# ---- design 1 ----
$ cat src/rtl/mbus_mon_pkg.sv
// Shared types for the MBus interjection monitor.
// Holds the FSM state encoding and default toggle threshold.
package mbus_mon_pkg;

  typedef enum logic [2:0] {
    IDLE   = 3'd0,
    ACTIVE = 3'd1,
    INTERJ = 3'd2,
    CTRL0  = 3'd3,
    CTRL1  = 3'd4,
    REPORT = 3'd5
  } mon_state_t;

  localparam int TOGGLE_MIN_DEF = 3;

endpackage

$ cat src/rtl/mbus_edge_sync.sv
// Synchronizer chain plus one-cycle edge detector for an async
// MBus line; level/rise/fall are all in the CLK domain.
module mbus_edge_sync #(
  parameter int SYNC_STAGES = 2
) (
  input  logic clk,
  input  logic rst,
  input  logic din,
  output logic level,
  output logic rise,
  output logic fall
);

  logic [SYNC_STAGES-1:0] sync_q;
  logic                   prev_q;

  always_ff @(posedge clk) begin
    if (rst) begin
      sync_q <= '0;
      prev_q <= 1'b0;
    end else begin
      sync_q <= {sync_q[SYNC_STAGES-2:0], din};
      prev_q <= sync_q[SYNC_STAGES-1];
    end
  end

  assign level = sync_q[SYNC_STAGES-1];
  assign rise  = level & ~prev_q;
  assign fall  = ~level & prev_q;

endmodule

$ cat src/rtl/mbus_interject_monitor.sv
// Oversampling MBus monitor: tracks a transaction, detects an
// interjection, captures two control bits and reports an event.
module mbus_interject_monitor
  import mbus_mon_pkg::*;
#(
  parameter int SYNC_STAGES = 2,
  parameter int TOGGLE_MIN  = TOGGLE_MIN_DEF,
  parameter int CNT_W       = 16
) (
  input  logic             CLK,
  input  logic             RESET,
  input  logic             ENABLE,
  input  logic             CIN,
  input  logic             DIN,
  output logic             EVT_VALID,
  output logic [1:0]       EVT_CTRL,
  output logic [CNT_W-1:0] EVT_BITS,
  output logic [CNT_W-1:0] EVT_COUNT,
  output logic             BUSY
);

  localparam int TW = $clog2(TOGGLE_MIN + 1);

  logic c_lvl, c_rise, c_fall;
  logic d_lvl, d_rise, d_fall;
  logic d_edge, d_tog;

  mon_state_t       state;
  logic [CNT_W-1:0] bit_cnt;
  logic [CNT_W-1:0] bits_shadow;
  logic [TW-1:0]    tog_cnt;
  logic             cb0;

  mbus_edge_sync #(.SYNC_STAGES(SYNC_STAGES)) u_cin_sync (
    .clk   (CLK),
    .rst   (RESET),
    .din   (CIN),
    .level (c_lvl),
    .rise  (c_rise),
    .fall  (c_fall)
  );

  mbus_edge_sync #(.SYNC_STAGES(SYNC_STAGES)) u_din_sync (
    .clk   (CLK),
    .rst   (RESET),
    .din   (DIN),
    .level (d_lvl),
    .rise  (d_rise),
    .fall  (d_fall)
  );

  // A DIN edge coinciding with a CIN rise is a data bit, not a toggle
  assign d_edge = d_rise | d_fall;
  assign d_tog  = d_edge & c_lvl & ~c_rise;
  assign BUSY   = (state != IDLE);

  always_ff @(posedge CLK) begin
    if (RESET) begin
      state       <= IDLE;
      bit_cnt     <= '0;
      tog_cnt     <= '0;
      bits_shadow <= '0;
      cb0         <= 1'b0;
      EVT_VALID   <= 1'b0;
      EVT_CTRL    <= '0;
      EVT_BITS    <= '0;
      EVT_COUNT   <= '0;
    end else if (!ENABLE) begin
      state     <= IDLE;
      bit_cnt   <= '0;
      tog_cnt   <= '0;
      EVT_VALID <= 1'b0;
    end else begin
      EVT_VALID <= 1'b0;
      unique case (state)
        IDLE: begin
          bit_cnt <= '0;
          tog_cnt <= '0;
          if (c_lvl && d_fall)
            state <= ACTIVE;
        end
        ACTIVE: begin
          if (c_rise && bit_cnt != '1)
            bit_cnt <= bit_cnt + CNT_W'(1);
          if (c_fall) begin
            tog_cnt <= '0;
          end else if (d_tog) begin
            if (tog_cnt == TW'(TOGGLE_MIN - 1)) begin
              bits_shadow <= bit_cnt;
              state       <= INTERJ;
            end else begin
              tog_cnt <= tog_cnt + TW'(1);
            end
          end
        end
        INTERJ: begin
          if (c_fall)
            state <= CTRL0;
        end
        CTRL0: begin
          if (c_rise) begin
            cb0   <= d_lvl;
            state <= CTRL1;
          end
        end
        CTRL1: begin
          if (c_rise) begin
            EVT_VALID <= 1'b1;
            EVT_CTRL  <= {d_lvl, cb0};
            EVT_BITS  <= bits_shadow;
            if (EVT_COUNT != '1)
              EVT_COUNT <= EVT_COUNT + CNT_W'(1);
            state <= REPORT;
          end
        end
        REPORT: begin
          state <= IDLE;
        end
        default: begin
          state <= IDLE;
        end
      endcase
    end
  end

endmodule

$ cat config.mk
export PLATFORM = sky130hd
export DESIGN_NAME = mbus_interject_monitor
export DESIGN_NICKNAME = d
export VERILOG_FILES = /design/src/rtl/mbus_mon_pkg.sv /design/src/rtl/mbus_edge_sync.sv /design/src/rtl/mbus_interject_monitor.sv
export SDC_FILE = /design/constraint.sdc
export NUM_CORES = 1
export LEC_CHECK = 0
export ABC_CLOCK_PERIOD_IN_PS = 2480
export CELL_PAD_IN_SITES_DETAIL_PLACEMENT = 2
export CELL_PAD_IN_SITES_GLOBAL_PLACEMENT = 2
export CORE_UTILIZATION = 35
export CTS_BUF_LIST = sky130_fd_sc_hd__clkbuf_8
export CTS_CLUSTER_DIAMETER = 120
export DETAILED_ROUTE_END_ITERATION = 7
export PLACE_DENSITY = 0.84
export REMOVE_ABC_BUFFERS = 1
export SYNTH_ARGS = -nofsm -noshare
export SYNTH_HDL_FRONTEND = slang
export SYNTH_SLANG_ARGS = --single-unit
$ cat constraint.sdc
create_clock -name CLK -period 2.48 [get_ports CLK]
set_clock_uncertainty 0.1 [all_clocks]
set_input_delay 0.496 -clock CLK [delete_from_list [all_inputs] [get_ports CLK]]
set_output_delay 0.496 -clock CLK [all_outputs]
set_load 0.005 [all_outputs]
Figure 1. Floorplan with the power grid (design 1).
Pins as bars on the die edge.
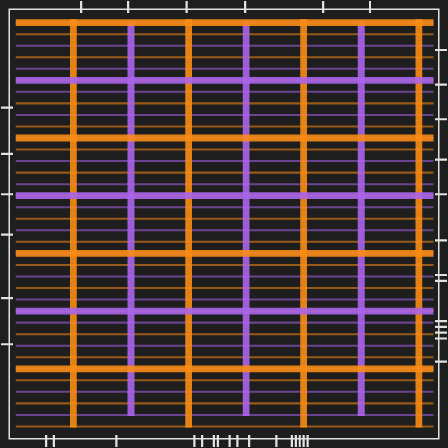
Key: purple = VDD; orange = VSS
7 straps on met5. 36 met1 rails follow the rows.

Figure 2. The metal 1 layer (design 1).
Supply wires on this layer in grey.
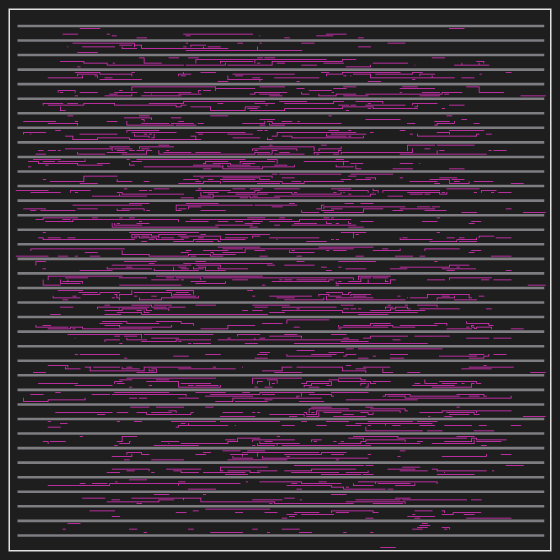
423 nets have wire on it. The longest straight run is 28.1 um.

-- final timing paths --
check                           cells after the start                   end                 start
worst min-delay path                                1  u_cin_sync.sync_q[1]  u_cin_sync.sync_q[0]
worst max register to register                      6            bit_cnt[6]            bit_cnt[0]
worst min register to register                      1  u_cin_sync.sync_q[1]  u_cin_sync.sync_q[0]
worst max-delay path                                3                  BUSY              state[1]
-- registers in the layout, indices dropped and copies added (netlist names), 2 cells and up --
name               flops
bit_cnt               16
EVT_BITS              16
EVT_CTRL               2
u_cin_sync.sync_q      2
bits_shadow           16
EVT_COUNT             16
tog_cnt                2
u_din_sync.sync_q      2
state                  3
==> impl_metrics.csv <==
group,metric,value,unit
run_status,run_status,"finished clean",
critical_path,critPathMaxStageDelay,580,ps
layout,layout.buffer.nonclock.area_share,12.2,%
power_and_ir_drop,clkPwrFrac,44.5,%
critical_path,path_max_fanout,11,
clock_tree,cts_buffers,9,
clock_tree,clockBufferDepth,2,
global_route,grt_busiest_layer,"met2",
route,wl_met1,4690,um
clock_tree,ctsHoldBuffers,0,
synth,logic_family,"simple AND/OR/NAND/NOR gates",
synth,syn_area,3420,um2
timing,worstMarginPinSlew,602,ps
synth,topCellsByArea,"dfxtp_1 (46%), nand2_1 (6.0%), mux2i_1 (5.8%)",
power_and_ir_drop,p_sw,564,uW
timing,slew_violations,0,
synth,yosysCellCount,399,
timing,whs,358,ps
critical_path,path_buffers,2,
layout,layout_top_cell,"dfxtp_1",
clock_tree,path_clk_slew,90,ps
synth,synth-edff-count,0,
synth,synth_flops,79,
layout,antennaDiodeCount,0,
power_and_ir_drop,power-top-group,"registers",
clock_tree,cts.sinks,79,
layout,drive_gt1_share,9.56,%
worst_hold_path,hold_path_class,"reg -> reg",
placed_design,dp_hpwl,6820,um
critical_path,critPathLaunchType,"flop",
power_and_ir_drop,ir_worst_vdd,267,uV
synth,avgSynthCellArea,8.58,um2
floorplan,dieArea,10200,um2
layout,layout_top_cells,"dfxtp_1 (79), nand2_1 (55), nor2_1 (50)",
critical_path,reg2reg_slack,270,ps
floorplan,rows,35,
route,top_layer,"met4",
layout,nets,454,
global_route,overflow,0,
route,met3_length,177,um
critical_path,end_kind,"primary output",
layout,dominant-cell-class,"logic gates",
clock_tree,cts_resized,0,
power_and_ir_drop,cellInternalPower,1810,uW
placed_design,dp_cells,563,
layout,flop-count,79,
timing,finalSetupViolCount,0,
route,routed_via_density,5.36,
layout,inverters,9,
global_route,use_met1,26.8,%
run,maxCapViolCount,0,

# ---- design 2 ----
===== src/rtl/ahb3lite_dma_arbiter.sv =====
// Round-robin arbiter sharing one AHB3-Lite slave port among NUM_M DMA write masters.
// Grants move only on owner IDLE with HREADY=1, so bursts are never split.
module ahb3lite_dma_arbiter #(
    parameter int NUM_M      = 3,
    parameter int BUSY_LIMIT = 16
) (
    input  logic                HCLK,
    input  logic                HRESET,
    input  logic [NUM_M-1:0]    m_req,
    output logic [NUM_M-1:0]    m_grant,
    input  logic [NUM_M*32-1:0] m_HADDR,
    input  logic [NUM_M*32-1:0] m_HWDATA,
    input  logic [NUM_M-1:0]    m_HWRITE,
    input  logic [NUM_M*2-1:0]  m_HTRANS,
    input  logic [NUM_M*3-1:0]  m_HBURST,
    input  logic [NUM_M*3-1:0]  m_HSIZE,
    output logic [31:0]         HADDR,
    output logic [31:0]         HWDATA,
    output logic                HWRITE,
    output logic [1:0]          HTRANS,
    output logic [2:0]          HBURST,
    output logic [2:0]          HSIZE,
    input  logic                HREADY,
    input  logic                HRESP,
    output logic [1:0]          HMASTER,
    output logic [1:0]          HMASTER_D,
    output logic                busy_err
);
    localparam logic [1:0] TR_IDLE = 2'd0;
    localparam logic [1:0] TR_BUSY = 2'd1;

    typedef enum logic [1:0] {NO_OWNER, OWNED, HANDOVER} state_t;

    state_t             state, state_nxt;
    logic [NUM_M-1:0]   grant_nxt;
    logic [1:0]         owner_nxt, last_owner, last_nxt, winner, winner_nxt;
    logic [4:0]         busy_cnt, busy_nxt;

    logic [31:0]        own_addr;
    logic               own_write;
    logic [1:0]         own_trans;
    logic [2:0]         own_burst, own_size;

    logic [NUM_M-1:0]   req_mask;
    logic               rr_found;
    logic [1:0]         rr_idx, cand;
    logic               arb_point, own_busy;

    // Masters take HREADY/HRESP straight from the slave; HRESP has no use inside.
    logic               hresp_unused;
    assign hresp_unused = HRESP;

    function automatic logic [NUM_M-1:0] onehot(input logic [1:0] idx);
        logic [NUM_M-1:0] oh;
        oh = '0;
        for (int k = 0; k < NUM_M; k++)
            if (idx == 2'(k)) oh[k] = 1'b1;
        return oh;
    endfunction

    always_comb begin
        own_addr  = '0;
        own_write = 1'b0;
        own_trans = TR_IDLE;
        own_burst = '0;
        own_size  = '0;
        HWDATA    = m_HWDATA[31:0];
        for (int i = 0; i < NUM_M; i++) begin
            if (HMASTER == 2'(i)) begin
                own_addr  = m_HADDR[i*32 +: 32];
                own_write = m_HWRITE[i];
                own_trans = m_HTRANS[i*2 +: 2];
                own_burst = m_HBURST[i*3 +: 3];
                own_size  = m_HSIZE[i*3 +: 3];
            end
            // Data phase follows HMASTER_D so a pending beat finishes across handover.
            if (HMASTER_D == 2'(i))
                HWDATA = m_HWDATA[i*32 +: 32];
        end
    end

    always_comb begin
        HADDR  = '0;
        HWRITE = 1'b0;
        HTRANS = TR_IDLE;
        HBURST = '0;
        HSIZE  = '0;
        if (state == OWNED) begin
            HADDR  = own_addr;
            HWRITE = own_write;
            HTRANS = own_trans;
            HBURST = own_burst;
            HSIZE  = own_size;
        end
    end

    // Search starts after last_owner; while owned, the owner itself is masked out.
    always_comb begin
        req_mask = (state == OWNED) ? (m_req & ~m_grant) : m_req;
        rr_found = 1'b0;
        rr_idx   = '0;
        cand     = '0;
        for (int k = 1; k <= NUM_M; k++) begin
            cand = 2'((int'(last_owner) + k) % NUM_M);
            if (!rr_found && req_mask[cand]) begin
                rr_found = 1'b1;
                rr_idx   = cand;
            end
        end
    end

    assign arb_point = (state == OWNED) && HREADY && (own_trans == TR_IDLE);
    assign own_busy  = (state == OWNED) && (own_trans == TR_BUSY);

    always_comb begin
        state_nxt  = state;
        grant_nxt  = m_grant;
        owner_nxt  = HMASTER;
        last_nxt   = last_owner;
        winner_nxt = winner;
        case (state)
            NO_OWNER: begin
                if (rr_found) begin
                    state_nxt = OWNED;
                    grant_nxt = onehot(rr_idx);
                    owner_nxt = rr_idx;
                    last_nxt  = rr_idx;
                end
            end
            OWNED: begin
                if (arb_point) begin
                    if (rr_found) begin
                        state_nxt  = HANDOVER;
                        grant_nxt  = '0;
                        winner_nxt = rr_idx;
                    end else if ((m_req & m_grant) == '0) begin
                        state_nxt = NO_OWNER;
                        grant_nxt = '0;
                    end
                end
            end
            HANDOVER: begin
                state_nxt = OWNED;
                grant_nxt = onehot(winner);
                owner_nxt = winner;
                last_nxt  = winner;
            end
            default: begin
                state_nxt = NO_OWNER;
                grant_nxt = '0;
            end
        endcase
    end

    always_comb begin
        busy_nxt = '0;
        if (own_busy && grant_nxt == m_grant)
            busy_nxt = (busy_cnt == 5'h1f) ? busy_cnt : busy_cnt + 5'd1;
    end

    always_ff @(posedge HCLK or posedge HRESET) begin
        if (HRESET) begin
            state      <= NO_OWNER;
            m_grant    <= '0;
            HMASTER    <= '0;
            HMASTER_D  <= '0;
            last_owner <= 2'(NUM_M - 1);
            winner     <= '0;
            busy_cnt   <= '0;
            busy_err   <= 1'b0;
        end else begin
            state      <= state_nxt;
            m_grant    <= grant_nxt;
            HMASTER    <= owner_nxt;
            last_owner <= last_nxt;
            winner     <= winner_nxt;
            busy_cnt   <= busy_nxt;
            if (HREADY)
                HMASTER_D <= HMASTER;
            if ({27'b0, busy_nxt} >= 32'(BUSY_LIMIT))
                busy_err <= 1'b1;
        end
    end
endmodule


===== config.mk =====
export PLATFORM = sky130hd
export DESIGN_NAME = ahb3lite_dma_arbiter
export DESIGN_NICKNAME = d
export VERILOG_FILES = /design/src/rtl/ahb3lite_dma_arbiter.sv
export SDC_FILE = /design/constraint.sdc
export NUM_CORES = 1
export LEC_CHECK = 0
export ABC_CLOCK_PERIOD_IN_PS = 3550
export CORE_AREA = 2 2 120 122
export DETAILED_ROUTE_END_ITERATION = 10
export DIE_AREA = 0 0 122 124
export GPL_TIMING_DRIVEN = 0
export SLEW_MARGIN = 40
export SYNTH_ARGS = -nofsm -noshare
export SYNTH_HDL_FRONTEND = slang
export SYNTH_SLANG_ARGS = --single-unit

===== constraint.sdc =====
create_clock -name HCLK -period 3.55 [get_ports HCLK]
set_input_delay 0.5325 -clock HCLK [delete_from_list [all_inputs] [get_ports HCLK]]
set_output_delay 0.5325 -clock HCLK [all_outputs]
set_load 0.01 [all_outputs]

Figure 3. Gate families picked out (design 2).
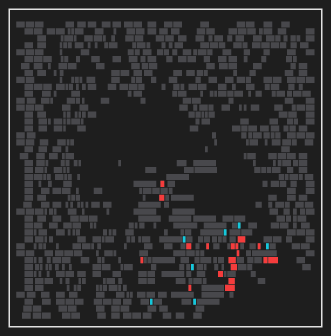
Key: red = nand cells [cells 18, most used nand2_1]; cyan = inv cells [cells 7, most used inv_1, where south]
most frequent logic cell in the layout: clkdlybuf4s50_1
logic share of the area: 38.1%

==> impl_metrics.csv <==
group,metric,value,unit
run_status,run_status,"finished clean",
timing,worstMarginPinSlew,694,ps
synth,synth.cellmix.xorXnorShare,0.844,%
synth,avgSynthCellArea,7.09,um2
route,dr_wl_met2,8080,um
layout,area_delta_synth_final,108,%
floorplan,die_h,124,um
layout,inverters,7,
global_route,use_met2,35.9,%
synth,ys_sh_simple,23.2,%
synth,synth_flops,18,
placed_design,io_buffers,305,
layout,clock_buffer_count,4,
route,drtIter0Drc,181,
synth,top_cells_by_count,"nor2_1 (86), a21oi_1 (76), mux2i_1 (75), nor2b_1 (35), a211oi_1 (32)",
power_and_ir_drop,ir_worst_vdd,404,uV
route,routed_via_density,4.80,
critical_path,required,3020,ps
clock_tree,cts_buffers,3,
placed_design,placed_area,6390,um2
layout,drive_gt1_share,4.01,%
synth,ys_area,3110,um2
clock_tree,clockBufferDepth,2,
timing,whs,474,ps
layout,flop-count,18,
global_route,grt_pass1_vias,4342,
clock_tree,ctsHoldBuffers,0,
route,drt_pre_antenna_iters,4,
synth,synth_top_flop_cell,"dfrtp_1",
layout,signal_buffers,345,
route,ant_nets,0,
route,wl_met1,6140,um
clock_tree,insertion_delay,250,ps
timing,finalHoldViolations,0,
power_and_ir_drop,power,4530,uW
global_route,grt_busiest_layer,"met2",
layout,seqCellArea,452,um2
route,vias,4451,
global_route,grt_pass1_wl,23200,um
critical_path,reg2reg_depth,9,
placed_design,gp_congestion,0.890,
floorplan,fp-utilization,22.7,%
critical_path,critPathLaunchType,"flop",
synth,top_area_cell,"mux2i_1",
global_route,grt_start_max_net_pins,19,
floorplan,nWellTaps,180,
layout,postLayoutCellArea,6480,um2
floorplan,dieArea,15100,um2
timing,slew_headroom,53.7,%
clock_tree,cts-root-buf,"clkbuf_16",
synth,synthAoiAreaFrac,27.7,%
synth,syn_inst,439,
worst_hold_path,hold_depth,1,
Figure 4. The metal 1 layer (design 2).
Supply wires on this layer in grey.
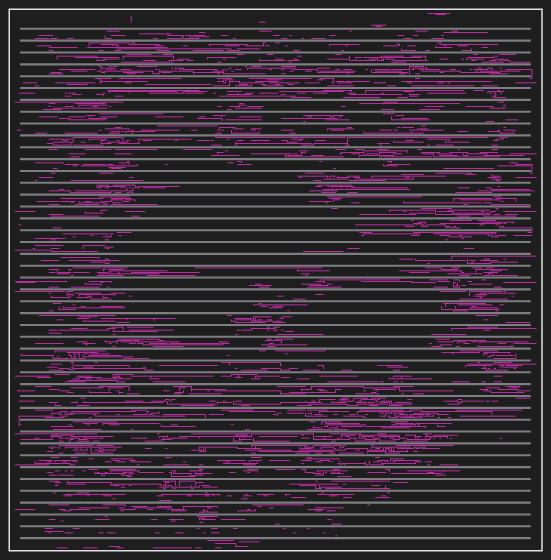
The layer holds 39% of the routed length. 839 nets have wire on it. The layer carries 6140 um of wire. The wires run mostly horizontal.
total routed wirelength: 15800 um
met1 Usage GRT: 22.4%

-- where the power goes --
| part | leakage [uW] | internal, uW | switching, uW |
|---|---|---|---|
| clock network | 0.0000442 | 171 | 72.6 |
| logic | 0.00220 | 1950 | 1980 |
| registers | 0.000231 | 279 | 73.5 |
-- worst paths after layout --
path | slack, ps | end | start
worst min register to register | 470 | busy_err | busy_err
worst max register to register | 610 | winner[0] | HMASTER[0]
worst max-delay path | 240 | HADDR[30] | HMASTER[0]
max in group asynchronous | 2420 | HMASTER_D[0] | HRESET
worst min-delay path | 470 | busy_err | busy_err
min in group asynchronous | 690 | m_grant[2] | HRESET

# ---- design 3 ----
Figure 5. Gate families picked out (design 3).
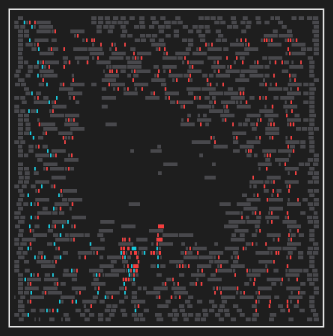
Figure 6. The metal 1 layer (design 3).
Supply wires on this layer in grey.
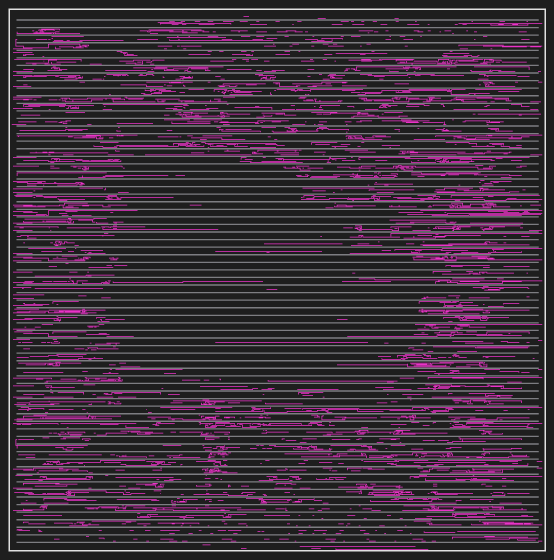
Figure 7. Sequential cells grouped by signal name (design 3).
Other sequential cells in the stronger grey, the rest of the logic in the fainter grey.
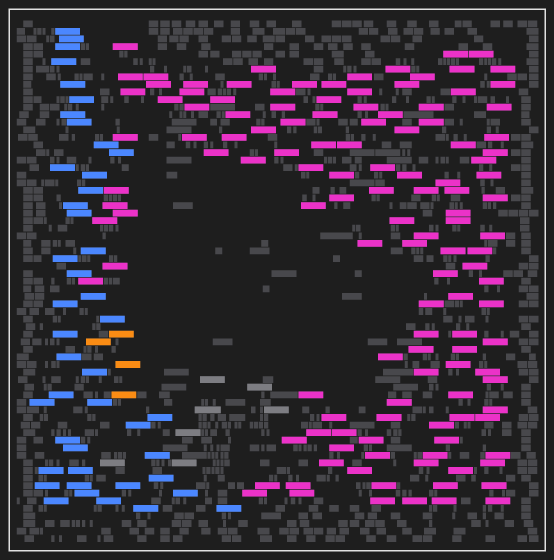
**config.mk**
```make
export PLATFORM = sky130hd
export DESIGN_NAME = snitch_icache_line_refill_flat
export DESIGN_NICKNAME = d
export VERILOG_FILES = /design/src/rtl/snitch_icache_pkg.sv /design/src/rtl/snitch_icache_line_refill_if.sv /design/src/rtl/snitch_icache_line_refill.sv /design/src/flat_wrapper.sv
export SDC_FILE = /design/constraint.sdc
export NUM_CORES = 1
export LEC_CHECK = 0
export ABC_AREA = 1
export CORE_AREA = 2 2 190 192
export CTS_BUF_LIST = sky130_fd_sc_hd__clkbuf_16
export DETAILED_ROUTE_END_ITERATION = 8
export DIE_AREA = 0 0 192 194
export PLACE_DENSITY_LB_ADDON = 0.12
export SLEW_MARGIN = 10
export SYNTH_ARGS = -nofsm -noshare
export SYNTH_HDL_FRONTEND = slang
export SYNTH_SLANG_ARGS = --single-unit
```
**constraint.sdc**
```tcl
create_clock -name clk_i -period 2 [get_ports clk_i]
set_clock_uncertainty 0.05 [all_clocks]
set_input_delay 0.2 -clock clk_i [delete_from_list [all_inputs] [get_ports clk_i]]
set_output_delay 0.2 -clock clk_i [all_outputs]
set_load 0.05 [all_outputs]
```
**src/rtl/snitch_icache_pkg.sv**
```systemverilog
// Shared types for the instruction-cache line refill unit.
//   refill_req_t : registered miss request (line address, victim set, miss ID)
//   cnt_width()  : beat counter width for a given number of beats per line
package snitch_icache_pkg;

   localparam int unsigned FetchAw  = 48;
   localparam int unsigned SetAlign = 1;
   localparam int unsigned IdWidth  = 4;

   // Field widths track the default refill geometry; instances with other
   // address/set/id widths need matching values here.
   typedef struct packed {
      logic [FetchAw-1:0]  addr;
      logic [SetAlign-1:0] set;
      logic [IdWidth-1:0]  id;
   } refill_req_t;

   function automatic int unsigned cnt_width(input int unsigned beats);
      return (beats > 1) ? $clog2(beats) : 1;
   endfunction

endpackage

```
**src/rtl/snitch_icache_line_refill_if.sv**
```systemverilog
// Signal bundle around the line refill unit.
//   in_*    : miss request from the cache lookup (refill unit is the sink)
//   mem_*   : line request to memory and returning data beats
//   write_* : line write into the lookup arrays
//   out_*   : completion returned to the fetch side
// Modport master is the refill unit; slave is its environment.
interface snitch_icache_line_refill_if #(
   parameter int unsigned FETCH_AW    = 48,
   parameter int unsigned LINE_WIDTH  = 128,
   parameter int unsigned MEM_DW      = 64,
   parameter int unsigned COUNT_ALIGN = 7,
   parameter int unsigned SET_ALIGN   = 1,
   parameter int unsigned TAG_WIDTH   = 37,
   parameter int unsigned ID_WIDTH    = 4
) ();

   logic [FETCH_AW-1:0]    in_addr_i;
   logic [SET_ALIGN-1:0]   in_set_i;
   logic [ID_WIDTH-1:0]    in_id_i;
   logic                   in_valid_i;
   logic                   in_ready_o;

   logic [FETCH_AW-1:0]    mem_addr_o;
   logic                   mem_valid_o;
   logic                   mem_ready_i;

   logic [MEM_DW-1:0]      mem_rdata_i;
   logic                   mem_rerror_i;
   logic                   mem_rlast_i;
   logic                   mem_rvalid_i;
   logic                   mem_rready_o;

   logic [COUNT_ALIGN-1:0] write_addr_o;
   logic [SET_ALIGN-1:0]   write_set_o;
   logic [LINE_WIDTH-1:0]  write_data_o;
   logic [TAG_WIDTH-1:0]   write_tag_o;
   logic                   write_error_o;
   logic                   write_valid_o;
   logic                   write_ready_i;

   logic [ID_WIDTH-1:0]    out_id_o;
   logic [LINE_WIDTH-1:0]  out_data_o;
   logic                   out_error_o;
   logic                   out_valid_o;
   logic                   out_ready_i;

   modport master (
      input  in_addr_i, in_set_i, in_id_i, in_valid_i,
      output in_ready_o,
      output mem_addr_o, mem_valid_o,
      input  mem_ready_i,
      input  mem_rdata_i, mem_rerror_i, mem_rlast_i, mem_rvalid_i,
      output mem_rready_o,
      output write_addr_o, write_set_o, write_data_o, write_tag_o, write_error_o, write_valid_o,
      input  write_ready_i,
      output out_id_o, out_data_o, out_error_o, out_valid_o,
      input  out_ready_i
   );

   modport slave (
      output in_addr_i, in_set_i, in_id_i, in_valid_i,
      input  in_ready_o,
      input  mem_addr_o, mem_valid_o,
      output mem_ready_i,
      output mem_rdata_i, mem_rerror_i, mem_rlast_i, mem_rvalid_i,
      input  mem_rready_o,
      input  write_addr_o, write_set_o, write_data_o, write_tag_o, write_error_o, write_valid_o,
      output write_ready_i,
      input  out_id_o, out_data_o, out_error_o, out_valid_o,
      output out_ready_i
   );

endinterface

```
**src/rtl/snitch_icache_line_refill.sv**
```systemverilog
// Instruction-cache line refill: accepts one miss, requests the line from
// memory, assembles the returning beats, writes the line into the lookup
// arrays and then reports completion. One miss in flight at a time.
//   clk_i  : clock
//   rst_ni : asynchronous active-low reset
//   bus    : miss request, memory request/response, lookup write, completion
module snitch_icache_line_refill
   import snitch_icache_pkg::*;
#(
   parameter int unsigned FETCH_AW    = FetchAw,
   parameter int unsigned LINE_WIDTH  = 128,
   parameter int unsigned MEM_DW      = 64,
   parameter int unsigned LINE_ALIGN  = 4,
   parameter int unsigned COUNT_ALIGN = 7,
   parameter int unsigned SET_ALIGN   = SetAlign,
   parameter int unsigned TAG_WIDTH   = FETCH_AW - LINE_ALIGN - COUNT_ALIGN,
   parameter int unsigned ID_WIDTH    = IdWidth
) (
   input logic                         clk_i,
   input logic                         rst_ni,
   snitch_icache_line_refill_if.master bus
);

   localparam int unsigned Beats = LINE_WIDTH / MEM_DW;
   localparam int unsigned CntW  = cnt_width(Beats);
   localparam logic [CntW-1:0] LastBeat = CntW'(Beats - 1);

   typedef enum logic [2:0] {StIdle, StReq, StRecv, StWrite, StRsp} state_e;

   state_e                state_q, state_d;
   refill_req_t           req_q, req_d;
   logic [LINE_WIDTH-1:0] line_q, line_d;
   logic                  err_q, err_d;
   logic [CntW-1:0]       cnt_q, cnt_d;
   // Holds in_ready_o low until the first clock after reset release.
   logic                  armed_q;

   always_comb begin
      state_d = state_q;
      req_d   = req_q;
      line_d  = line_q;
      err_d   = err_q;
      cnt_d   = cnt_q;

      bus.in_ready_o    = 1'b0;
      bus.mem_valid_o   = 1'b0;
      bus.mem_rready_o  = 1'b0;
      bus.write_valid_o = 1'b0;
      bus.out_valid_o   = 1'b0;

      unique case (state_q)
         StIdle: begin
            bus.in_ready_o = armed_q;
            if (armed_q && bus.in_valid_i) begin
               req_d.addr = bus.in_addr_i;
               req_d.set  = bus.in_set_i;
               req_d.id   = bus.in_id_i;
               line_d     = '0;
               err_d      = 1'b0;
               cnt_d      = '0;
               state_d    = StReq;
            end
         end
         StReq: begin
            bus.mem_valid_o = 1'b1;
            if (bus.mem_ready_i) state_d = StRecv;
         end
         StRecv: begin
            bus.mem_rready_o = 1'b1;
            if (bus.mem_rvalid_i) begin
               for (int unsigned b = 0; b < Beats; b++) begin
                  if (cnt_q == b[CntW-1:0]) line_d[b*MEM_DW +: MEM_DW] = bus.mem_rdata_i;
               end
               err_d = err_q | bus.mem_rerror_i;
               cnt_d = cnt_q + 1'b1;
               if (bus.mem_rlast_i || (cnt_q == LastBeat)) begin
                  state_d = StWrite;
                  // Memory ended the burst short: the line is incomplete.
                  if (cnt_q != LastBeat) err_d = 1'b1;
               end
            end
         end
         StWrite: begin
            bus.write_valid_o = 1'b1;
            if (bus.write_ready_i) state_d = StRsp;
         end
         StRsp: begin
            bus.out_valid_o = 1'b1;
            if (bus.out_ready_i) state_d = StIdle;
         end
         default: state_d = StIdle;
      endcase
   end

   // Payload outputs come straight from registers, so they cannot change
   // while the matching valid is waiting for its ready.
   assign bus.mem_addr_o    = {req_q.addr[FETCH_AW-1:LINE_ALIGN], {LINE_ALIGN{1'b0}}};
   assign bus.write_addr_o  = req_q.addr[LINE_ALIGN +: COUNT_ALIGN];
   assign bus.write_tag_o   = req_q.addr[LINE_ALIGN+COUNT_ALIGN +: TAG_WIDTH];
   assign bus.write_set_o   = req_q.set;
   assign bus.write_data_o  = line_q;
   assign bus.write_error_o = err_q;
   assign bus.out_id_o      = req_q.id;
   assign bus.out_data_o    = line_q;
   assign bus.out_error_o   = err_q;

   // Byte offset within the line is captured but never needed.
   logic unused_offset;
   assign unused_offset = ^req_q.addr[LINE_ALIGN-1:0];

   always_ff @(posedge clk_i or negedge rst_ni) begin
      if (!rst_ni) begin
         state_q <= StIdle;
         req_q   <= '0;
         line_q  <= '0;
         err_q   <= 1'b0;
         cnt_q   <= '0;
         armed_q <= 1'b0;
      end else begin
         state_q <= state_d;
         req_q   <= req_d;
         line_q  <= line_d;
         err_q   <= err_d;
         cnt_q   <= cnt_d;
         armed_q <= 1'b1;
      end
   end

endmodule

```
**src/flat_wrapper.sv**
```systemverilog
// flat-port wrapper written by rule: the top's interface ports become plain ports
module snitch_icache_line_refill_flat import snitch_icache_pkg::*;
#(
   parameter int unsigned FETCH_AW    = FetchAw,
   parameter int unsigned LINE_WIDTH  = 128,
   parameter int unsigned MEM_DW      = 64,
   parameter int unsigned LINE_ALIGN  = 4,
   parameter int unsigned COUNT_ALIGN = 7,
   parameter int unsigned SET_ALIGN   = SetAlign,
   parameter int unsigned TAG_WIDTH   = FETCH_AW - LINE_ALIGN - COUNT_ALIGN,
   parameter int unsigned ID_WIDTH    = IdWidth
)
  (clk_i, rst_ni, bus_in_addr_i, bus_in_set_i, bus_in_id_i, bus_in_valid_i, bus_in_ready_o, bus_mem_addr_o, bus_mem_valid_o, bus_mem_ready_i, bus_mem_rdata_i, bus_mem_rerror_i, bus_mem_rlast_i, bus_mem_rvalid_i, bus_mem_rready_o, bus_write_addr_o, bus_write_set_o, bus_write_data_o, bus_write_tag_o, bus_write_error_o, bus_write_valid_o, bus_write_ready_i, bus_out_id_o, bus_out_data_o, bus_out_error_o, bus_out_valid_o, bus_out_ready_i);
  snitch_icache_line_refill_if #(.FETCH_AW(FETCH_AW), .LINE_WIDTH(LINE_WIDTH), .MEM_DW(MEM_DW), .COUNT_ALIGN(COUNT_ALIGN), .SET_ALIGN(SET_ALIGN), .TAG_WIDTH(TAG_WIDTH), .ID_WIDTH(ID_WIDTH)) bus_i ();
  input logic clk_i;
  input logic rst_ni;
  input wire logic [$bits(bus_i.in_addr_i)-1:0] bus_in_addr_i;
  input wire logic [$bits(bus_i.in_set_i)-1:0] bus_in_set_i;
  input wire logic [$bits(bus_i.in_id_i)-1:0] bus_in_id_i;
  input wire logic [$bits(bus_i.in_valid_i)-1:0] bus_in_valid_i;
  output wire logic [$bits(bus_i.in_ready_o)-1:0] bus_in_ready_o;
  output wire logic [$bits(bus_i.mem_addr_o)-1:0] bus_mem_addr_o;
  output wire logic [$bits(bus_i.mem_valid_o)-1:0] bus_mem_valid_o;
  input wire logic [$bits(bus_i.mem_ready_i)-1:0] bus_mem_ready_i;
  input wire logic [$bits(bus_i.mem_rdata_i)-1:0] bus_mem_rdata_i;
  input wire logic [$bits(bus_i.mem_rerror_i)-1:0] bus_mem_rerror_i;
  input wire logic [$bits(bus_i.mem_rlast_i)-1:0] bus_mem_rlast_i;
  input wire logic [$bits(bus_i.mem_rvalid_i)-1:0] bus_mem_rvalid_i;
  output wire logic [$bits(bus_i.mem_rready_o)-1:0] bus_mem_rready_o;
  output wire logic [$bits(bus_i.write_addr_o)-1:0] bus_write_addr_o;
  output wire logic [$bits(bus_i.write_set_o)-1:0] bus_write_set_o;
  output wire logic [$bits(bus_i.write_data_o)-1:0] bus_write_data_o;
  output wire logic [$bits(bus_i.write_tag_o)-1:0] bus_write_tag_o;
  output wire logic [$bits(bus_i.write_error_o)-1:0] bus_write_error_o;
  output wire logic [$bits(bus_i.write_valid_o)-1:0] bus_write_valid_o;
  input wire logic [$bits(bus_i.write_ready_i)-1:0] bus_write_ready_i;
  output wire logic [$bits(bus_i.out_id_o)-1:0] bus_out_id_o;
  output wire logic [$bits(bus_i.out_data_o)-1:0] bus_out_data_o;
  output wire logic [$bits(bus_i.out_error_o)-1:0] bus_out_error_o;
  output wire logic [$bits(bus_i.out_valid_o)-1:0] bus_out_valid_o;
  input wire logic [$bits(bus_i.out_ready_i)-1:0] bus_out_ready_i;
  assign bus_i.in_addr_i = bus_in_addr_i;
  assign bus_i.in_set_i = bus_in_set_i;
  assign bus_i.in_id_i = bus_in_id_i;
  assign bus_i.in_valid_i = bus_in_valid_i;
  assign bus_in_ready_o = bus_i.in_ready_o;
  assign bus_mem_addr_o = bus_i.mem_addr_o;
  assign bus_mem_valid_o = bus_i.mem_valid_o;
  assign bus_i.mem_ready_i = bus_mem_ready_i;
  assign bus_i.mem_rdata_i = bus_mem_rdata_i;
  assign bus_i.mem_rerror_i = bus_mem_rerror_i;
  assign bus_i.mem_rlast_i = bus_mem_rlast_i;
  assign bus_i.mem_rvalid_i = bus_mem_rvalid_i;
  assign bus_mem_rready_o = bus_i.mem_rready_o;
  assign bus_write_addr_o = bus_i.write_addr_o;
  assign bus_write_set_o = bus_i.write_set_o;
  assign bus_write_data_o = bus_i.write_data_o;
  assign bus_write_tag_o = bus_i.write_tag_o;
  assign bus_write_error_o = bus_i.write_error_o;
  assign bus_write_valid_o = bus_i.write_valid_o;
  assign bus_i.write_ready_i = bus_write_ready_i;
  assign bus_out_id_o = bus_i.out_id_o;
  assign bus_out_data_o = bus_i.out_data_o;
  assign bus_out_error_o = bus_i.out_error_o;
  assign bus_out_valid_o = bus_i.out_valid_o;
  assign bus_i.out_ready_i = bus_out_ready_i;
  snitch_icache_line_refill #(.FETCH_AW(FETCH_AW), .LINE_WIDTH(LINE_WIDTH), .MEM_DW(MEM_DW), .LINE_ALIGN(LINE_ALIGN), .COUNT_ALIGN(COUNT_ALIGN), .SET_ALIGN(SET_ALIGN), .TAG_WIDTH(TAG_WIDTH), .ID_WIDTH(ID_WIDTH)) u_core (.clk_i(clk_i), .rst_ni(rst_ni), .bus(bus_i));
endmodule
```
==> impl_metrics.csv <==
group,metric,value,unit
run_status,run_status,"finished clean",
synth,avgSynthCellArea,9.11,um2
timing,fin_crit_sh,97.5,%
layout,dominant-cell-class,"buffers",
timing,setup_tns,0,ps
placed_design,placed_area,12400,um2
clock_tree,path_clk_slew,70,ps
layout,layout_top_cells,"clkdlybuf4s50_1 (429), nand2_1 (257), dfrtp_1 (182)",
layout,comb_area,2030,um2
synth,synthAoiAreaFrac,10.8,%
layout,seq_area_share,34.9,%
layout,nets,1356,
clock_tree,clockBufferDepth,2,
clock_tree,post-cts-setup-buffers,2,
route,drt_pre_antenna_iters,6,
timing,slew_violations,0,
layout,area_delta_synth_final,55.1,%
critical_path,critPathMaxStageDelay,840,ps
clock_tree,ctsHoldBuffers,1,
synth,synth.top_cell.area_share,54.1,%
critical_path,worstPathArrival,1700,ps
synth,yosysCellCount,930,
synth,synth_flops,183,
route,wirelength,29300,um
timing,worstMarginPinSlew,585,ps
synth,ys_seq_share,54.1,%
floorplan,die_h,194,um
route,drc,0,
timing,finalSetupViolCount,0,
critical_path,r2r-start,"u_core.state_q[0]",
run,maxCapViolCount,0,
global_route,use_met1,19.0,%
global_route,grt_start_max_net_pins,129,
clock_tree,cts_resized,9,
global_route,grt_pass1_vias,6918,
synth,syn_inst,930,
route,drtIter0Drc,290,
critical_path,path_delay_family,"buffers and inverters",
About Figure 5:
Key: red = nand cells [cells 269, most used nand2_1, where spread over the die]; cyan = inv cells [cells 63, most used inv_1]

About Figure 6:
The longest straight run is 54.7 um. The wires run mostly horizontal.

About Figure 7:
Key: orange = u_core.bus.out_id_o [placed flops 4]; magenta = u_core.bus.out_data_o [placed flops 128]; blue = u_core.bus.mem_addr_o [placed flops 44, where a column on the left]

## stage by stage
stage	instances	util [%]	setup slack, ps
CTS	1703	37.0	3.41
detailed placement	1667	35.2	65.9
global placement	1667	35.2	90.1
global route	1704	37.3	0.194
floorplan	933	-	185
finish	1704	37.3	50.0
## sequential cells by signal, summed over array words and instances, names as in the netlist
signal                  flops
u_core.cnt_q                1
u_core.state_q              3
u_core.bus.out_id_o         4
u_core.armed_q              1
u_core.bus.mem_addr_o      44
u_core.bus.out_error_o      1
u_core.bus.write_set_o      1
u_core.bus.out_data_o     128

# ---- design 4 ----
<file path="config.mk">
export PLATFORM = sky130hd
export DESIGN_NAME = amba3ahblite_master_widget
export DESIGN_NICKNAME = d
export VERILOG_FILES = /design/src/rtl/amba3ahblite_master_widget.sv
export SDC_FILE = /design/constraint.sdc
export NUM_CORES = 1
export LEC_CHECK = 0
export CAP_MARGIN = 20
export CORE_MARGIN = 5
export CORE_UTILIZATION = 30
export CTS_BUF_LIST = sky130_fd_sc_hd__clkbuf_8
export DETAILED_ROUTE_END_ITERATION = 6
export GPL_ROUTABILITY_DRIVEN = 0
export PLACE_DENSITY_LB_ADDON = 0.3
export SLEW_MARGIN = 5
export SYNTH_ARGS = -nofsm -noshare
export SYNTH_HDL_FRONTEND = slang
export SYNTH_SLANG_ARGS = --single-unit
</file>
<file path="constraint.sdc">
create_clock -name HCLK -period 2.2 [get_ports HCLK]
set_input_delay 0.33 -clock HCLK [delete_from_list [all_inputs] [get_ports HCLK]]
set_output_delay 0.33 -clock HCLK [all_outputs]
set_load 0.01 [all_outputs]
</file>
<file path="src/rtl/amba3ahblite_master_widget.sv">
// AHB-Lite single-transfer initiator: valid/ready register requests in, pipelined
// address/data phases out, with the two-cycle ERROR response cancelling the queued transfer.
module amba3ahblite_master_widget #(
    parameter logic [3:0] HPROT_VAL = 4'b0011
) (
    input  logic        HCLK,
    input  logic        HRESETn,
    input  logic        req_vld,
    output logic        req_rdy,
    input  logic [31:0] req_addr,
    input  logic        req_write,
    input  logic [2:0]  req_size,
    input  logic [31:0] req_wdata,
    output logic        rsp_vld,
    output logic [31:0] rsp_rdata,
    output logic        rsp_err,
    output logic [31:0] HADDR,
    output logic        HWRITE,
    output logic [2:0]  HSIZE,
    output logic [2:0]  HBURST,
    output logic [3:0]  HPROT,
    output logic [1:0]  HTRANS,
    output logic        HMASTLOCK,
    output logic [31:0] HWDATA,
    input  logic        HREADY,
    input  logic        HRESP,
    input  logic [31:0] HRDATA
);
    localparam logic [1:0] TRANS_IDLE   = 2'b00;
    localparam logic [1:0] TRANS_NONSEQ = 2'b10;

    logic        a_vld_reg;
    logic [31:0] a_addr_reg;
    logic        a_write_reg;
    logic [2:0]  a_size_reg;
    logic [31:0] a_wdata_reg;
    logic        d_vld_reg;
    logic        d_write_reg;
    logic [31:0] d_wdata_reg;
    logic        cancel_reg;
    logic        rsp_vld_reg;
    logic        rsp_err_reg;
    logic [31:0] rsp_rdata_reg;

    logic accept;
    logic promote;
    logic complete;

    // Holding req_rdy low during reset keeps a requester from handshaking into a cleared slot.
    assign req_rdy  = HRESETn && !cancel_reg && (!a_vld_reg || HREADY);
    assign accept   = req_vld && req_rdy;
    assign promote  = HREADY && a_vld_reg && !cancel_reg;
    assign complete = d_vld_reg && HREADY;

    always_ff @(posedge HCLK or negedge HRESETn) begin
        if (!HRESETn) begin
            a_vld_reg   <= 1'b0;
            a_addr_reg  <= 32'h0;
            a_write_reg <= 1'b0;
            a_size_reg  <= 3'b000;
            a_wdata_reg <= 32'h0;
        end else if (accept) begin
            // An accept with A occupied implies A is being promoted on this same edge.
            a_vld_reg   <= 1'b1;
            a_addr_reg  <= req_addr;
            a_write_reg <= req_write;
            a_size_reg  <= req_size;
            a_wdata_reg <= req_wdata;
        end else if (promote) begin
            a_vld_reg   <= 1'b0;
        end
    end

    always_ff @(posedge HCLK or negedge HRESETn) begin
        if (!HRESETn) begin
            d_vld_reg   <= 1'b0;
            d_write_reg <= 1'b0;
            d_wdata_reg <= 32'h0;
        end else if (promote) begin
            d_vld_reg   <= 1'b1;
            d_write_reg <= a_write_reg;
            d_wdata_reg <= a_wdata_reg;
        end else if (complete) begin
            d_vld_reg   <= 1'b0;
        end
    end

    always_ff @(posedge HCLK or negedge HRESETn) begin
        if (!HRESETn) begin
            cancel_reg <= 1'b0;
        end else if (d_vld_reg && HRESP && !HREADY) begin
            cancel_reg <= 1'b1;
        end else if (HREADY) begin
            cancel_reg <= 1'b0;
        end
    end

    always_ff @(posedge HCLK or negedge HRESETn) begin
        if (!HRESETn) begin
            rsp_vld_reg   <= 1'b0;
            rsp_err_reg   <= 1'b0;
            rsp_rdata_reg <= 32'h0;
        end else begin
            rsp_vld_reg   <= complete;
            rsp_err_reg   <= complete && HRESP;
            rsp_rdata_reg <= (complete && !d_write_reg) ? HRDATA : 32'h0;
        end
    end

    assign HTRANS    = (a_vld_reg && !cancel_reg) ? TRANS_NONSEQ : TRANS_IDLE;
    assign HADDR     = a_addr_reg;
    assign HWRITE    = a_write_reg;
    assign HSIZE     = a_size_reg;
    assign HWDATA    = d_wdata_reg;
    assign HBURST    = 3'b000;
    assign HPROT     = HPROT_VAL;
    assign HMASTLOCK = 1'b0;
    assign rsp_vld   = rsp_vld_reg;
    assign rsp_err   = rsp_err_reg;
    assign rsp_rdata = rsp_rdata_reg;
endmodule

</file>
==> impl_metrics.csv <==
group,metric,value,unit
run_status,run_status,"finished clean",
critical_path,required,1870,ps
power_and_ir_drop,power,9470,uW
layout,fillers,1483,
global_route,grt_start_max_net_pins,131,
layout,comb_cells,155,
critical_path,path_buffers,1,
synth,syn_inst,310,
floorplan,num_io_pins,218,
synth,avgSynthCellArea,16.3,um2
timing,postLayoutSetupSlackWorst,289,ps
layout,area_delta_synth_final,55.8,%
route,drt_pre_antenna_iters,4,
clock_tree,clockBufferDepth,2,
route,drtIter0Drc,50,
synth,ys_area,5060,um2
global_route,antenna_found_initial,0,
route,wl_per_cell,15.7,um
critical_path,endpoint,"HTRANS[1]",
timing,fin_crit_sh,86.9,%
synth,ys_seq_share,68.2,%
timing,clock_skew,10.5,ps
critical_path,path_delay_family,"buffers and inverters",
critical_path,cp_num_cells,2,
layout,layout_top_cells,"clkdlybuf4s50_1 (206), dfrtp_1 (138), mux2_2 (92)",
placed_design,placed_area,7430,um2
route,drc,0,
synth,synthAoiAreaFrac,0.198,%
synth,yosys_warnings,0,
timing,finalHoldViolations,0,
placed_design,pre_cts_ws,169,ps
critical_path,worstPathArrival,1580,ps
synth,syn_area,5060,um2
timing,rsz0062_at_grt,"no",
critical_path,end_kind,"primary output",
critical_path,critPathMaxStageDelay,580,ps
layout,drive_gt1_share,26.2,%
critical_path,crit_chain,"nor2b_1 -> clkdlybuf4s50_1",
layout,signal_buffers,217,
[routing by layer]
| layer | GRT usage (%) | routed length, um | up-vias |
|---|---|---|---|
| met5 | 0 | 0 | - |
| met4 | 4.39 | 164 | 0 |
| met3 | 6.00 | 1010 | 12 |
| met2 | 20.9 | 6100 | 117 |
| met1 | 14.2 | 4710 | 1579 |
| li1 | - | - | 1471 |
[logic make-up after synthesis]
kind of cell	after synthesis
other	2
AOI/OAI and AO/OA	2
and+or+nand+nor	43
DFF	138
muxes	101
buffers and inverters	24
[power by group]
group	total (uW)	switching [uW]	internal, uW
sequential	3900	446	3460
clock	2280	963	1320
combinational	3280	1150	2130
Figure 8. Clock routing (design 4).
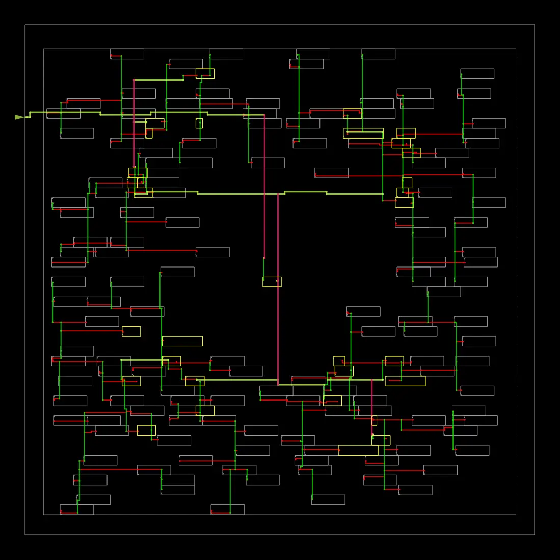
# clk buffers: 20
clock sinks: 138

Figure 9. Floorplan with the power grid (design 4).
Pins as bars on the die edge.
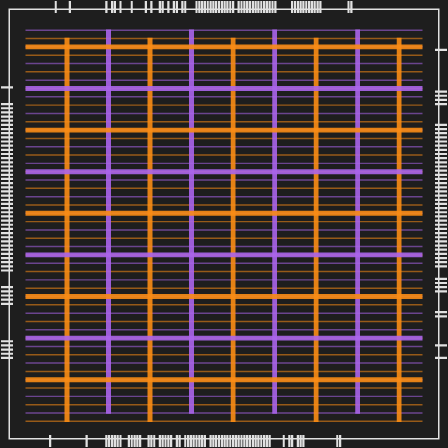
Key: purple = VDD; orange = VSS
218 signal pins sit on the boundary. 9 straps on met5. 48 met1 rails follow the rows. 9 straps on met4.
die height: 140 um
total core area: 16600 um2
peak supply drop: 537 uV
Die Width: 140 um


# ---- design 5 ----
Figure 10. Sequential cells grouped by signal name (design 5).
Other sequential cells in the stronger grey, the rest of the logic in the fainter grey.
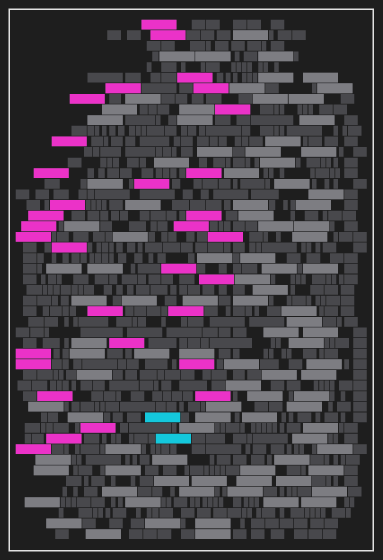
Figure 11. Floorplan with the power grid (design 5).
Pins as bars on the die edge.
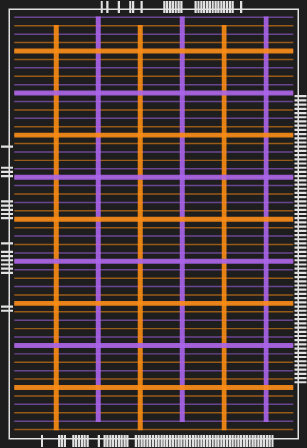
$ cat src/rtl/proc_pkg.sv
// Shared definitions for the 32-bit core front end: opcode values, opcode field
// bounds, fetch-stage state encoding and sign-extender select values.
// No ports; imported by the fetch stage and anything decoding instruction words.
package proc_pkg;

    // Opcode field position inside an instruction word
    localparam int OPC_MSB = 31;
    localparam int OPC_LSB = 26;
    localparam int OPC_W   = OPC_MSB - OPC_LSB + 1;

    // Opcode values
    localparam logic [OPC_W-1:0] OP_LOADLIT = 6'd1;
    localparam logic [OPC_W-1:0] OP_JUMP    = 6'd2;
    localparam logic [OPC_W-1:0] OP_LCL     = 6'd3;
    localparam logic [OPC_W-1:0] OP_LCH     = 6'd4;

    // Sign-extender mode select: 16-bit immediate or 12-bit jump offset
    localparam logic EXT_16 = 1'b0;
    localparam logic EXT_12 = 1'b1;

    // Fetch-stage states
    typedef enum logic [1:0] {
        OCIOSO  = 2'd0,
        BUSCA   = 2'd1,
        ENTREGA = 2'd2
    } estado_t;

    // Extension mode implied by an instruction word's opcode
    function automatic logic sel_extensao(input logic [31:0] palavra);
        return (palavra[OPC_MSB:OPC_LSB] == OP_JUMP) ? EXT_12 : EXT_16;
    endfunction

endpackage

$ cat src/rtl/unidade_busca.sv
// Instruction fetch stage: owns the PC, fetches words over a req/ack handshake and
// holds the current instruction (plus its immediate and extension select) for decode.
// Ports: Clock/Reset (async active-low); MemReq/MemEnd/MemAck/MemDado memory side;
//   Avanca/Desvio/DesvioAlvo from control; Instrucao/InstrValida/PCInstr/ConstanteExt/
//   ControleExt to decode and the sign extender.
// Latency: MemAck in cycle t -> InstrValida in t+1; Avanca in t -> MemReq in t+1.
module unidade_busca
    import proc_pkg::*;
#(
    parameter int                    LARGURA_PC = 32,
    parameter logic [LARGURA_PC-1:0] PC_INICIAL = '0
) (
    input  logic                  Clock,
    input  logic                  Reset,
    output logic                  MemReq,
    output logic [LARGURA_PC-1:0] MemEnd,
    input  logic                  MemAck,
    input  logic [31:0]           MemDado,
    input  logic                  Avanca,
    input  logic                  Desvio,
    input  logic [LARGURA_PC-1:0] DesvioAlvo,
    output logic [31:0]           Instrucao,
    output logic                  InstrValida,
    output logic [LARGURA_PC-1:0] PCInstr,
    output logic [15:0]           ConstanteExt,
    output logic                  ControleExt
);

    estado_t               estado_q, estado_d;
    logic [LARGURA_PC-1:0] pc_q, pc_d;
    // A redirect arrived while a request was outstanding: the address could not
    // change mid-request, so the returning word is dropped and alvo_q is fetched next.
    logic                  descarte_q, descarte_d;
    logic [LARGURA_PC-1:0] alvo_q, alvo_d;
    logic [31:0]           instr_q, instr_d;
    logic                  valido_q, valido_d;
    logic [LARGURA_PC-1:0] pcinstr_q, pcinstr_d;
    logic [15:0]           const_q, const_d;
    logic                  ctrl_q, ctrl_d;

    always_ff @(posedge Clock or negedge Reset) begin
        if (!Reset) begin
            estado_q   <= OCIOSO;
            pc_q       <= PC_INICIAL;
            descarte_q <= 1'b0;
            alvo_q     <= '0;
            instr_q    <= '0;
            valido_q   <= 1'b0;
            pcinstr_q  <= '0;
            const_q    <= '0;
            ctrl_q     <= 1'b0;
        end else begin
            estado_q   <= estado_d;
            pc_q       <= pc_d;
            descarte_q <= descarte_d;
            alvo_q     <= alvo_d;
            instr_q    <= instr_d;
            valido_q   <= valido_d;
            pcinstr_q  <= pcinstr_d;
            const_q    <= const_d;
            ctrl_q     <= ctrl_d;
        end
    end

    always_comb begin
        estado_d   = estado_q;
        pc_d       = pc_q;
        descarte_d = descarte_q;
        alvo_d     = alvo_q;
        instr_d    = instr_q;
        valido_d   = valido_q;
        pcinstr_d  = pcinstr_q;
        const_d    = const_q;
        ctrl_d     = ctrl_q;

        case (estado_q)
            OCIOSO: begin
                if (Desvio) begin
                    pc_d = DesvioAlvo;
                end
                estado_d = BUSCA;
            end

            BUSCA: begin
                if (MemAck) begin
                    if (Desvio) begin
                        // Newest redirect wins over any earlier pending one
                        pc_d       = DesvioAlvo;
                        descarte_d = 1'b0;
                    end else if (descarte_q) begin
                        pc_d       = alvo_q;
                        descarte_d = 1'b0;
                    end else begin
                        instr_d   = MemDado;
                        const_d   = MemDado[15:0];
                        ctrl_d    = sel_extensao(MemDado);
                        pcinstr_d = pc_q;
                        pc_d      = pc_q + LARGURA_PC'(1);
                        valido_d  = 1'b1;
                        estado_d  = ENTREGA;
                    end
                end else if (Desvio) begin
                    // MemEnd must stay put until the ack; remember where to go
                    descarte_d = 1'b1;
                    alvo_d     = DesvioAlvo;
                end
            end

            ENTREGA: begin
                if (Desvio) begin
                    pc_d     = DesvioAlvo;
                    valido_d = 1'b0;
                    estado_d = BUSCA;
                end else if (Avanca) begin
                    valido_d = 1'b0;
                    estado_d = BUSCA;
                end
            end

            default: begin
                estado_d = OCIOSO;
            end
        endcase
    end

    assign MemReq       = (estado_q == BUSCA);
    assign MemEnd       = pc_q;
    assign Instrucao    = instr_q;
    assign InstrValida  = valido_q;
    assign PCInstr      = pcinstr_q;
    assign ConstanteExt = const_q;
    assign ControleExt  = ctrl_q;

endmodule
$ cat config.mk
export PLATFORM = sky130hd
export DESIGN_NAME = unidade_busca
export DESIGN_NICKNAME = d
export VERILOG_FILES = /design/src/rtl/proc_pkg.sv /design/src/rtl/unidade_busca.sv
export SDC_FILE = /design/constraint.sdc
export NUM_CORES = 1
export LEC_CHECK = 0
export CORE_ASPECT_RATIO = 1.5
export CORE_UTILIZATION = 52
export CTS_CLUSTER_SIZE = 16
export DETAILED_ROUTE_END_ITERATION = 10
export PLACE_DENSITY = 0.86
export SETUP_SLACK_MARGIN = 0.3
export SLEW_MARGIN = 20
export SYNTH_ARGS = -nofsm -noshare
export SYNTH_HDL_FRONTEND = slang
export SYNTH_SLANG_ARGS = --single-unit
$ cat constraint.sdc
create_clock -name Clock -period 3.3 [get_ports Clock]
set_input_delay 0.66 -clock Clock [delete_from_list [all_inputs] [get_ports Clock]]
set_output_delay 0.66 -clock Clock [all_outputs]
set_load 0.05 [all_outputs]
==> impl_metrics.csv <==
group,metric,value,unit
route,met3_length,1470,um
layout,flop-count,133,
clock_tree,cts_resized,0,
synth,async_flop_share,100,%
timing,min_period,2680,ps
synth,synth_top_flop_cell,"dfrtp_1",
global_route,use_met2,50.6,%
clock_tree,cts-root-buf,"clkbuf_16",
critical_path,required,2640,ps
critical_path,path_delay_family,"buffers and inverters",
global_route,overflow,0,
synth,ys_sh_simple,24.2,%
clock_tree,cts.sinks,133,
placed_design,io_buffers,183,
timing,finalHoldViolations,0,
run_status,run_status,"finished clean",
layout,antennaDiodeCount,2,
synth,synth.mux.area_fraction,6.02,%
layout,layout_top_cell,"nand2_1",
critical_path,cp_slowest_cell,"clkdlybuf4s50_1",
power_and_ir_drop,ir_worst_vdd,665,uV
timing,postLayoutSetupSlackWorst,615,ps
floorplan,num_io_pins,184,
critical_path,crit_chain,"and2b_1 -> clkdlybuf4s50_1",
route,wl_met1,6670,um
timing,clock_skew,6.03,ps
layout,nets,901,
timing,finalSetupViolCount,0,
clock_tree,cts_buffers,17,
timing,rsz0062_at_grt,"no",
clock_tree,insertion_delay,410,ps
synth,topCellsByArea,"dfrtp_1 (52%), nand2_1 (13%), mux2_2 (5.2%)",
route,drt_pre_antenna_iters,8,
Notes on Figure 10 above:
Key: magenta = alvo_q [placed flops 32]; cyan = estado_q [placed flops 2]
Another 99 sequential cells are not coloured.

Notes on Figure 11 above:
Key: orange = VSS; purple = VDD
6 straps on met4. 184 signal pins sit on the boundary. 9 straps on met5. 50 met1 rails follow the rows.
Die Width: 92.9 um
total core area: 12000 um2

-- per-stage QoR --
| stage | cells | area, um2 | power, uW |
|---|---|---|---|
| 2_1_floorplan | 676 | 6450 | 7110 |
| 3_3_place_gp | 965 | 8290 | 8880 |
| 3_5_place_dp | 965 | 8290 | 9080 |
| 4_1_cts | 997 | 8930 | 11200 |
| 5_1_grt | 999 | 8930 | 11600 |
| 6_report | 999 | 8930 | 11200 |
-- report_power, final --
group          total [uW]  internal (uW)  switching (uW)
Clock                2030           1330             706
Sequential           3210           2420             796
Combinational        5920           2000            3920

# ---- design 6 ----
## src/rtl/mips_multicycle_control.sv

```systemverilog
// rtl/mips_multicycle_control.sv - multicycle MIPS control FSM with retired-instruction counter
// op_code/funct are latched on the DECODE edge; later states decode from the latched copy.
module mips_multicycle_control (
   input  logic        i_clk,
   input  logic        i_rst_n,
   input  logic [5:0]  i_op_code,
   input  logic [5:0]  i_funct,
   input  logic        i_zero,
   input  logic        i_mem_ready,
   output logic        o_pc_write,
   output logic        o_ir_write,
   output logic        o_i_or_d,
   output logic        o_mem_read,
   output logic        o_mem_write,
   output logic        o_reg_write,
   output logic [1:0]  o_reg_dst,
   output logic [1:0]  o_mem_to_reg,
   output logic        o_alu_src_a,
   output logic [1:0]  o_alu_src_b,
   output logic [3:0]  o_alu_op,
   output logic [1:0]  o_pc_source,
   output logic [1:0]  o_byte_number,
   output logic [3:0]  o_state,
   output logic        o_illegal,
   output logic [31:0] o_instr_count
);

   typedef enum logic [3:0] {
      S_FETCH     = 4'd0,
      S_DECODE    = 4'd1,
      S_MEM_ADDR  = 4'd2,
      S_MEM_READ  = 4'd3,
      S_MEM_WB    = 4'd4,
      S_MEM_WRITE = 4'd5,
      S_R_EXEC    = 4'd6,
      S_R_WB      = 4'd7,
      S_I_EXEC    = 4'd8,
      S_I_WB      = 4'd9,
      S_BRANCH    = 4'd10,
      S_JUMP      = 4'd11,
      S_JR        = 4'd12
   } state_t;

   localparam logic [5:0] OP_RTYPE = 6'b000000;
   localparam logic [5:0] OP_J     = 6'b000010;
   localparam logic [5:0] OP_JAL   = 6'b000011;
   localparam logic [5:0] OP_BEQ   = 6'b000100;
   localparam logic [5:0] OP_BNE   = 6'b000101;
   localparam logic [5:0] F_JR     = 6'b001000;
   localparam logic [3:0] ALU_ADD  = 4'b0100;

   state_t      r_state;
   state_t      w_next;
   logic [5:0]  r_op_code;
   logic [5:0]  r_funct;
   logic [31:0] r_instr_count;
   logic [4:0]  w_live_r;
   logic [4:0]  w_live_i;
   logic [4:0]  w_exec_r;
   logic [4:0]  w_exec_i;
   logic        w_retire;

   // Returns {valid, alu_op} for an R-type funct field.
   function automatic logic [4:0] f_r_decode(input logic [5:0] fn);
      case (fn)
         6'b100000: return {1'b1, 4'b0100};
         6'b100001: return {1'b1, 4'b0101};
         6'b100100: return {1'b1, 4'b0000};
         6'b100111: return {1'b1, 4'b0010};
         6'b100101: return {1'b1, 4'b0001};
         6'b101010: return {1'b1, 4'b1110};
         6'b101011: return {1'b1, 4'b1111};
         6'b000000: return {1'b1, 4'b1000};
         6'b000010: return {1'b1, 4'b1010};
         6'b100010: return {1'b1, 4'b0110};
         6'b100011: return {1'b1, 4'b0111};
         default:   return {1'b0, 4'b0011};
      endcase
   endfunction

   function automatic logic [4:0] f_i_decode(input logic [5:0] op);
      case (op)
         6'b001000: return {1'b1, 4'b0100};
         6'b001001: return {1'b1, 4'b0101};
         6'b001100: return {1'b1, 4'b0000};
         6'b001101: return {1'b1, 4'b0001};
         6'b001010: return {1'b1, 4'b1110};
         6'b001011: return {1'b1, 4'b1111};
         6'b001111: return {1'b1, 4'b1100};
         default:   return {1'b0, 4'b0011};
      endcase
   endfunction

   function automatic logic f_is_load(input logic [5:0] op);
      return (op == 6'b100011) || (op == 6'b110000) || (op == 6'b100100) || (op == 6'b100101);
   endfunction

   function automatic logic f_is_store(input logic [5:0] op);
      return (op == 6'b101011) || (op == 6'b111000) || (op == 6'b101000) || (op == 6'b101001);
   endfunction

   function automatic logic [1:0] f_byte_number(input logic [5:0] op);
      case (op)
         6'b100100, 6'b101000: return 2'b10;
         6'b100101, 6'b101001: return 2'b01;
         default:              return 2'b00;
      endcase
   endfunction

   assign w_live_r = f_r_decode(i_funct);
   assign w_live_i = f_i_decode(i_op_code);
   assign w_exec_r = f_r_decode(r_funct);
   assign w_exec_i = f_i_decode(r_op_code);

   always_ff @(posedge i_clk or negedge i_rst_n) begin
      if (!i_rst_n) begin
         r_state       <= S_FETCH;
         r_op_code     <= 6'd0;
         r_funct       <= 6'd0;
         r_instr_count <= 32'd0;
      end else begin
         r_state <= w_next;
         if (r_state == S_DECODE) begin
            r_op_code <= i_op_code;
            r_funct   <= i_funct;
         end
         if (w_retire)
            r_instr_count <= r_instr_count + 32'd1;
      end
   end

   always_comb begin
      w_next        = S_FETCH;
      o_pc_write    = 1'b0;
      o_ir_write    = 1'b0;
      o_i_or_d      = 1'b0;
      o_mem_read    = 1'b0;
      o_mem_write   = 1'b0;
      o_reg_write   = 1'b0;
      o_reg_dst     = 2'b00;
      o_mem_to_reg  = 2'b00;
      o_alu_src_a   = 1'b0;
      o_alu_src_b   = 2'b00;
      o_alu_op      = 4'b0000;
      o_pc_source   = 2'b00;
      o_byte_number = 2'b00;
      o_illegal     = 1'b0;
      case (r_state)
         S_FETCH: begin
            o_mem_read  = 1'b1;
            o_alu_src_b = 2'b01;
            o_alu_op    = ALU_ADD;
            o_ir_write  = i_mem_ready;
            o_pc_write  = i_mem_ready;
            w_next      = i_mem_ready ? S_DECODE : S_FETCH;
         end
         S_DECODE: begin
            o_alu_src_b = 2'b11;
            o_alu_op    = ALU_ADD;
            if (i_op_code == OP_RTYPE) begin
               if (i_funct == F_JR)
                  w_next = S_JR;
               else if (w_live_r[4])
                  w_next = S_R_EXEC;
               else
                  o_illegal = 1'b1;
            end else if ((i_op_code == OP_J) || (i_op_code == OP_JAL)) begin
               w_next = S_JUMP;
            end else if ((i_op_code == OP_BEQ) || (i_op_code == OP_BNE)) begin
               w_next = S_BRANCH;
            end else if (f_is_load(i_op_code) || f_is_store(i_op_code)) begin
               w_next = S_MEM_ADDR;
            end else if (w_live_i[4]) begin
               w_next = S_I_EXEC;
            end else begin
               o_illegal = 1'b1;
            end
         end
         S_MEM_ADDR: begin
            o_alu_src_a   = 1'b1;
            o_alu_src_b   = 2'b10;
            o_alu_op      = ALU_ADD;
            o_byte_number = f_byte_number(r_op_code);
            w_next        = f_is_load(r_op_code) ? S_MEM_READ : S_MEM_WRITE;
         end
         S_MEM_READ: begin
            o_mem_read    = 1'b1;
            o_i_or_d      = 1'b1;
            o_byte_number = f_byte_number(r_op_code);
            w_next        = i_mem_ready ? S_MEM_WB : S_MEM_READ;
         end
         S_MEM_WB: begin
            o_reg_write   = 1'b1;
            o_mem_to_reg  = 2'b11;
            o_byte_number = f_byte_number(r_op_code);
         end
         S_MEM_WRITE: begin
            o_mem_write   = 1'b1;
            o_i_or_d      = 1'b1;
            o_byte_number = f_byte_number(r_op_code);
            w_next        = i_mem_ready ? S_FETCH : S_MEM_WRITE;
         end
         S_R_EXEC: begin
            o_alu_src_a = 1'b1;
            o_alu_op    = w_exec_r[3:0];
            w_next      = S_R_WB;
         end
         S_R_WB: begin
            o_reg_write = 1'b1;
            o_reg_dst   = 2'b11;
         end
         S_I_EXEC: begin
            o_alu_src_a = 1'b1;
            o_alu_src_b = 2'b10;
            o_alu_op    = w_exec_i[3:0];
            w_next      = S_I_WB;
         end
         S_I_WB: begin
            o_reg_write = 1'b1;
         end
         S_BRANCH: begin
            o_alu_src_a = 1'b1;
            o_alu_op    = 4'b0110;
            o_pc_source = 2'b01;
            o_pc_write  = (r_op_code == OP_BNE) ? ~i_zero : i_zero;
         end
         S_JUMP: begin
            o_pc_source = 2'b10;
            o_pc_write  = 1'b1;
            if (r_op_code == OP_JAL) begin
               o_reg_write  = 1'b1;
               o_reg_dst    = 2'b01;
               o_mem_to_reg = 2'b01;
            end
         end
         S_JR: begin
            o_pc_source = 2'b11;
            o_pc_write  = 1'b1;
            o_alu_op    = 4'b0011;
         end
         default: w_next = S_FETCH;
      endcase
   end

   // Illegal decodes and unused state codes return to FETCH without retiring.
   assign w_retire = (w_next == S_FETCH) &&
                     ((r_state == S_MEM_WB) || (r_state == S_MEM_WRITE) || (r_state == S_R_WB) ||
                      (r_state == S_I_WB)   || (r_state == S_BRANCH)    || (r_state == S_JUMP) ||
                      (r_state == S_JR));

   assign o_state       = r_state;
   assign o_instr_count = r_instr_count;

endmodule

```

## config.mk

```make
export PLATFORM = sky130hd
export DESIGN_NAME = mips_multicycle_control
export DESIGN_NICKNAME = d
export VERILOG_FILES = /design/src/rtl/mips_multicycle_control.sv
export SDC_FILE = /design/constraint.sdc
export NUM_CORES = 1
export LEC_CHECK = 0
export CORE_MARGIN = 4
export CORE_UTILIZATION = 30
export DETAILED_ROUTE_END_ITERATION = 12
export GPL_ROUTABILITY_DRIVEN = 0
export PLACE_DENSITY = 0.52
export SYNTH_ARGS = -nofsm -noshare
export SYNTH_HDL_FRONTEND = slang
export SYNTH_SLANG_ARGS = --single-unit
```

## constraint.sdc

```tcl
create_clock -name i_clk -period 5.1 [get_ports i_clk]
set_clock_uncertainty 0.15 [all_clocks]
set_input_delay 1.02 -clock i_clk [delete_from_list [all_inputs] [get_ports i_clk]]
set_output_delay 1.02 -clock i_clk [all_outputs]
set_load 0.005 [all_outputs]
```

Figure 12. Floorplan with the power grid (design 6).
Pins as bars on the die edge.
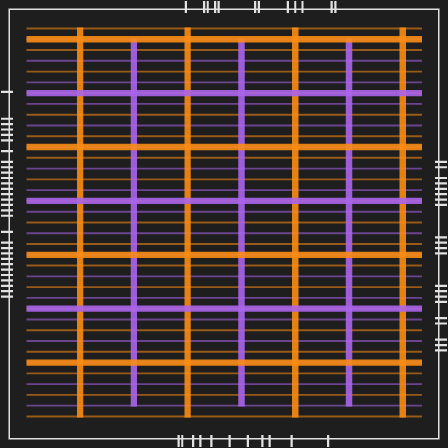
Key: orange = VSS; purple = VDD
7 straps on met4. 7 straps on met5. 37 met1 rails follow the rows. The core has 36 rows. 74 signal pins sit on the boundary.
Die Width: 108 um
die height: 108 um
total core area: 9770 um2

Figure 13. Gate families picked out (design 6).
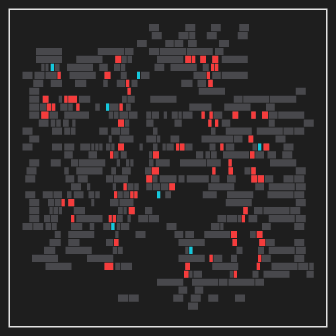
Key: red = nand cells [cells 71, most used nand2_1]; cyan = inv cells [cells 7, most used inv_1]

[report_power, final]
group          internal, uW  total [uW]  switching [uW]  leakage (uW)
clock                   148         288             140     0.0000583
combinational           392         739             347      0.000807
sequential              456         631             175      0.000631
[state kept, by name (all words and copies together), names as in the netlist]
register / count
o_instr_count: 32
r_funct: 6
r_op_code: 6
o_state: 4
[routing by layer]
layer	vias up	GRT usage [%]	routed length (um)	share of wire (%)
met3	4	3.10	555	6.8
met2	90	23.4	3790	47
met4	0	2.34	35	0.43
li1	1316	-	-	-
met5	-	0	0	0
met1	1259	19.9	3740	46
==> impl_metrics.csv <==
group,metric,value,unit
synth,logic_family,"simple AND/OR/NAND/NOR gates",
route,drtIter0Drc,130,
synth,top_cell,"dfrtp_1",
critical_path,path_delay_family,"simple AND/OR/NAND/NOR gates",
critical_path,worstPathArrival,3220,ps
synth,yosysCellCount,329,
floorplan,dieArea,11700,um2
placed_design,pre_cts_ws,764,ps
critical_path,path_class,"in -> out",
critical_path,reg2reg_depth,5,
synth,synth_top_flop_cell,"dfrtp_1",
critical_path,required,3930,ps
critical_path,path_buffers,2,
critical_path,crit_chain,"clkdlybuf4s50_1 -> or3_1 -> nor4_1 -> o21ai_0 -> and4_1 -> clkdlybuf4s50_1",
placed_design,dp_cells,522,
synth,synth_flops,48,
timing,min_period,4390,ps
layout,clock_buffer_count,5,
layout,seqCellArea,1200,um2
global_route,grt_pass1_vias,2549,
timing,finalHoldViolations,0,
synth,yosysUniqueCellTypes,54,
synth,ys_area,3000,um2
layout,flop-count,48,
clock_tree,cts-root-buf,"clkbuf_8",
run,warnings,26,
layout,postLayoutCellArea,3940,um2
layout,layout_top_cell,"clkdlybuf4s50_1",
layout,finalNonFillerCells,530,
route,drt_pre_antenna_iters,5,
global_route,overflow,0,
route,ant_nets,0,
timing,rsz0062_at_grt,"no",
critical_path,cp_num_cells,6,
worst_hold_path,hold_depth,1,
layout,signal_buffers,74,
power_and_ir_drop,power.density,421,nW/um2
synth,ys_sh_adder,0.417,%
worst_hold_path,hold_path_class,"reg -> reg",
critical_path,critPathLaunchType,"primary input",
synth,ys_sh_simple,29.3,%
synth,avgSynthCellArea,9.12,um2
synth,synth.cellmix.xorXnorShare,10.5,%
power_and_ir_drop,ir_worst_vdd,203,uV
clock_tree,ctsHoldBuffers,0,
synth,synth.mux.area_fraction,4.46,%
timing,fin_crit_sh,86.0,%
synth,ys_seq_share,40.0,%
synth,topCellsByArea,"dfrtp_1 (40%), xnor2_1 (7.9%), nand2_1 (4.1%)",
run_status,run_status,"finished clean",
floorplan,rows,36,
critical_path,timing.rr.end,"o_instr_count[26]",
synth,synth.top_cell.area_share,40.0,%
placed_design,dp_hpwl,6090,um
layout,layout.buffer.nonclock.area_share,18.6,%
worst_hold_path,hp-start,"o_instr_count[31]",
layout,fillers,1002,

# ---- design 7 ----
$ cat config.mk
export PLATFORM = sky130hd
export DESIGN_NAME = nmp_bram_arbiter
export DESIGN_NICKNAME = d
export VERILOG_FILES = /design/src/rtl/nmp_pkg.sv /design/src/rtl/nmp_rr_pick.sv /design/src/rtl/nmp_bram_arbiter.sv
export SDC_FILE = /design/constraint.sdc
export NUM_CORES = 1
export LEC_CHECK = 0
export CAP_MARGIN = 20
export CORE_ASPECT_RATIO = 0.75
export CORE_UTILIZATION = 35
export DETAILED_ROUTE_END_ITERATION = 8
export PLACE_DENSITY = 0.81
export RECOVER_POWER = 25
export SYNTH_ARGS = -nofsm -noshare
export SYNTH_HDL_FRONTEND = slang
export SYNTH_SLANG_ARGS = --single-unit
$ cat constraint.sdc
create_clock -name S_AXI_ACLK -period 2 [get_ports S_AXI_ACLK]
set_input_delay 0.3 -clock S_AXI_ACLK [delete_from_list [all_inputs] [get_ports S_AXI_ACLK]]
set_output_delay 0.3 -clock S_AXI_ACLK [all_outputs]
set_load 0.01 [all_outputs]
$ cat src/rtl/nmp_pkg.sv
// Shared constants for the NMP BRAM datapath: memory geometry, arbiter states, requester slots.
// No logic; imported by the arbiter and its picker.
// Backpressure: not applicable.
package nmp_pkg;

    localparam int NMP_RAM_WIDTH     = 32;
    localparam int NMP_RAM_ADDR_BITS = 12;

    localparam logic [0:0] ARB_UNLOCKED = 1'b0;
    localparam logic [0:0] ARB_LOCKED   = 1'b1;

    localparam int REQ_AXIL = 0;
    localparam int REQ_VEC  = 1;

endpackage

$ cat src/rtl/nmp_rr_pick.sv
// Round-robin picker: first set request strictly after ptr, wrapping modulo N.
// Latency: purely combinational.
// Backpressure: none; any=0 when no request is set.
module nmp_rr_pick #(
    parameter int N  = 2,
    parameter int PW = $clog2(N)
) (
    input  logic [N-1:0]  req,
    input  logic [PW-1:0] ptr,
    output logic [N-1:0]  gnt,
    output logic [PW-1:0] idx,
    output logic          any
);

    logic [PW:0] cand;

    always_comb begin
        gnt  = '0;
        idx  = '0;
        any  = 1'b0;
        cand = '0;
        for (int i = 1; i <= N; i++) begin
            // one spare bit so ptr+i never overflows before the explicit wrap
            cand = {1'b0, ptr} + (PW+1)'(i);
            if (cand >= (PW+1)'(N)) begin
                cand = cand - (PW+1)'(N);
            end
            if (!any && req[cand[PW-1:0]]) begin
                any              = 1'b1;
                idx              = cand[PW-1:0];
                gnt[cand[PW-1:0]] = 1'b1;
            end
        end
    end

endmodule

$ cat src/rtl/nmp_bram_arbiter.sv
// Round-robin arbiter sharing one single-port BRAM between NREQ requesters, with per-requester lock.
// Latency: RAM command registered 1 cycle after accept; read response pulse 2 cycles after accept.
// Backpressure: one-hot ready per cycle; a lock owner stalls everyone else; responses cannot be stalled.
module nmp_bram_arbiter
    import nmp_pkg::*;
#(
    parameter int NREQ          = 2,
    parameter int RAM_WIDTH     = NMP_RAM_WIDTH,
    parameter int RAM_ADDR_BITS = NMP_RAM_ADDR_BITS,
    parameter int LOCK_LIMIT    = 16
) (
    input  logic                          S_AXI_ACLK,
    input  logic                          S_AXI_ARESETN,
    input  logic [NREQ-1:0]               i_req_valid,
    output logic [NREQ-1:0]               o_req_ready,
    input  logic [NREQ-1:0]               i_req_we,
    input  logic [NREQ-1:0]               i_req_lock,
    input  logic [NREQ*RAM_ADDR_BITS-1:0] i_req_addr,
    input  logic [NREQ*RAM_WIDTH-1:0]     i_req_wdata,
    output logic [NREQ-1:0]               o_rsp_valid,
    output logic [RAM_WIDTH-1:0]          o_rsp_data,
    output logic                          o_ram_enable,
    output logic                          o_ram_we,
    output logic [RAM_ADDR_BITS-1:0]      o_ram_addr,
    output logic [RAM_WIDTH-1:0]          o_ram_wdata,
    input  logic [RAM_WIDTH-1:0]          i_ram_rdata
);

    localparam int PW = $clog2(NREQ);
    localparam int CW = (LOCK_LIMIT > 0) ? $clog2(LOCK_LIMIT + 1) : 1;

    logic [0:0]      state;
    logic [PW-1:0]   owner;
    logic [PW-1:0]   ptr;
    logic [CW-1:0]   lock_cnt;
    logic [CW-1:0]   cnt_inc;
    logic            limit_hit;

    logic [NREQ-1:0] rr_gnt;
    logic [PW-1:0]   rr_idx;
    logic            rr_any;
    logic [NREQ-1:0] gnt;
    logic [PW-1:0]   gnt_idx;
    logic            acc_vld;
    logic [NREQ-1:0] rd_pend;

    logic [RAM_ADDR_BITS-1:0] addr_arr  [NREQ];
    logic [RAM_WIDTH-1:0]     wdata_arr [NREQ];

    for (genvar k = 0; k < NREQ; k++) begin : g_unpack
        assign addr_arr[k]  = i_req_addr[k*RAM_ADDR_BITS +: RAM_ADDR_BITS];
        assign wdata_arr[k] = i_req_wdata[k*RAM_WIDTH +: RAM_WIDTH];
    end

    nmp_rr_pick #(
        .N  (NREQ),
        .PW (PW)
    ) u_pick (
        .req (i_req_valid),
        .ptr (ptr),
        .gnt (rr_gnt),
        .idx (rr_idx),
        .any (rr_any)
    );

    // While locked, only the owner may be granted, even if it is idle.
    always_comb begin
        gnt     = '0;
        gnt_idx = rr_idx;
        acc_vld = 1'b0;
        if (state == ARB_LOCKED) begin
            gnt_idx = owner;
            if (i_req_valid[owner]) begin
                gnt[owner] = 1'b1;
                acc_vld    = 1'b1;
            end
        end else begin
            gnt     = rr_gnt;
            acc_vld = rr_any;
        end
    end

    assign o_req_ready = S_AXI_ARESETN ? gnt : '0;
    assign cnt_inc     = lock_cnt + CW'(1);
    assign limit_hit   = (LOCK_LIMIT != 0) && (cnt_inc == CW'(LOCK_LIMIT));

    always_ff @(posedge S_AXI_ACLK or negedge S_AXI_ARESETN) begin
        if (!S_AXI_ARESETN) begin
            state    <= ARB_UNLOCKED;
            owner    <= '0;
            ptr      <= PW'(NREQ - 1);
            lock_cnt <= '0;
        end else if (state == ARB_UNLOCKED) begin
            if (acc_vld) begin
                ptr <= gnt_idx;
                // a limit of one means the first locked access already exhausts the lock
                if (i_req_lock[gnt_idx] && (LOCK_LIMIT != 1)) begin
                    state    <= ARB_LOCKED;
                    owner    <= gnt_idx;
                    lock_cnt <= CW'(1);
                end
            end
        end else begin
            if (acc_vld) begin
                ptr <= owner;
                if (!i_req_lock[owner] || limit_hit) begin
                    state    <= ARB_UNLOCKED;
                    lock_cnt <= '0;
                end else if (LOCK_LIMIT != 0) begin
                    lock_cnt <= cnt_inc;
                end
            end else if (!i_req_valid[owner] && !i_req_lock[owner]) begin
                state    <= ARB_UNLOCKED;
                ptr      <= owner;
                lock_cnt <= '0;
            end
        end
    end

    always_ff @(posedge S_AXI_ACLK or negedge S_AXI_ARESETN) begin
        if (!S_AXI_ARESETN) begin
            o_ram_enable <= 1'b0;
            o_ram_we     <= 1'b0;
            o_ram_addr   <= '0;
            o_ram_wdata  <= '0;
            rd_pend      <= '0;
            o_rsp_valid  <= '0;
        end else begin
            o_ram_enable <= acc_vld;
            o_ram_we     <= acc_vld & i_req_we[gnt_idx];
            if (acc_vld) begin
                o_ram_addr  <= addr_arr[gnt_idx];
                o_ram_wdata <= wdata_arr[gnt_idx];
            end
            rd_pend     <= (acc_vld && !i_req_we[gnt_idx]) ? gnt : '0;
            o_rsp_valid <= rd_pend;
        end
    end

    // BRAM output register already aligns data with the response pulse.
    assign o_rsp_data = (|o_rsp_valid) ? i_ram_rdata : '0;

endmodule

Figure 14. Floorplan with the power grid (design 7).
Pins as bars on the die edge.
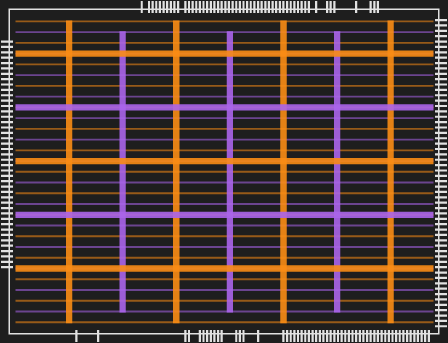
Key: purple = VDD; orange = VSS
5 straps on met5. The core has 28 rows.

Figure 15. Gate families picked out (design 7).
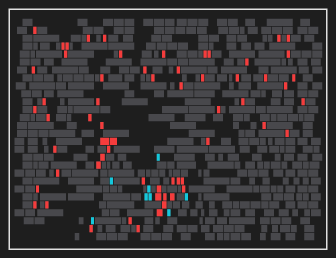
Key: red = nand cells [cells 61, most used nand2_1, where spread over the die]; cyan = inv cells [cells 8, most used inv_1, where south]

==> impl_metrics.csv <==
group,metric,value,unit
synth,synthAoiAreaFrac,12.0,%
clock_tree,cts-root-buf,"clkbuf_16",
timing,whs,344,ps
critical_path,endpoint,"o_rsp_data[3]",
floorplan,dieArea,8860,um2
timing,fin_crit_sh,96.8,%
synth,synth.mux.area_fraction,16.2,%
floorplan,fp-utilization,36.8,%
route,drt_pre_antenna_iters,4,
run,maxCapViolCount,0,
synth,top_area_cell,"dfrtp_1",
layout,layout_top_cells,"clkdlybuf4s50_1 (205), dfrtp_1 (56), nand2_1 (52)",
critical_path,crit_chain,"nor2_2 -> buf_4 -> nor2b_1 -> clkdlybuf4s50_1",
route,wl_met1,3940,um
layout,inverters,8,
critical_path,cp_slowest_cell,"clkdlybuf4s50_1",
critical_path,reg2reg_slack,240,ps
critical_path,path_class,"reg -> out",
synth,topCellsByArea,"dfrtp_1 (48%), mux2i_1 (16%), nor2b_1 (7.0%)",
global_route,grt_busiest_layer,"met2",
layout,fin_util,69.5,%
layout,largest_reg_flops,32,
floorplan,nWellTaps,105,
synth,yosysCellCount,307,
floorplan,core_area,8060,um2
floorplan,die_h,81.8,um
critical_path,cp_num_cells,4,
synth,synth-edff-count,0,
critical_path,path_delay_family,"buffers and inverters",
power_and_ir_drop,power,6820,uW
layout,finalNonFillerCells,636,
placed_design,io_buffers,209,
power_and_ir_drop,power.density,1220,nW/um2
floorplan,die_w,108,um
synth,ys_area,2970,um2
route,top_layer,"met4",
layout,antennaDiodeCount,0,
run_status,run_status,"finished clean",
timing,slew_violations,0,
clock_tree,ctsHoldBuffers,0,
power_and_ir_drop,p_leak,0.00252,uW
layout,drive_gt1_share,7.16,%
global_route,grt_pass1_vias,2885,
clock_tree,cts_max_level,3,
synth,top_cell,"dfrtp_1",
synth,yosysUniqueCellTypes,35,
layout,signal_buffers,227,
placed_design,dp_hpwl,7830,um
Figure 16. Clock routing (design 7).
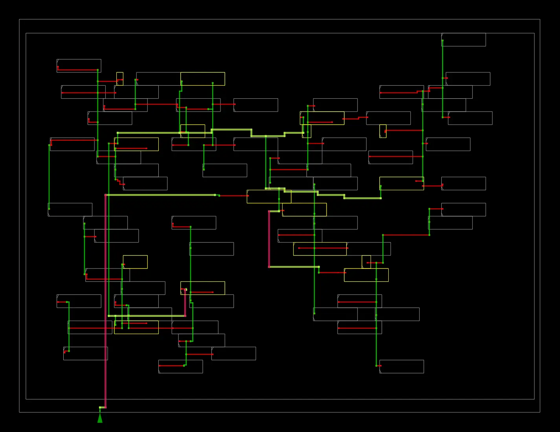
clk pwr: 1520 uW
Clock Skew: 11.5 ps
# clk buffers: 13

## worst min path at each step
stage,endpoint,slack (ps),cells after the start
after floorplan,lock_cnt[0],4,0
after global routing,o_rsp_valid[1],360,0
after detailed placement,o_rsp_valid[1],340,0
after global placement,o_rsp_valid[1],330,0
final,o_rsp_valid[1],340,0
after CTS,o_ram_addr[2],170,2
## power by group
group | switching [uW] | internal, uW
sequential | 302 | 1670
combinational | 1480 | 1850
clock | 491 | 1030
total | 2270 | 4550
## worst reg2reg max path: stages, from the launching register on
cell      delay (ps)
dfstp_2          570
nand2_1          120
a21boi_4         220
buf_12           190
mux2_1           380
and2_1           170

# ---- design 8 ----
[config.mk]
export PLATFORM = sky130hd
export DESIGN_NAME = instruction_sequencer
export DESIGN_NICKNAME = d
export VERILOG_FILES = /design/src/rtl/instruction_sequencer.sv
export SDC_FILE = /design/constraint.sdc
export NUM_CORES = 1
export LEC_CHECK = 0
export CORE_MARGIN = 1
export CORE_UTILIZATION = 60
export CTS_CLUSTER_DIAMETER = 30
export DETAILED_ROUTE_END_ITERATION = 7
export PLACE_DENSITY = 0.9
export REMOVE_ABC_BUFFERS = 1
export SETUP_SLACK_MARGIN = 0.2
export SLEW_MARGIN = 25
export SYNTH_ARGS = -nofsm -noshare
export SYNTH_HDL_FRONTEND = slang
export SYNTH_SLANG_ARGS = --single-unit
[constraint.sdc]
create_clock -name clk -period 5.61 [get_ports clk]
set_clock_uncertainty 0.15 [all_clocks]
set_input_delay 0.8415 -clock clk [delete_from_list [all_inputs] [get_ports clk]]
set_output_delay 0.8415 -clock clk [all_outputs]
set_load 0.02 [all_outputs]
[src/rtl/instruction_sequencer.sv]
// instruction_sequencer: small writable program store plus a fetch/decode/issue
// engine. Sequencing opcodes (NOP, JMP, HALT) are resolved here; datapath
// opcodes are handed to the control unit over a valid/ready handshake.
module instruction_sequencer #(
  parameter int DEPTH  = 16,
  parameter int ADDR_W = 4
) (
  input  logic              clk,
  input  logic              rst_n,
  input  logic              prog_we,
  input  logic [ADDR_W-1:0] prog_addr,
  input  logic [7:0]        prog_data,
  input  logic              start,
  input  logic              stop,
  input  logic              instr_ready,
  output logic              instr_valid,
  output logic [7:0]        instruction,
  output logic [ADDR_W-1:0] pc,
  output logic              busy,
  output logic              done
);

  typedef enum logic [2:0] {
    S_IDLE,
    S_FETCH,
    S_DECODE,
    S_ISSUE,
    S_DONE
  } state_t;

  state_t            state_q, state_d;
  logic [ADDR_W-1:0] pc_q, pc_d;
  logic              instr_valid_q, instr_valid_d;
  logic [7:0]        instruction_q, instruction_d;
  logic [7:0]        word_q, word_d;
  logic [7:0]        mem_q [DEPTH];
  logic [7:0]        mem_d [DEPTH];

  logic              prog_open;
  logic              running;
  logic              handshake;
  logic [3:0]        opcode;

  // The program may only be changed while nothing is executing.
  assign prog_open = (state_q == S_IDLE) || (state_q == S_DONE);
  assign running   = (state_q == S_FETCH) || (state_q == S_DECODE) || (state_q == S_ISSUE);
  assign handshake = (state_q == S_ISSUE) && instr_valid_q && instr_ready;
  assign opcode    = word_q[7:4];

  // Program store next-state: a single addressed write, only when not busy.
  always_comb begin
    for (int i = 0; i < DEPTH; i++) begin
      mem_d[i] = mem_q[i];
      if (prog_open && prog_we && (prog_addr == ADDR_W'(i))) begin
        mem_d[i] = prog_data;
      end
    end
  end

  // Program store registers; every word comes out of reset as HALT.
  always_ff @(posedge clk or negedge rst_n) begin
    if (!rst_n) begin
      for (int i = 0; i < DEPTH; i++) begin
        mem_q[i] <= 8'hF0;
      end
    end else begin
      for (int i = 0; i < DEPTH; i++) begin
        mem_q[i] <= mem_d[i];
      end
    end
  end

  // Sequencer next-state: walk the program, resolve sequencing opcodes locally.
  always_comb begin
    state_d       = state_q;
    pc_d          = pc_q;
    instr_valid_d = instr_valid_q;
    instruction_d = instruction_q;
    word_d        = word_q;

    case (state_q)
      S_IDLE, S_DONE: begin
        if (stop) begin
          state_d = S_IDLE;
        end else if (start) begin
          state_d = S_FETCH;
          pc_d    = '0;
        end
      end
      S_FETCH: begin
        word_d  = mem_q[pc_q];
        state_d = S_DECODE;
      end
      S_DECODE: begin
        case (opcode)
          4'hC, 4'hD: begin
            pc_d    = pc_q + ADDR_W'(1);
            state_d = S_FETCH;
          end
          4'hE: begin
            pc_d    = word_q[ADDR_W-1:0];
            state_d = S_FETCH;
          end
          4'hF: begin
            state_d = S_DONE;
          end
          default: begin
            instruction_d = word_q;
            instr_valid_d = 1'b1;
            state_d       = S_ISSUE;
          end
        endcase
      end
      S_ISSUE: begin
        if (handshake) begin
          instr_valid_d = 1'b0;
          pc_d          = pc_q + ADDR_W'(1);
          state_d       = S_FETCH;
        end
      end
      default: begin
        state_d = S_IDLE;
      end
    endcase

    // Abort wins over everything except a transfer completing on this edge,
    // which is still counted (pc advances) before going idle.
    if (stop && running) begin
      state_d       = S_IDLE;
      instr_valid_d = 1'b0;
      instruction_d = instruction_q;
      pc_d          = handshake ? (pc_q + ADDR_W'(1)) : pc_q;
    end
  end

  // Sequencer state and registered outputs.
  always_ff @(posedge clk or negedge rst_n) begin
    if (!rst_n) begin
      state_q       <= S_IDLE;
      pc_q          <= '0;
      instr_valid_q <= 1'b0;
      instruction_q <= 8'h00;
      word_q        <= 8'h00;
    end else begin
      state_q       <= state_d;
      pc_q          <= pc_d;
      instr_valid_q <= instr_valid_d;
      instruction_q <= instruction_d;
      word_q        <= word_d;
    end
  end

  assign instr_valid = instr_valid_q;
  assign instruction = instruction_q;
  assign pc          = pc_q;
  assign busy        = running;
  assign done        = (state_q == S_DONE);

endmodule
==> impl_metrics.csv <==
group,metric,value,unit
route,wl_met1,6410,um
synth,synthAoiAreaFrac,3.97,%
worst_hold_path,hold_end,"mem_q[112]",
clock_tree,cts.sinks,152,
synth,yosysUniqueCellTypes,49,
worst_hold_path,hold_path_class,"reg -> reg",
clock_tree,clockBufferDepth,2,
route,vias,4348,
power_and_ir_drop,p_sw,1050,uW
timing,fin_crit_sh,53.1,%
timing,fmax,336,MHz
timing,finalHoldViolations,0,
global_route,use_met3,6.23,%
critical_path,path_buffers,1,
power_and_ir_drop,power,3810,uW
run_status,run_status,"finished clean",
clock_tree,cts_tree,"done",
placed_design,dp_cells,645,
clock_tree,cts-root-buf,"clkbuf_16",
run,warnings,27,
route,ant_nets,0,
timing,worstMarginPinSlew,915,ps
synth,logic_family,"multiplexers",
route,top_layer,"met4",
run,maxCapViolCount,0,
critical_path,critPathLaunchType,"flop",
global_route,overflow,0,
power_and_ir_drop,clkPwrFrac,30.0,%
synth,avgSynthCellArea,14.4,um2
floorplan,die_h,111,um
synth,ys_seq_share,54.6,%
route,drc,0,
global_route,grt.total_usage,27.6,%
synth,synth_top_flop_cell,"dfrtp_1",
power_and_ir_drop,power.density,468,nW/um2
layout,area_delta_synth_final,14.2,%
power_and_ir_drop,p_leak,0.00331,uW
synth,synth.mux.area_fraction,32.6,%
timing,slew_violations,0,
layout,finalNonFillerCells,677,
route,drtIter0Drc,302,
timing,finalSetupViolCount,0,
worst_hold_path,hold_depth,1,
global_route,grt_pass1_vias,4688,
critical_path,reg2reg_depth,5,
[per-stage QoR]
stage	setup WS [ps]	area [um2]
after floorplan	2490	7000
after global placement	2600	7530
after detailed placement	2520	7530
after CTS	2630	8130
after global routing	2550	8130
final	2630	8130
[layout make-up]
type,instances,area (um2),share of cell area [%]
sequential,152,3880,47.8
multi-input combinational,312,3110,38.3
clock buffer,25,505,6.22
timing repair buffer,36,352,4.32
tap,143,179,2.20
clock inverter,7,90.1,1.11
inverter,2,7.51,0.0923
[state kept, by name, indices dropped and copies added (netlist names)]
register,flops
mem_q,128
instruction,8
word_q,8
pc,4
state_q,3
instr_valid,1
Figure 17. Floorplan with the power grid (design 8).
Pins as bars on the die edge.
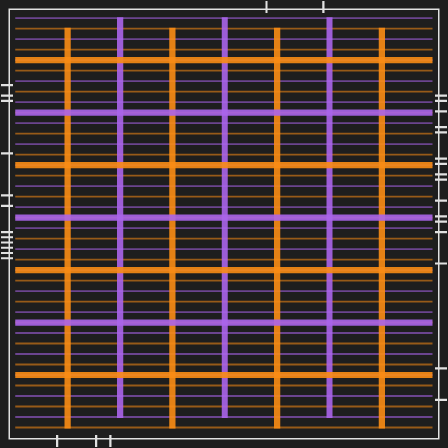
Key: orange = VSS; purple = VDD
7 straps on met4. The core has 39 rows.


# ---- design 9 ----
**src/rtl/axi4lite_regbank_if.sv**
```systemverilog
// -----------------------------------------------------------------------------
// axi4lite_regbank_if
//   AXI4-Lite five-channel bundle between a master and axi4lite_regbank.
//
//   Parameters : ADDR_WIDTH (byte address width), DATA_WIDTH (data width)
//   Optional   : AXIL_WSTRB_EN adds s_wstrb (one strobe bit per data byte)
//   Modports   : master drives addresses, data, valids and the response
//                readies. slave drives address/data readies and responses.
// -----------------------------------------------------------------------------
interface axi4lite_regbank_if #(
  parameter int ADDR_WIDTH = 4,
  parameter int DATA_WIDTH = 32
);

  // Write address channel
  logic [ADDR_WIDTH-1:0]   s_awaddr;
  logic                    s_awvalid;
  logic                    s_awready;
  // Write data channel
  logic [DATA_WIDTH-1:0]   s_wdata;
`ifdef AXIL_WSTRB_EN
  logic [DATA_WIDTH/8-1:0] s_wstrb;
`endif
  logic                    s_wvalid;
  logic                    s_wready;
  // Write response channel
  logic [1:0]              s_bresp;
  logic                    s_bvalid;
  logic                    s_bready;
  // Read address channel
  logic [ADDR_WIDTH-1:0]   s_araddr;
  logic                    s_arvalid;
  logic                    s_arready;
  // Read data channel
  logic [DATA_WIDTH-1:0]   s_rdata;
  logic [1:0]              s_rresp;
  logic                    s_rvalid;
  logic                    s_rready;

`ifdef AXIL_WSTRB_EN
  modport master (
    output s_awaddr, s_awvalid, s_wdata, s_wstrb, s_wvalid, s_bready,
           s_araddr, s_arvalid, s_rready,
    input  s_awready, s_wready, s_bresp, s_bvalid,
           s_arready, s_rdata, s_rresp, s_rvalid
  );

  modport slave (
    input  s_awaddr, s_awvalid, s_wdata, s_wstrb, s_wvalid, s_bready,
           s_araddr, s_arvalid, s_rready,
    output s_awready, s_wready, s_bresp, s_bvalid,
           s_arready, s_rdata, s_rresp, s_rvalid
  );
`else
  modport master (
    output s_awaddr, s_awvalid, s_wdata, s_wvalid, s_bready,
           s_araddr, s_arvalid, s_rready,
    input  s_awready, s_wready, s_bresp, s_bvalid,
           s_arready, s_rdata, s_rresp, s_rvalid
  );

  modport slave (
    input  s_awaddr, s_awvalid, s_wdata, s_wvalid, s_bready,
           s_araddr, s_arvalid, s_rready,
    output s_awready, s_wready, s_bresp, s_bvalid,
           s_arready, s_rdata, s_rresp, s_rvalid
  );
`endif

endinterface

```
**src/rtl/axi4lite_regbank.sv**
```systemverilog
// -----------------------------------------------------------------------------
// axi4lite_regbank
//   Parametrised AXI4-Lite slave register bank: NUM_REGS registers of
//   DATA_WIDTH bits, addressed by word index addr[ADDR_WIDTH-1:log2(bytes)].
//   Indices at or beyond NUM_REGS answer SLVERR; such writes are dropped and
//   such reads return zero.
//
//   Ports
//     clk    : clock
//     rst    : asynchronous reset, active high
//     bus    : AXI4-Lite slave modport (AW, W, B, AR, R channels)
//     reg_q  : all registers flattened, reg i at [i*DATA_WIDTH +: DATA_WIDTH]
//
//   Parameters
//     ADDR_WIDTH  : byte-address width
//     DATA_WIDTH  : data width, multiple of 8, at least 8
//     NUM_REGS    : implemented registers, 1 .. 2^(word-index width)
//     RESET_VALUE : reset value of every register
//
//   Build option
//     AXIL_WSTRB_EN : when defined, s_wstrb gates each byte lane of a write;
//                     otherwise every write replaces the full word.
//
//   Write and read paths are independent FSMs. AW and W are accepted in any
//   order; the register is committed on the edge where both are held, and
//   the B response is then held until s_bready. Reads register data on the
//   AR handshake, so there is no combinational path from araddr to rdata.
// -----------------------------------------------------------------------------
module axi4lite_regbank #(
  parameter int                        ADDR_WIDTH  = 4,
  parameter int                        DATA_WIDTH  = 32,
  parameter int                        NUM_REGS    = 3,
  parameter logic [DATA_WIDTH-1:0]     RESET_VALUE = '0
) (
  input  logic                         clk,
  input  logic                         rst,
  axi4lite_regbank_if.slave            bus,
  output logic [NUM_REGS*DATA_WIDTH-1:0] reg_q
);

  localparam int STRB_W = DATA_WIDTH / 8;
  localparam int OFFS_W = $clog2(STRB_W);
  localparam int IDX_W  = ADDR_WIDTH - OFFS_W;

  // One extra bit so NUM_REGS == 2^IDX_W still fits in the comparison.
  localparam logic [IDX_W:0] NUM_REGS_L = (IDX_W + 1)'(NUM_REGS);

  localparam logic [1:0] RESP_OKAY   = 2'b00;
  localparam logic [1:0] RESP_SLVERR = 2'b10;

  typedef enum logic {W_ACCEPT, W_RESP} w_state_t;
  typedef enum logic {R_ACCEPT, R_RESP} r_state_t;

  // ---------------------------------------------------------------------------
  // Register storage
  // ---------------------------------------------------------------------------
  logic [DATA_WIDTH-1:0] regs [NUM_REGS];

  // ---------------------------------------------------------------------------
  // Write path state
  // ---------------------------------------------------------------------------
  w_state_t              w_state;
  logic                  aw_captured;
  logic                  w_captured;
  logic [ADDR_WIDTH-1:0] aw_addr_q;
  logic [DATA_WIDTH-1:0] w_data_q;
  logic                  bvalid_q;
  logic [1:0]            bresp_q;

  logic                  aw_hs;
  logic                  w_hs;
  logic                  commit;
  logic [ADDR_WIDTH-1:0] wr_addr;
  logic [DATA_WIDTH-1:0] wr_data;
  logic [STRB_W-1:0]     wr_strb;
  logic [IDX_W-1:0]      wr_idx;
  logic                  wr_ok;

  // Both flags stay set through W_RESP, so the readies are low there without
  // any extra state.
  assign bus.s_awready = !aw_captured;
  assign bus.s_wready  = !w_captured;
  assign bus.s_bvalid  = bvalid_q;
  assign bus.s_bresp   = bresp_q;

  assign aw_hs = bus.s_awvalid && !aw_captured;
  assign w_hs  = bus.s_wvalid  && !w_captured;

  // Commit once address and data are both available, whether each was
  // latched earlier or is handshaking this very cycle.
  assign commit = (w_state == W_ACCEPT)
               && (aw_captured || aw_hs)
               && (w_captured  || w_hs);

  assign wr_addr = aw_hs ? bus.s_awaddr : aw_addr_q;
  assign wr_data = w_hs  ? bus.s_wdata  : w_data_q;
  assign wr_idx  = wr_addr[ADDR_WIDTH-1:OFFS_W];
  assign wr_ok   = {1'b0, wr_idx} < NUM_REGS_L;

`ifdef AXIL_WSTRB_EN
  logic [STRB_W-1:0] w_strb_q;

  assign wr_strb = w_hs ? bus.s_wstrb : w_strb_q;

  always_ff @(posedge clk or posedge rst) begin
    if (rst) begin
      w_strb_q <= '0;
    end else if (w_hs) begin
      w_strb_q <= bus.s_wstrb;
    end
  end
`else
  assign wr_strb = '1;
`endif

  always_ff @(posedge clk or posedge rst) begin
    if (rst) begin
      w_state     <= W_ACCEPT;
      aw_captured <= 1'b0;
      w_captured  <= 1'b0;
      aw_addr_q   <= '0;
      w_data_q    <= '0;
      bvalid_q    <= 1'b0;
      bresp_q     <= RESP_OKAY;
    end else begin
      // NOTE: state registers use non-blocking assignments so every flop
      // samples pre-edge values regardless of statement order.
      case (w_state)
        W_ACCEPT: begin
          if (aw_hs) begin
            aw_addr_q   <= bus.s_awaddr;
            aw_captured <= 1'b1;
          end
          if (w_hs) begin
            w_data_q   <= bus.s_wdata;
            w_captured <= 1'b1;
          end
          if (commit) begin
            bvalid_q <= 1'b1;
            bresp_q  <= wr_ok ? RESP_OKAY : RESP_SLVERR;
            w_state  <= W_RESP;
          end
        end
        W_RESP: begin
          if (bus.s_bready) begin
            bvalid_q    <= 1'b0;
            aw_captured <= 1'b0;
            w_captured  <= 1'b0;
            w_state     <= W_ACCEPT;
          end
        end
        default: w_state <= W_ACCEPT;
      endcase
    end
  end

  // ---------------------------------------------------------------------------
  // Register file update
  // ---------------------------------------------------------------------------
  always_ff @(posedge clk or posedge rst) begin
    if (rst) begin
      // NOTE: this storage is a handful of control registers with a defined
      // reset value, so it is reset like ordinary flops rather than treated
      // as an uninitialised RAM.
      for (int r = 0; r < NUM_REGS; r++) begin
        regs[r] <= RESET_VALUE;
      end
    end else if (commit && wr_ok) begin
      for (int r = 0; r < NUM_REGS; r++) begin
        if (wr_idx == IDX_W'(r)) begin
          for (int b = 0; b < STRB_W; b++) begin
            if (wr_strb[b]) begin
              regs[r][b*8 +: 8] <= wr_data[b*8 +: 8];
            end
          end
        end
      end
    end
  end

  // ---------------------------------------------------------------------------
  // Read path
  // ---------------------------------------------------------------------------
  r_state_t              r_state;
  logic                  arready_q;
  logic                  rvalid_q;
  logic [DATA_WIDTH-1:0] rdata_q;
  logic [1:0]            rresp_q;

  logic                  ar_hs;
  logic [IDX_W-1:0]      rd_idx;
  logic                  rd_ok;
  logic [DATA_WIDTH-1:0] rd_word;

  assign bus.s_arready = arready_q;
  assign bus.s_rvalid  = rvalid_q;
  assign bus.s_rdata   = rdata_q;
  assign bus.s_rresp   = rresp_q;

  assign ar_hs  = bus.s_arvalid && arready_q;
  assign rd_idx = bus.s_araddr[ADDR_WIDTH-1:OFFS_W];
  assign rd_ok  = {1'b0, rd_idx} < NUM_REGS_L;

  // Out-of-range indices match no entry and read as zero. The mux sees the
  // pre-edge register contents, so a read accepted on a commit edge returns
  // the old value.
  always_comb begin
    // NOTE: default first so every path assigns rd_word and no latch forms.
    rd_word = '0;
    for (int i = 0; i < NUM_REGS; i++) begin
      if (rd_idx == IDX_W'(i)) begin
        rd_word = regs[i];
      end
    end
  end

  always_ff @(posedge clk or posedge rst) begin
    if (rst) begin
      r_state   <= R_ACCEPT;
      arready_q <= 1'b1;
      rvalid_q  <= 1'b0;
      rdata_q   <= '0;
      rresp_q   <= RESP_OKAY;
    end else begin
      case (r_state)
        R_ACCEPT: begin
          if (ar_hs) begin
            rdata_q   <= rd_word;
            rresp_q   <= rd_ok ? RESP_OKAY : RESP_SLVERR;
            rvalid_q  <= 1'b1;
            arready_q <= 1'b0;
            r_state   <= R_RESP;
          end
        end
        R_RESP: begin
          if (bus.s_rready) begin
            rvalid_q  <= 1'b0;
            arready_q <= 1'b1;
            r_state   <= R_ACCEPT;
          end
        end
        default: r_state <= R_ACCEPT;
      endcase
    end
  end

  // ---------------------------------------------------------------------------
  // Flattened register view for fabric logic
  // ---------------------------------------------------------------------------
  always_comb begin
    reg_q = '0;
    for (int i = 0; i < NUM_REGS; i++) begin
      reg_q[i*DATA_WIDTH +: DATA_WIDTH] = regs[i];
    end
  end

  // Byte-offset address bits are deliberately ignored by the decoder.
  if (OFFS_W > 0) begin : g_offset
    logic unused_offset;
    assign unused_offset = ^{wr_addr[OFFS_W-1:0], bus.s_araddr[OFFS_W-1:0]};
  end

endmodule

```
**src/flat_wrapper.sv**
```systemverilog
// flat-port wrapper written by rule: the top's interface ports become plain ports
module axi4lite_regbank_flat 
#(
  parameter int                        ADDR_WIDTH  = 4,
  parameter int                        DATA_WIDTH  = 32,
  parameter int                        NUM_REGS    = 3,
  parameter logic [DATA_WIDTH-1:0]     RESET_VALUE = '0
)
  (clk, rst, reg_q, bus_s_awaddr, bus_s_awvalid, bus_s_wdata, bus_s_wvalid, bus_s_bready, bus_s_araddr, bus_s_arvalid, bus_s_rready, bus_s_awready, bus_s_wready, bus_s_bresp, bus_s_bvalid, bus_s_arready, bus_s_rdata, bus_s_rresp, bus_s_rvalid);
  axi4lite_regbank_if #(.ADDR_WIDTH(ADDR_WIDTH), .DATA_WIDTH(DATA_WIDTH)) bus_i ();
  input  logic clk;
  input  logic rst;
  output logic [NUM_REGS*DATA_WIDTH-1:0] reg_q;
  input wire logic [$bits(bus_i.s_awaddr)-1:0] bus_s_awaddr;
  input wire logic [$bits(bus_i.s_awvalid)-1:0] bus_s_awvalid;
  input wire logic [$bits(bus_i.s_wdata)-1:0] bus_s_wdata;
  input wire logic [$bits(bus_i.s_wvalid)-1:0] bus_s_wvalid;
  input wire logic [$bits(bus_i.s_bready)-1:0] bus_s_bready;
  input wire logic [$bits(bus_i.s_araddr)-1:0] bus_s_araddr;
  input wire logic [$bits(bus_i.s_arvalid)-1:0] bus_s_arvalid;
  input wire logic [$bits(bus_i.s_rready)-1:0] bus_s_rready;
  output wire logic [$bits(bus_i.s_awready)-1:0] bus_s_awready;
  output wire logic [$bits(bus_i.s_wready)-1:0] bus_s_wready;
  output wire logic [$bits(bus_i.s_bresp)-1:0] bus_s_bresp;
  output wire logic [$bits(bus_i.s_bvalid)-1:0] bus_s_bvalid;
  output wire logic [$bits(bus_i.s_arready)-1:0] bus_s_arready;
  output wire logic [$bits(bus_i.s_rdata)-1:0] bus_s_rdata;
  output wire logic [$bits(bus_i.s_rresp)-1:0] bus_s_rresp;
  output wire logic [$bits(bus_i.s_rvalid)-1:0] bus_s_rvalid;
  assign bus_i.s_awaddr = bus_s_awaddr;
  assign bus_i.s_awvalid = bus_s_awvalid;
  assign bus_i.s_wdata = bus_s_wdata;
  assign bus_i.s_wvalid = bus_s_wvalid;
  assign bus_i.s_bready = bus_s_bready;
  assign bus_i.s_araddr = bus_s_araddr;
  assign bus_i.s_arvalid = bus_s_arvalid;
  assign bus_i.s_rready = bus_s_rready;
  assign bus_s_awready = bus_i.s_awready;
  assign bus_s_wready = bus_i.s_wready;
  assign bus_s_bresp = bus_i.s_bresp;
  assign bus_s_bvalid = bus_i.s_bvalid;
  assign bus_s_arready = bus_i.s_arready;
  assign bus_s_rdata = bus_i.s_rdata;
  assign bus_s_rresp = bus_i.s_rresp;
  assign bus_s_rvalid = bus_i.s_rvalid;
  axi4lite_regbank #(.ADDR_WIDTH(ADDR_WIDTH), .DATA_WIDTH(DATA_WIDTH), .NUM_REGS(NUM_REGS), .RESET_VALUE(RESET_VALUE)) u_core (.clk(clk), .rst(rst), .bus(bus_i), .reg_q(reg_q));
endmodule
```
**config.mk**
```make
export PLATFORM = sky130hd
export DESIGN_NAME = axi4lite_regbank_flat
export DESIGN_NICKNAME = d
export VERILOG_FILES = /design/src/rtl/axi4lite_regbank_if.sv /design/src/rtl/axi4lite_regbank.sv /design/src/flat_wrapper.sv
export SDC_FILE = /design/constraint.sdc
export NUM_CORES = 1
export LEC_CHECK = 0
export ABC_AREA = 1
export CORE_MARGIN = 2
export CORE_UTILIZATION = 45
export DETAILED_ROUTE_END_ITERATION = 8
export GPL_ROUTABILITY_DRIVEN = 1
export GPL_TIMING_DRIVEN = 0
export HOLD_SLACK_MARGIN = 0.02
export PLACE_DENSITY = 0.78
export SLEW_MARGIN = 10
export SYNTH_ARGS = -nofsm -noshare
export SYNTH_HDL_FRONTEND = slang
export SYNTH_SLANG_ARGS = --single-unit
```
**constraint.sdc**
```tcl
create_clock -name clk -period 5.5 [get_ports clk]
set_input_delay 0.55 -clock clk [delete_from_list [all_inputs] [get_ports clk]]
set_output_delay 0.55 -clock clk [all_outputs]
set_load 0.02 [all_outputs]
```
Figure 18. Clock routing (design 9).
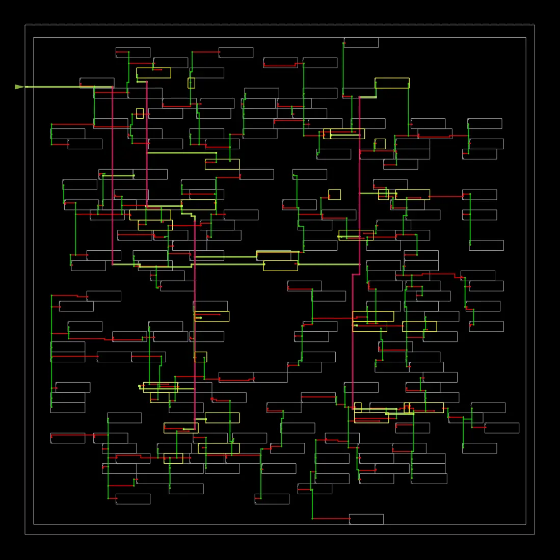
Clock Skew: 8.02 ps
latest clock arrival within the worst-skew pair: 440 ps

==> impl_metrics.csv <==
group,metric,value,unit
critical_path,path_class,"reg -> out",
power_and_ir_drop,cellInternalPower,3920,uW
power_and_ir_drop,power.density,664,nW/um2
synth,top_cells_by_count,"nand2_1 (562), dfrtp_1 (170), nand4_1 (96), nand3_1 (69), buf_2 (33)",
timing,whs,477,ps
route,wl_per_cell,17.7,um
layout,dominant-cell-class,"sequential cells",
worst_hold_path,hold_path_class,"reg -> reg",
placed_design,pre_cts_ws,2880,ps
layout,drive_gt1_share,7.46,%
layout,seqCellArea,4280,um2
synth,yosysUniqueCellTypes,23,
timing,slew_violations,0,
layout,nets,1255,
critical_path,endpoint,"bus_s_wready",
run_status,run_status,"finished clean",
synth,synth_flops,171,
timing,fin_crit_sh,47.8,%
synth,synthAoiAreaFrac,0.711,%
placed_design,io_buffers,176,
layout,area_delta_synth_final,33.9,%
timing,worstMarginPinSlew,789,ps
layout,fin_util,61.5,%
power_and_ir_drop,p_leak,0.00541,uW
synth,ys_seq_share,54.1,%
critical_path,r2r-start,"u_core.bus.s_arready",
clock_tree,path_clk_slew,60,ps
timing,finalHoldViolations,0,
synth,ys_sh_simple,39.7,%
placed_design,placed_area,10000,um2
critical_path,required,4950,ps
Figure 19. The metal 1 layer (design 9).
Supply wires on this layer in grey.
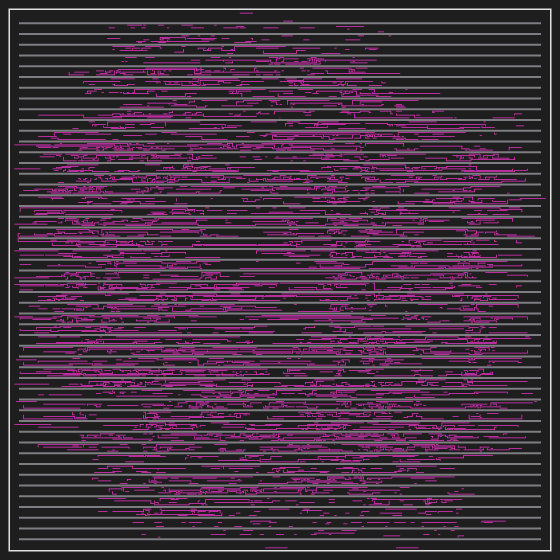
The longest straight run is 42.3 um. The wires run mostly horizontal. 1090 nets have wire on it.
met1 Usage GRT: 37.6%
total routed wirelength: 25500 um

[flip-flops by register name (all words and copies together) (netlist names), 2 cells and up]
name	count
u_core.w_data_q	32
u_core.bus.s_rdata	32
u_core.reg_q	96
u_core.aw_addr_q	2
[power by group through the flow]
stage                     sequential [uW]  combinational [uW]  clock [uW]
final                                2270                3540        1230
after global routing                 2330                3830        1290
after CTS                            2260                3520        1240
after detailed placement             2270                3500           0
after global placement               2270                3420           0
after floorplan                      2740                1460           0
[critical path: stages, from the launching register on]
cell	delay (ps)
dfrtp_1	400
inv_2	130
clkbuf_1	410
clkdlybuf4s50_1	700

# ---- design 10 ----
Figure 20. Gate families picked out (design 10).
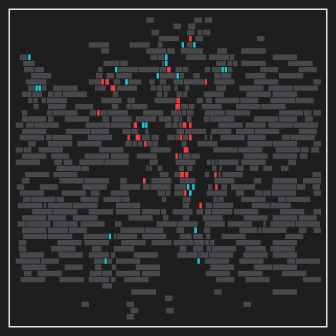
Figure 21. Sequential cells grouped by signal name (design 10).
Other sequential cells in the stronger grey, the rest of the logic in the fainter grey.
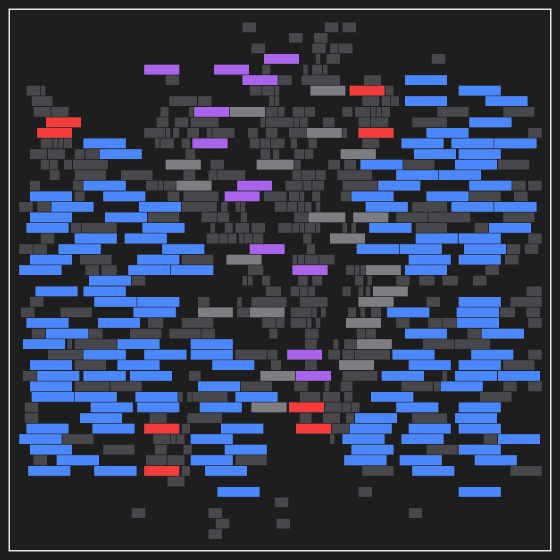
===== src/rtl/rx_lane_merger.sv =====
// Four-lane RX merger: per-lane byte FIFOs drained round-robin into one registered output stream.
// Optional MERGE_OVERFLOW_FLAG_EN adds ovf_lanes, a sticky per-lane flag for dropped bytes.

module rx_lane_fifo #(
  parameter int DEPTH = 4,
  parameter int W     = 8
) (
  input  logic         clk_f,
  input  logic         reset,
  input  logic         i_wr,
  input  logic [W-1:0] i_din,
  input  logic         i_rd,
  output logic [W-1:0] o_dout,
  output logic         o_empty
`ifdef MERGE_OVERFLOW_FLAG_EN
  ,
  output logic         o_ovf
`endif
);
  localparam int AW = $clog2(DEPTH);

  logic [W-1:0]  r_mem [DEPTH];
  logic [AW-1:0] r_wptr, r_rptr;
  logic [AW:0]   r_count;
  logic          w_full, w_wr_ok;

  // A pop on the same edge frees the slot, so a full FIFO still takes the write.
  assign w_full  = (r_count == (AW+1)'(DEPTH));
  assign w_wr_ok = i_wr & (~w_full | i_rd);
  assign o_empty = (r_count == '0);
  assign o_dout  = r_mem[r_rptr];

  always_ff @(posedge clk_f) begin
    if (w_wr_ok) r_mem[r_wptr] <= i_din;
  end

  always_ff @(posedge clk_f or posedge reset) begin
    if (reset) begin
      r_wptr  <= '0;
      r_rptr  <= '0;
      r_count <= '0;
    end else begin
      if (w_wr_ok) r_wptr <= r_wptr + 1'b1;
      if (i_rd)    r_rptr <= r_rptr + 1'b1;
      case ({w_wr_ok, i_rd})
        2'b10:   r_count <= r_count + 1'b1;
        2'b01:   r_count <= r_count - 1'b1;
        default: ;
      endcase
    end
  end

`ifdef MERGE_OVERFLOW_FLAG_EN
  logic r_ovf;
  always_ff @(posedge clk_f or posedge reset) begin
    if (reset)                 r_ovf <= 1'b0;
    else if (i_wr & ~w_wr_ok)  r_ovf <= 1'b1;
  end
  assign o_ovf = r_ovf;
`endif
endmodule

module rx_lane_merger #(
  parameter int DEPTH = 4,
  parameter int W     = 8
) (
  input  logic         clk_f,
  input  logic         reset,
  input  logic [W-1:0] data_rx0,
  input  logic [W-1:0] data_rx1,
  input  logic [W-1:0] data_rx2,
  input  logic [W-1:0] data_rx3,
  input  logic         valid_rx0,
  input  logic         valid_rx1,
  input  logic         valid_rx2,
  input  logic         valid_rx3,
  input  logic         ready_in,
  output logic [W-1:0] data_out,
  output logic         valid_out,
  output logic [1:0]   lane_out,
  output logic [3:0]   lanes_empty
`ifdef MERGE_OVERFLOW_FLAG_EN
  ,
  output logic [3:0]   ovf_lanes
`endif
);
  localparam int NUM_LANES = 4;

  logic [NUM_LANES-1:0][W-1:0] w_din, w_dout;
  logic [NUM_LANES-1:0]        w_vld, w_rd, w_empty;
  logic [1:0]                  w_gnt, w_idx;
  logic                        w_gnt_vld, w_load, w_pop;

  logic [W-1:0] r_data;
  logic         r_valid;
  logic [1:0]   r_lane, r_last_grant;

  assign w_din = {data_rx3, data_rx2, data_rx1, data_rx0};
  assign w_vld = {valid_rx3, valid_rx2, valid_rx1, valid_rx0};

  genvar g;
  generate
    for (g = 0; g < NUM_LANES; g++) begin : g_lane
      assign w_rd[g] = w_pop & (w_gnt == 2'(g));
      rx_lane_fifo #(.DEPTH(DEPTH), .W(W)) u_fifo (
        .clk_f   (clk_f),
        .reset   (reset),
        .i_wr    (w_vld[g]),
        .i_din   (w_din[g]),
        .i_rd    (w_rd[g]),
        .o_dout  (w_dout[g]),
        .o_empty (w_empty[g])
`ifdef MERGE_OVERFLOW_FLAG_EN
        ,
        .o_ovf   (ovf_lanes[g])
`endif
      );
    end
  endgenerate

  // Search order starts one past the last grant; offset 4 wraps back onto last_grant itself.
  always_comb begin
    w_gnt     = r_last_grant;
    w_gnt_vld = 1'b0;
    w_idx     = r_last_grant;
    for (int i = 1; i <= NUM_LANES; i++) begin
      w_idx = r_last_grant + 2'(i);
      if (!w_gnt_vld && !w_empty[w_idx]) begin
        w_gnt     = w_idx;
        w_gnt_vld = 1'b1;
      end
    end
  end

  assign w_load = ~r_valid | ready_in;
  assign w_pop  = w_load & w_gnt_vld;

  always_ff @(posedge clk_f or posedge reset) begin
    if (reset) begin
      r_data       <= '0;
      r_valid      <= 1'b0;
      r_lane       <= 2'd0;
      r_last_grant <= 2'd3;
    end else if (w_load) begin
      if (w_gnt_vld) begin
        r_data       <= w_dout[w_gnt];
        r_lane       <= w_gnt;
        r_valid      <= 1'b1;
        r_last_grant <= w_gnt;
      end else begin
        r_valid <= 1'b0;
      end
    end
  end

  assign data_out    = r_data;
  assign valid_out   = r_valid;
  assign lane_out    = r_lane;
  assign lanes_empty = w_empty;
endmodule


===== config.mk =====
export PLATFORM = sky130hd
export DESIGN_NAME = rx_lane_merger
export DESIGN_NICKNAME = d
export VERILOG_FILES = /design/src/rtl/rx_lane_merger.sv
export SDC_FILE = /design/constraint.sdc
export NUM_CORES = 1
export LEC_CHECK = 0
export CAP_MARGIN = 40
export CORE_MARGIN = 2
export CORE_UTILIZATION = 40
export DETAILED_ROUTE_END_ITERATION = 10
export MAX_ROUTING_LAYER = met4
export SYNTH_ARGS = -nofsm -noshare
export SYNTH_HDL_FRONTEND = slang
export SYNTH_SLANG_ARGS = --single-unit

===== constraint.sdc =====
create_clock -name clk_f -period 3.1 [get_ports clk_f]
set_input_delay 0.62 -clock clk_f [delete_from_list [all_inputs] [get_ports clk_f]]
set_output_delay 0.62 -clock clk_f [all_outputs]
set_load 0.05 [all_outputs]

==> impl_metrics.csv <==
group,metric,value,unit
synth,yosys_warnings,0,
timing,slew_headroom,53.5,%
critical_path,path_buffers,2,
timing,finalHoldViolations,0,
timing,worstMarginPinSlew,693,ps
timing,whs,480,ps
global_route,use_met3,3.52,%
critical_path,end_kind,"flop",
global_route,use_met1,20.9,%
clock_tree,insertion_delay,420,ps
run_status,run_status,"finished clean",
placed_design,io_buffers,53,
run,maxCapViolCount,0,
clock_tree,path_clk_slew,60,ps
route,top_layer,"met4",
global_route,antenna_found_initial,0,
global_route,grt_pass1_vias,3992,
route,drtIter0Drc,218,
worst_hold_path,hold_depth,1,
timing,clock_skew,6.16,ps
floorplan,die_w,139,um
timing,rsz0062_at_grt,"no",
layout,reg_top3,"g_lane.u_fifo.r_mem (128), g_lane.u_fifo.r_count (12)",
placed_design,pre_cts_ws,48.4,ps
clock_tree,cts-root-buf,"clkbuf_16",
placed_design,dp_hpwl,9790,um
power_and_ir_drop,ir_worst_vdd,505,uV
clock_tree,clockBufferDepth,2,
critical_path,critPathLaunchType,"flop",
synth,async_flop_share,24.3,%
critical_path,crit_chain,"or3_4 -> or3_1 -> o31ai_2 -> nor3_1 -> o21a_2 -> inv_1 -> ha_1 -> inv_1 -> fa_1 -> xor2_1 -> nor2_1 -> xor2_1",
placed_design,dp_cells,700,
layout,antennaDiodeCount,0,
layout,fin_util,48.5,%
synth,syn_nets,480,
power_and_ir_drop,power.density,1030,nW/um2
global_route,grt_pass1_wl,22200,um
## Picture notes: Figure 20
Key: cyan = inv cells [cells 22, most used inv_1]; red = nand cells [cells 26, most used nand2_1]

## Picture notes: Figure 21
Key: red = g_lane.u_fifo.r_wptr [placed flops 8]; purple = g_lane.u_fifo.r_count [placed flops 12]; blue = g_lane.u_fifo.r_mem [placed flops 128]
Another 21 sequential cells are not coloured.
Seq/total area: 55.9%
power in sequential cells: 3650 uW

[where the power goes]
part	switching (uW)	internal, uW
Sequential	540	3110
Clock	866	1190
Combinational	1730	1570
Total	3140	5880
[cell families after synthesis]
kind of cell	Yosys count
AOI/OAI and AO/OA	38
buffers and inverters	39
xor gates and xnor gates	19
adders and majority gates	21
muxes	63
DFF	169
and+or+nand+nor	71
[final cells by class]
class                           instances  area, um2
Multi-Input combinational cell        212       2240
Fill cell                            1509       9250
Tap cell                              229        287
Timing Repair Buffer                   68        656
Clock inverter                         14        148
Sequential cell                       169       4870
Inverter                               22       82.6
Clock buffer                           18        429


==> notes/layouts.md <==
Pictures saved along the way, in no particular order.

The metal 1 layer.
Supply wires on this layer in grey.
(a)
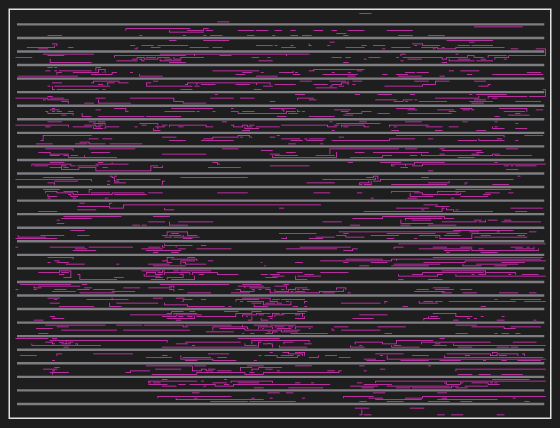
(b)
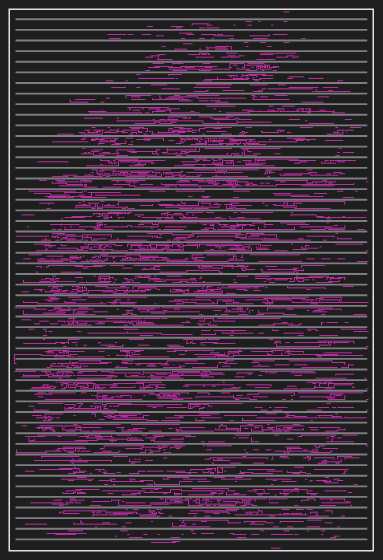
(c)
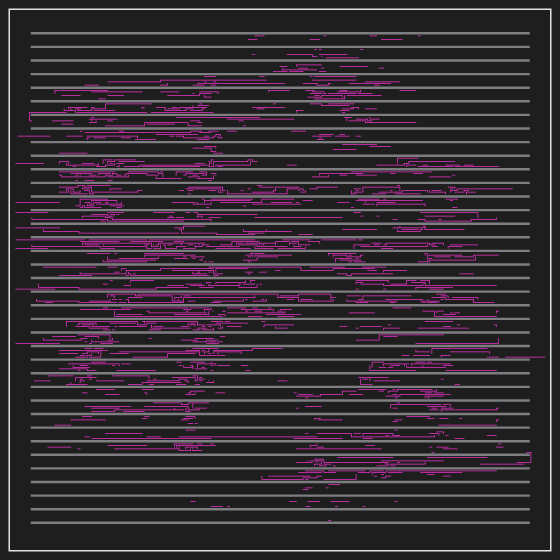
(d)
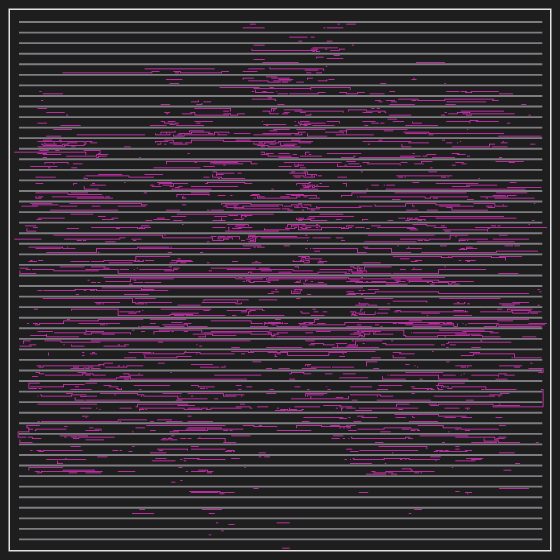
(e)
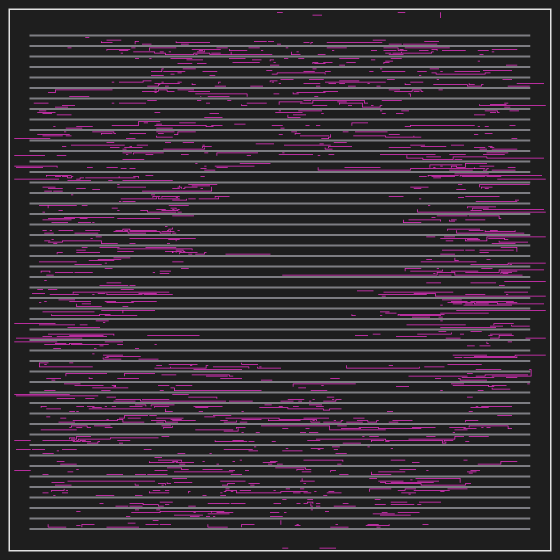
(f)
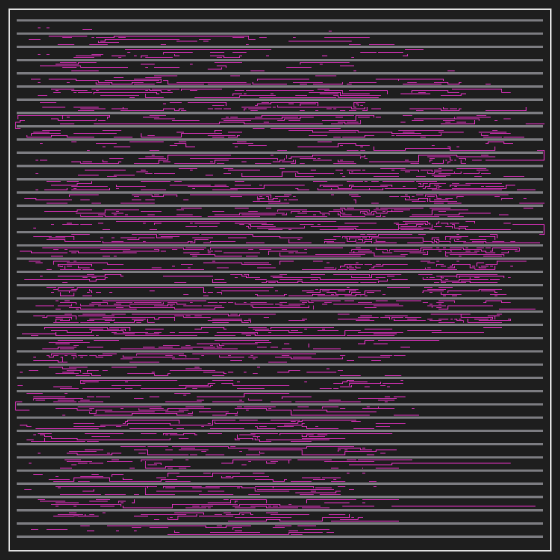
For design 5, see (b).
For design 6, see (c).
For design 10, see (d).
For design 7, see (a).
For design 4, see (e).
For design 8, see (f).


==> layout pictures side by side <==
Clock routing.
picture 1
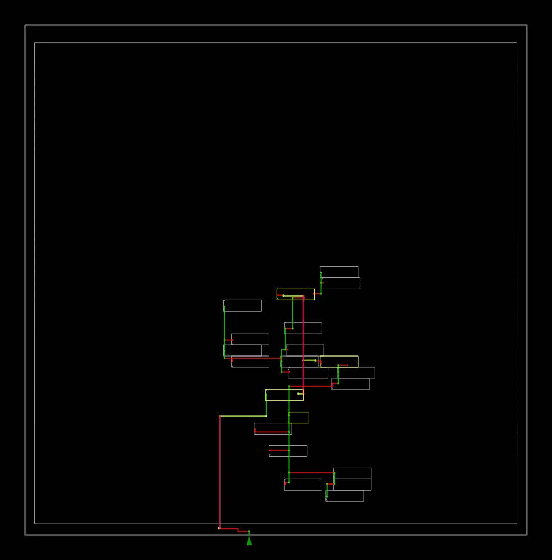
picture 2
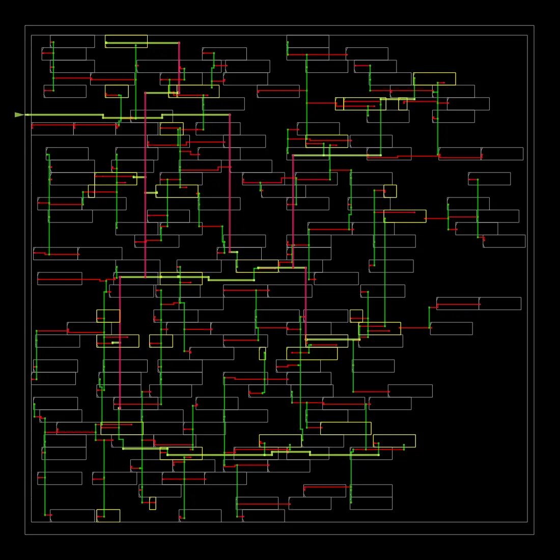
picture 3
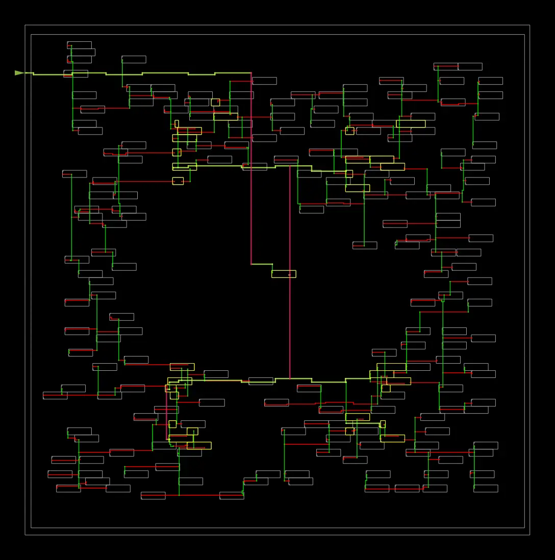
picture 4
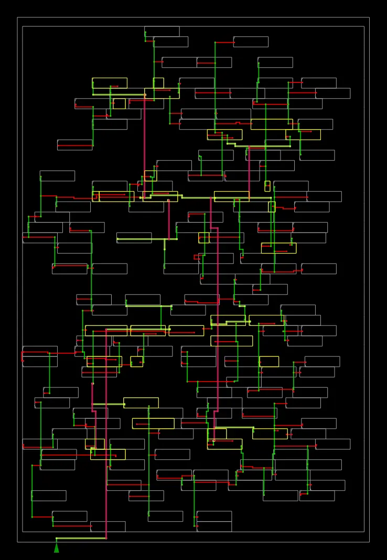
picture 5
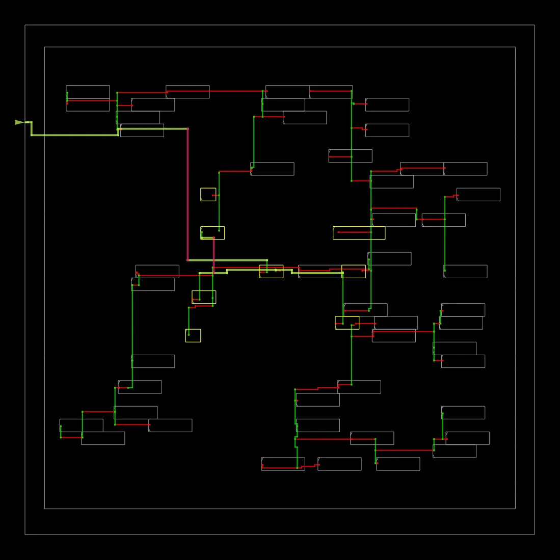
picture 6
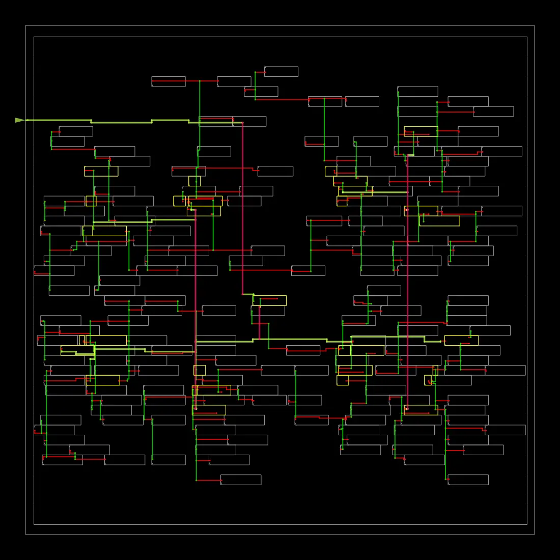
picture 2: design 8
picture 3: design 3
picture 1: design 2
picture 4: design 5
picture 6: design 10
picture 5: design 6
- fewest sequential cells: picture 1

Power and IR drop assume default switching activity.
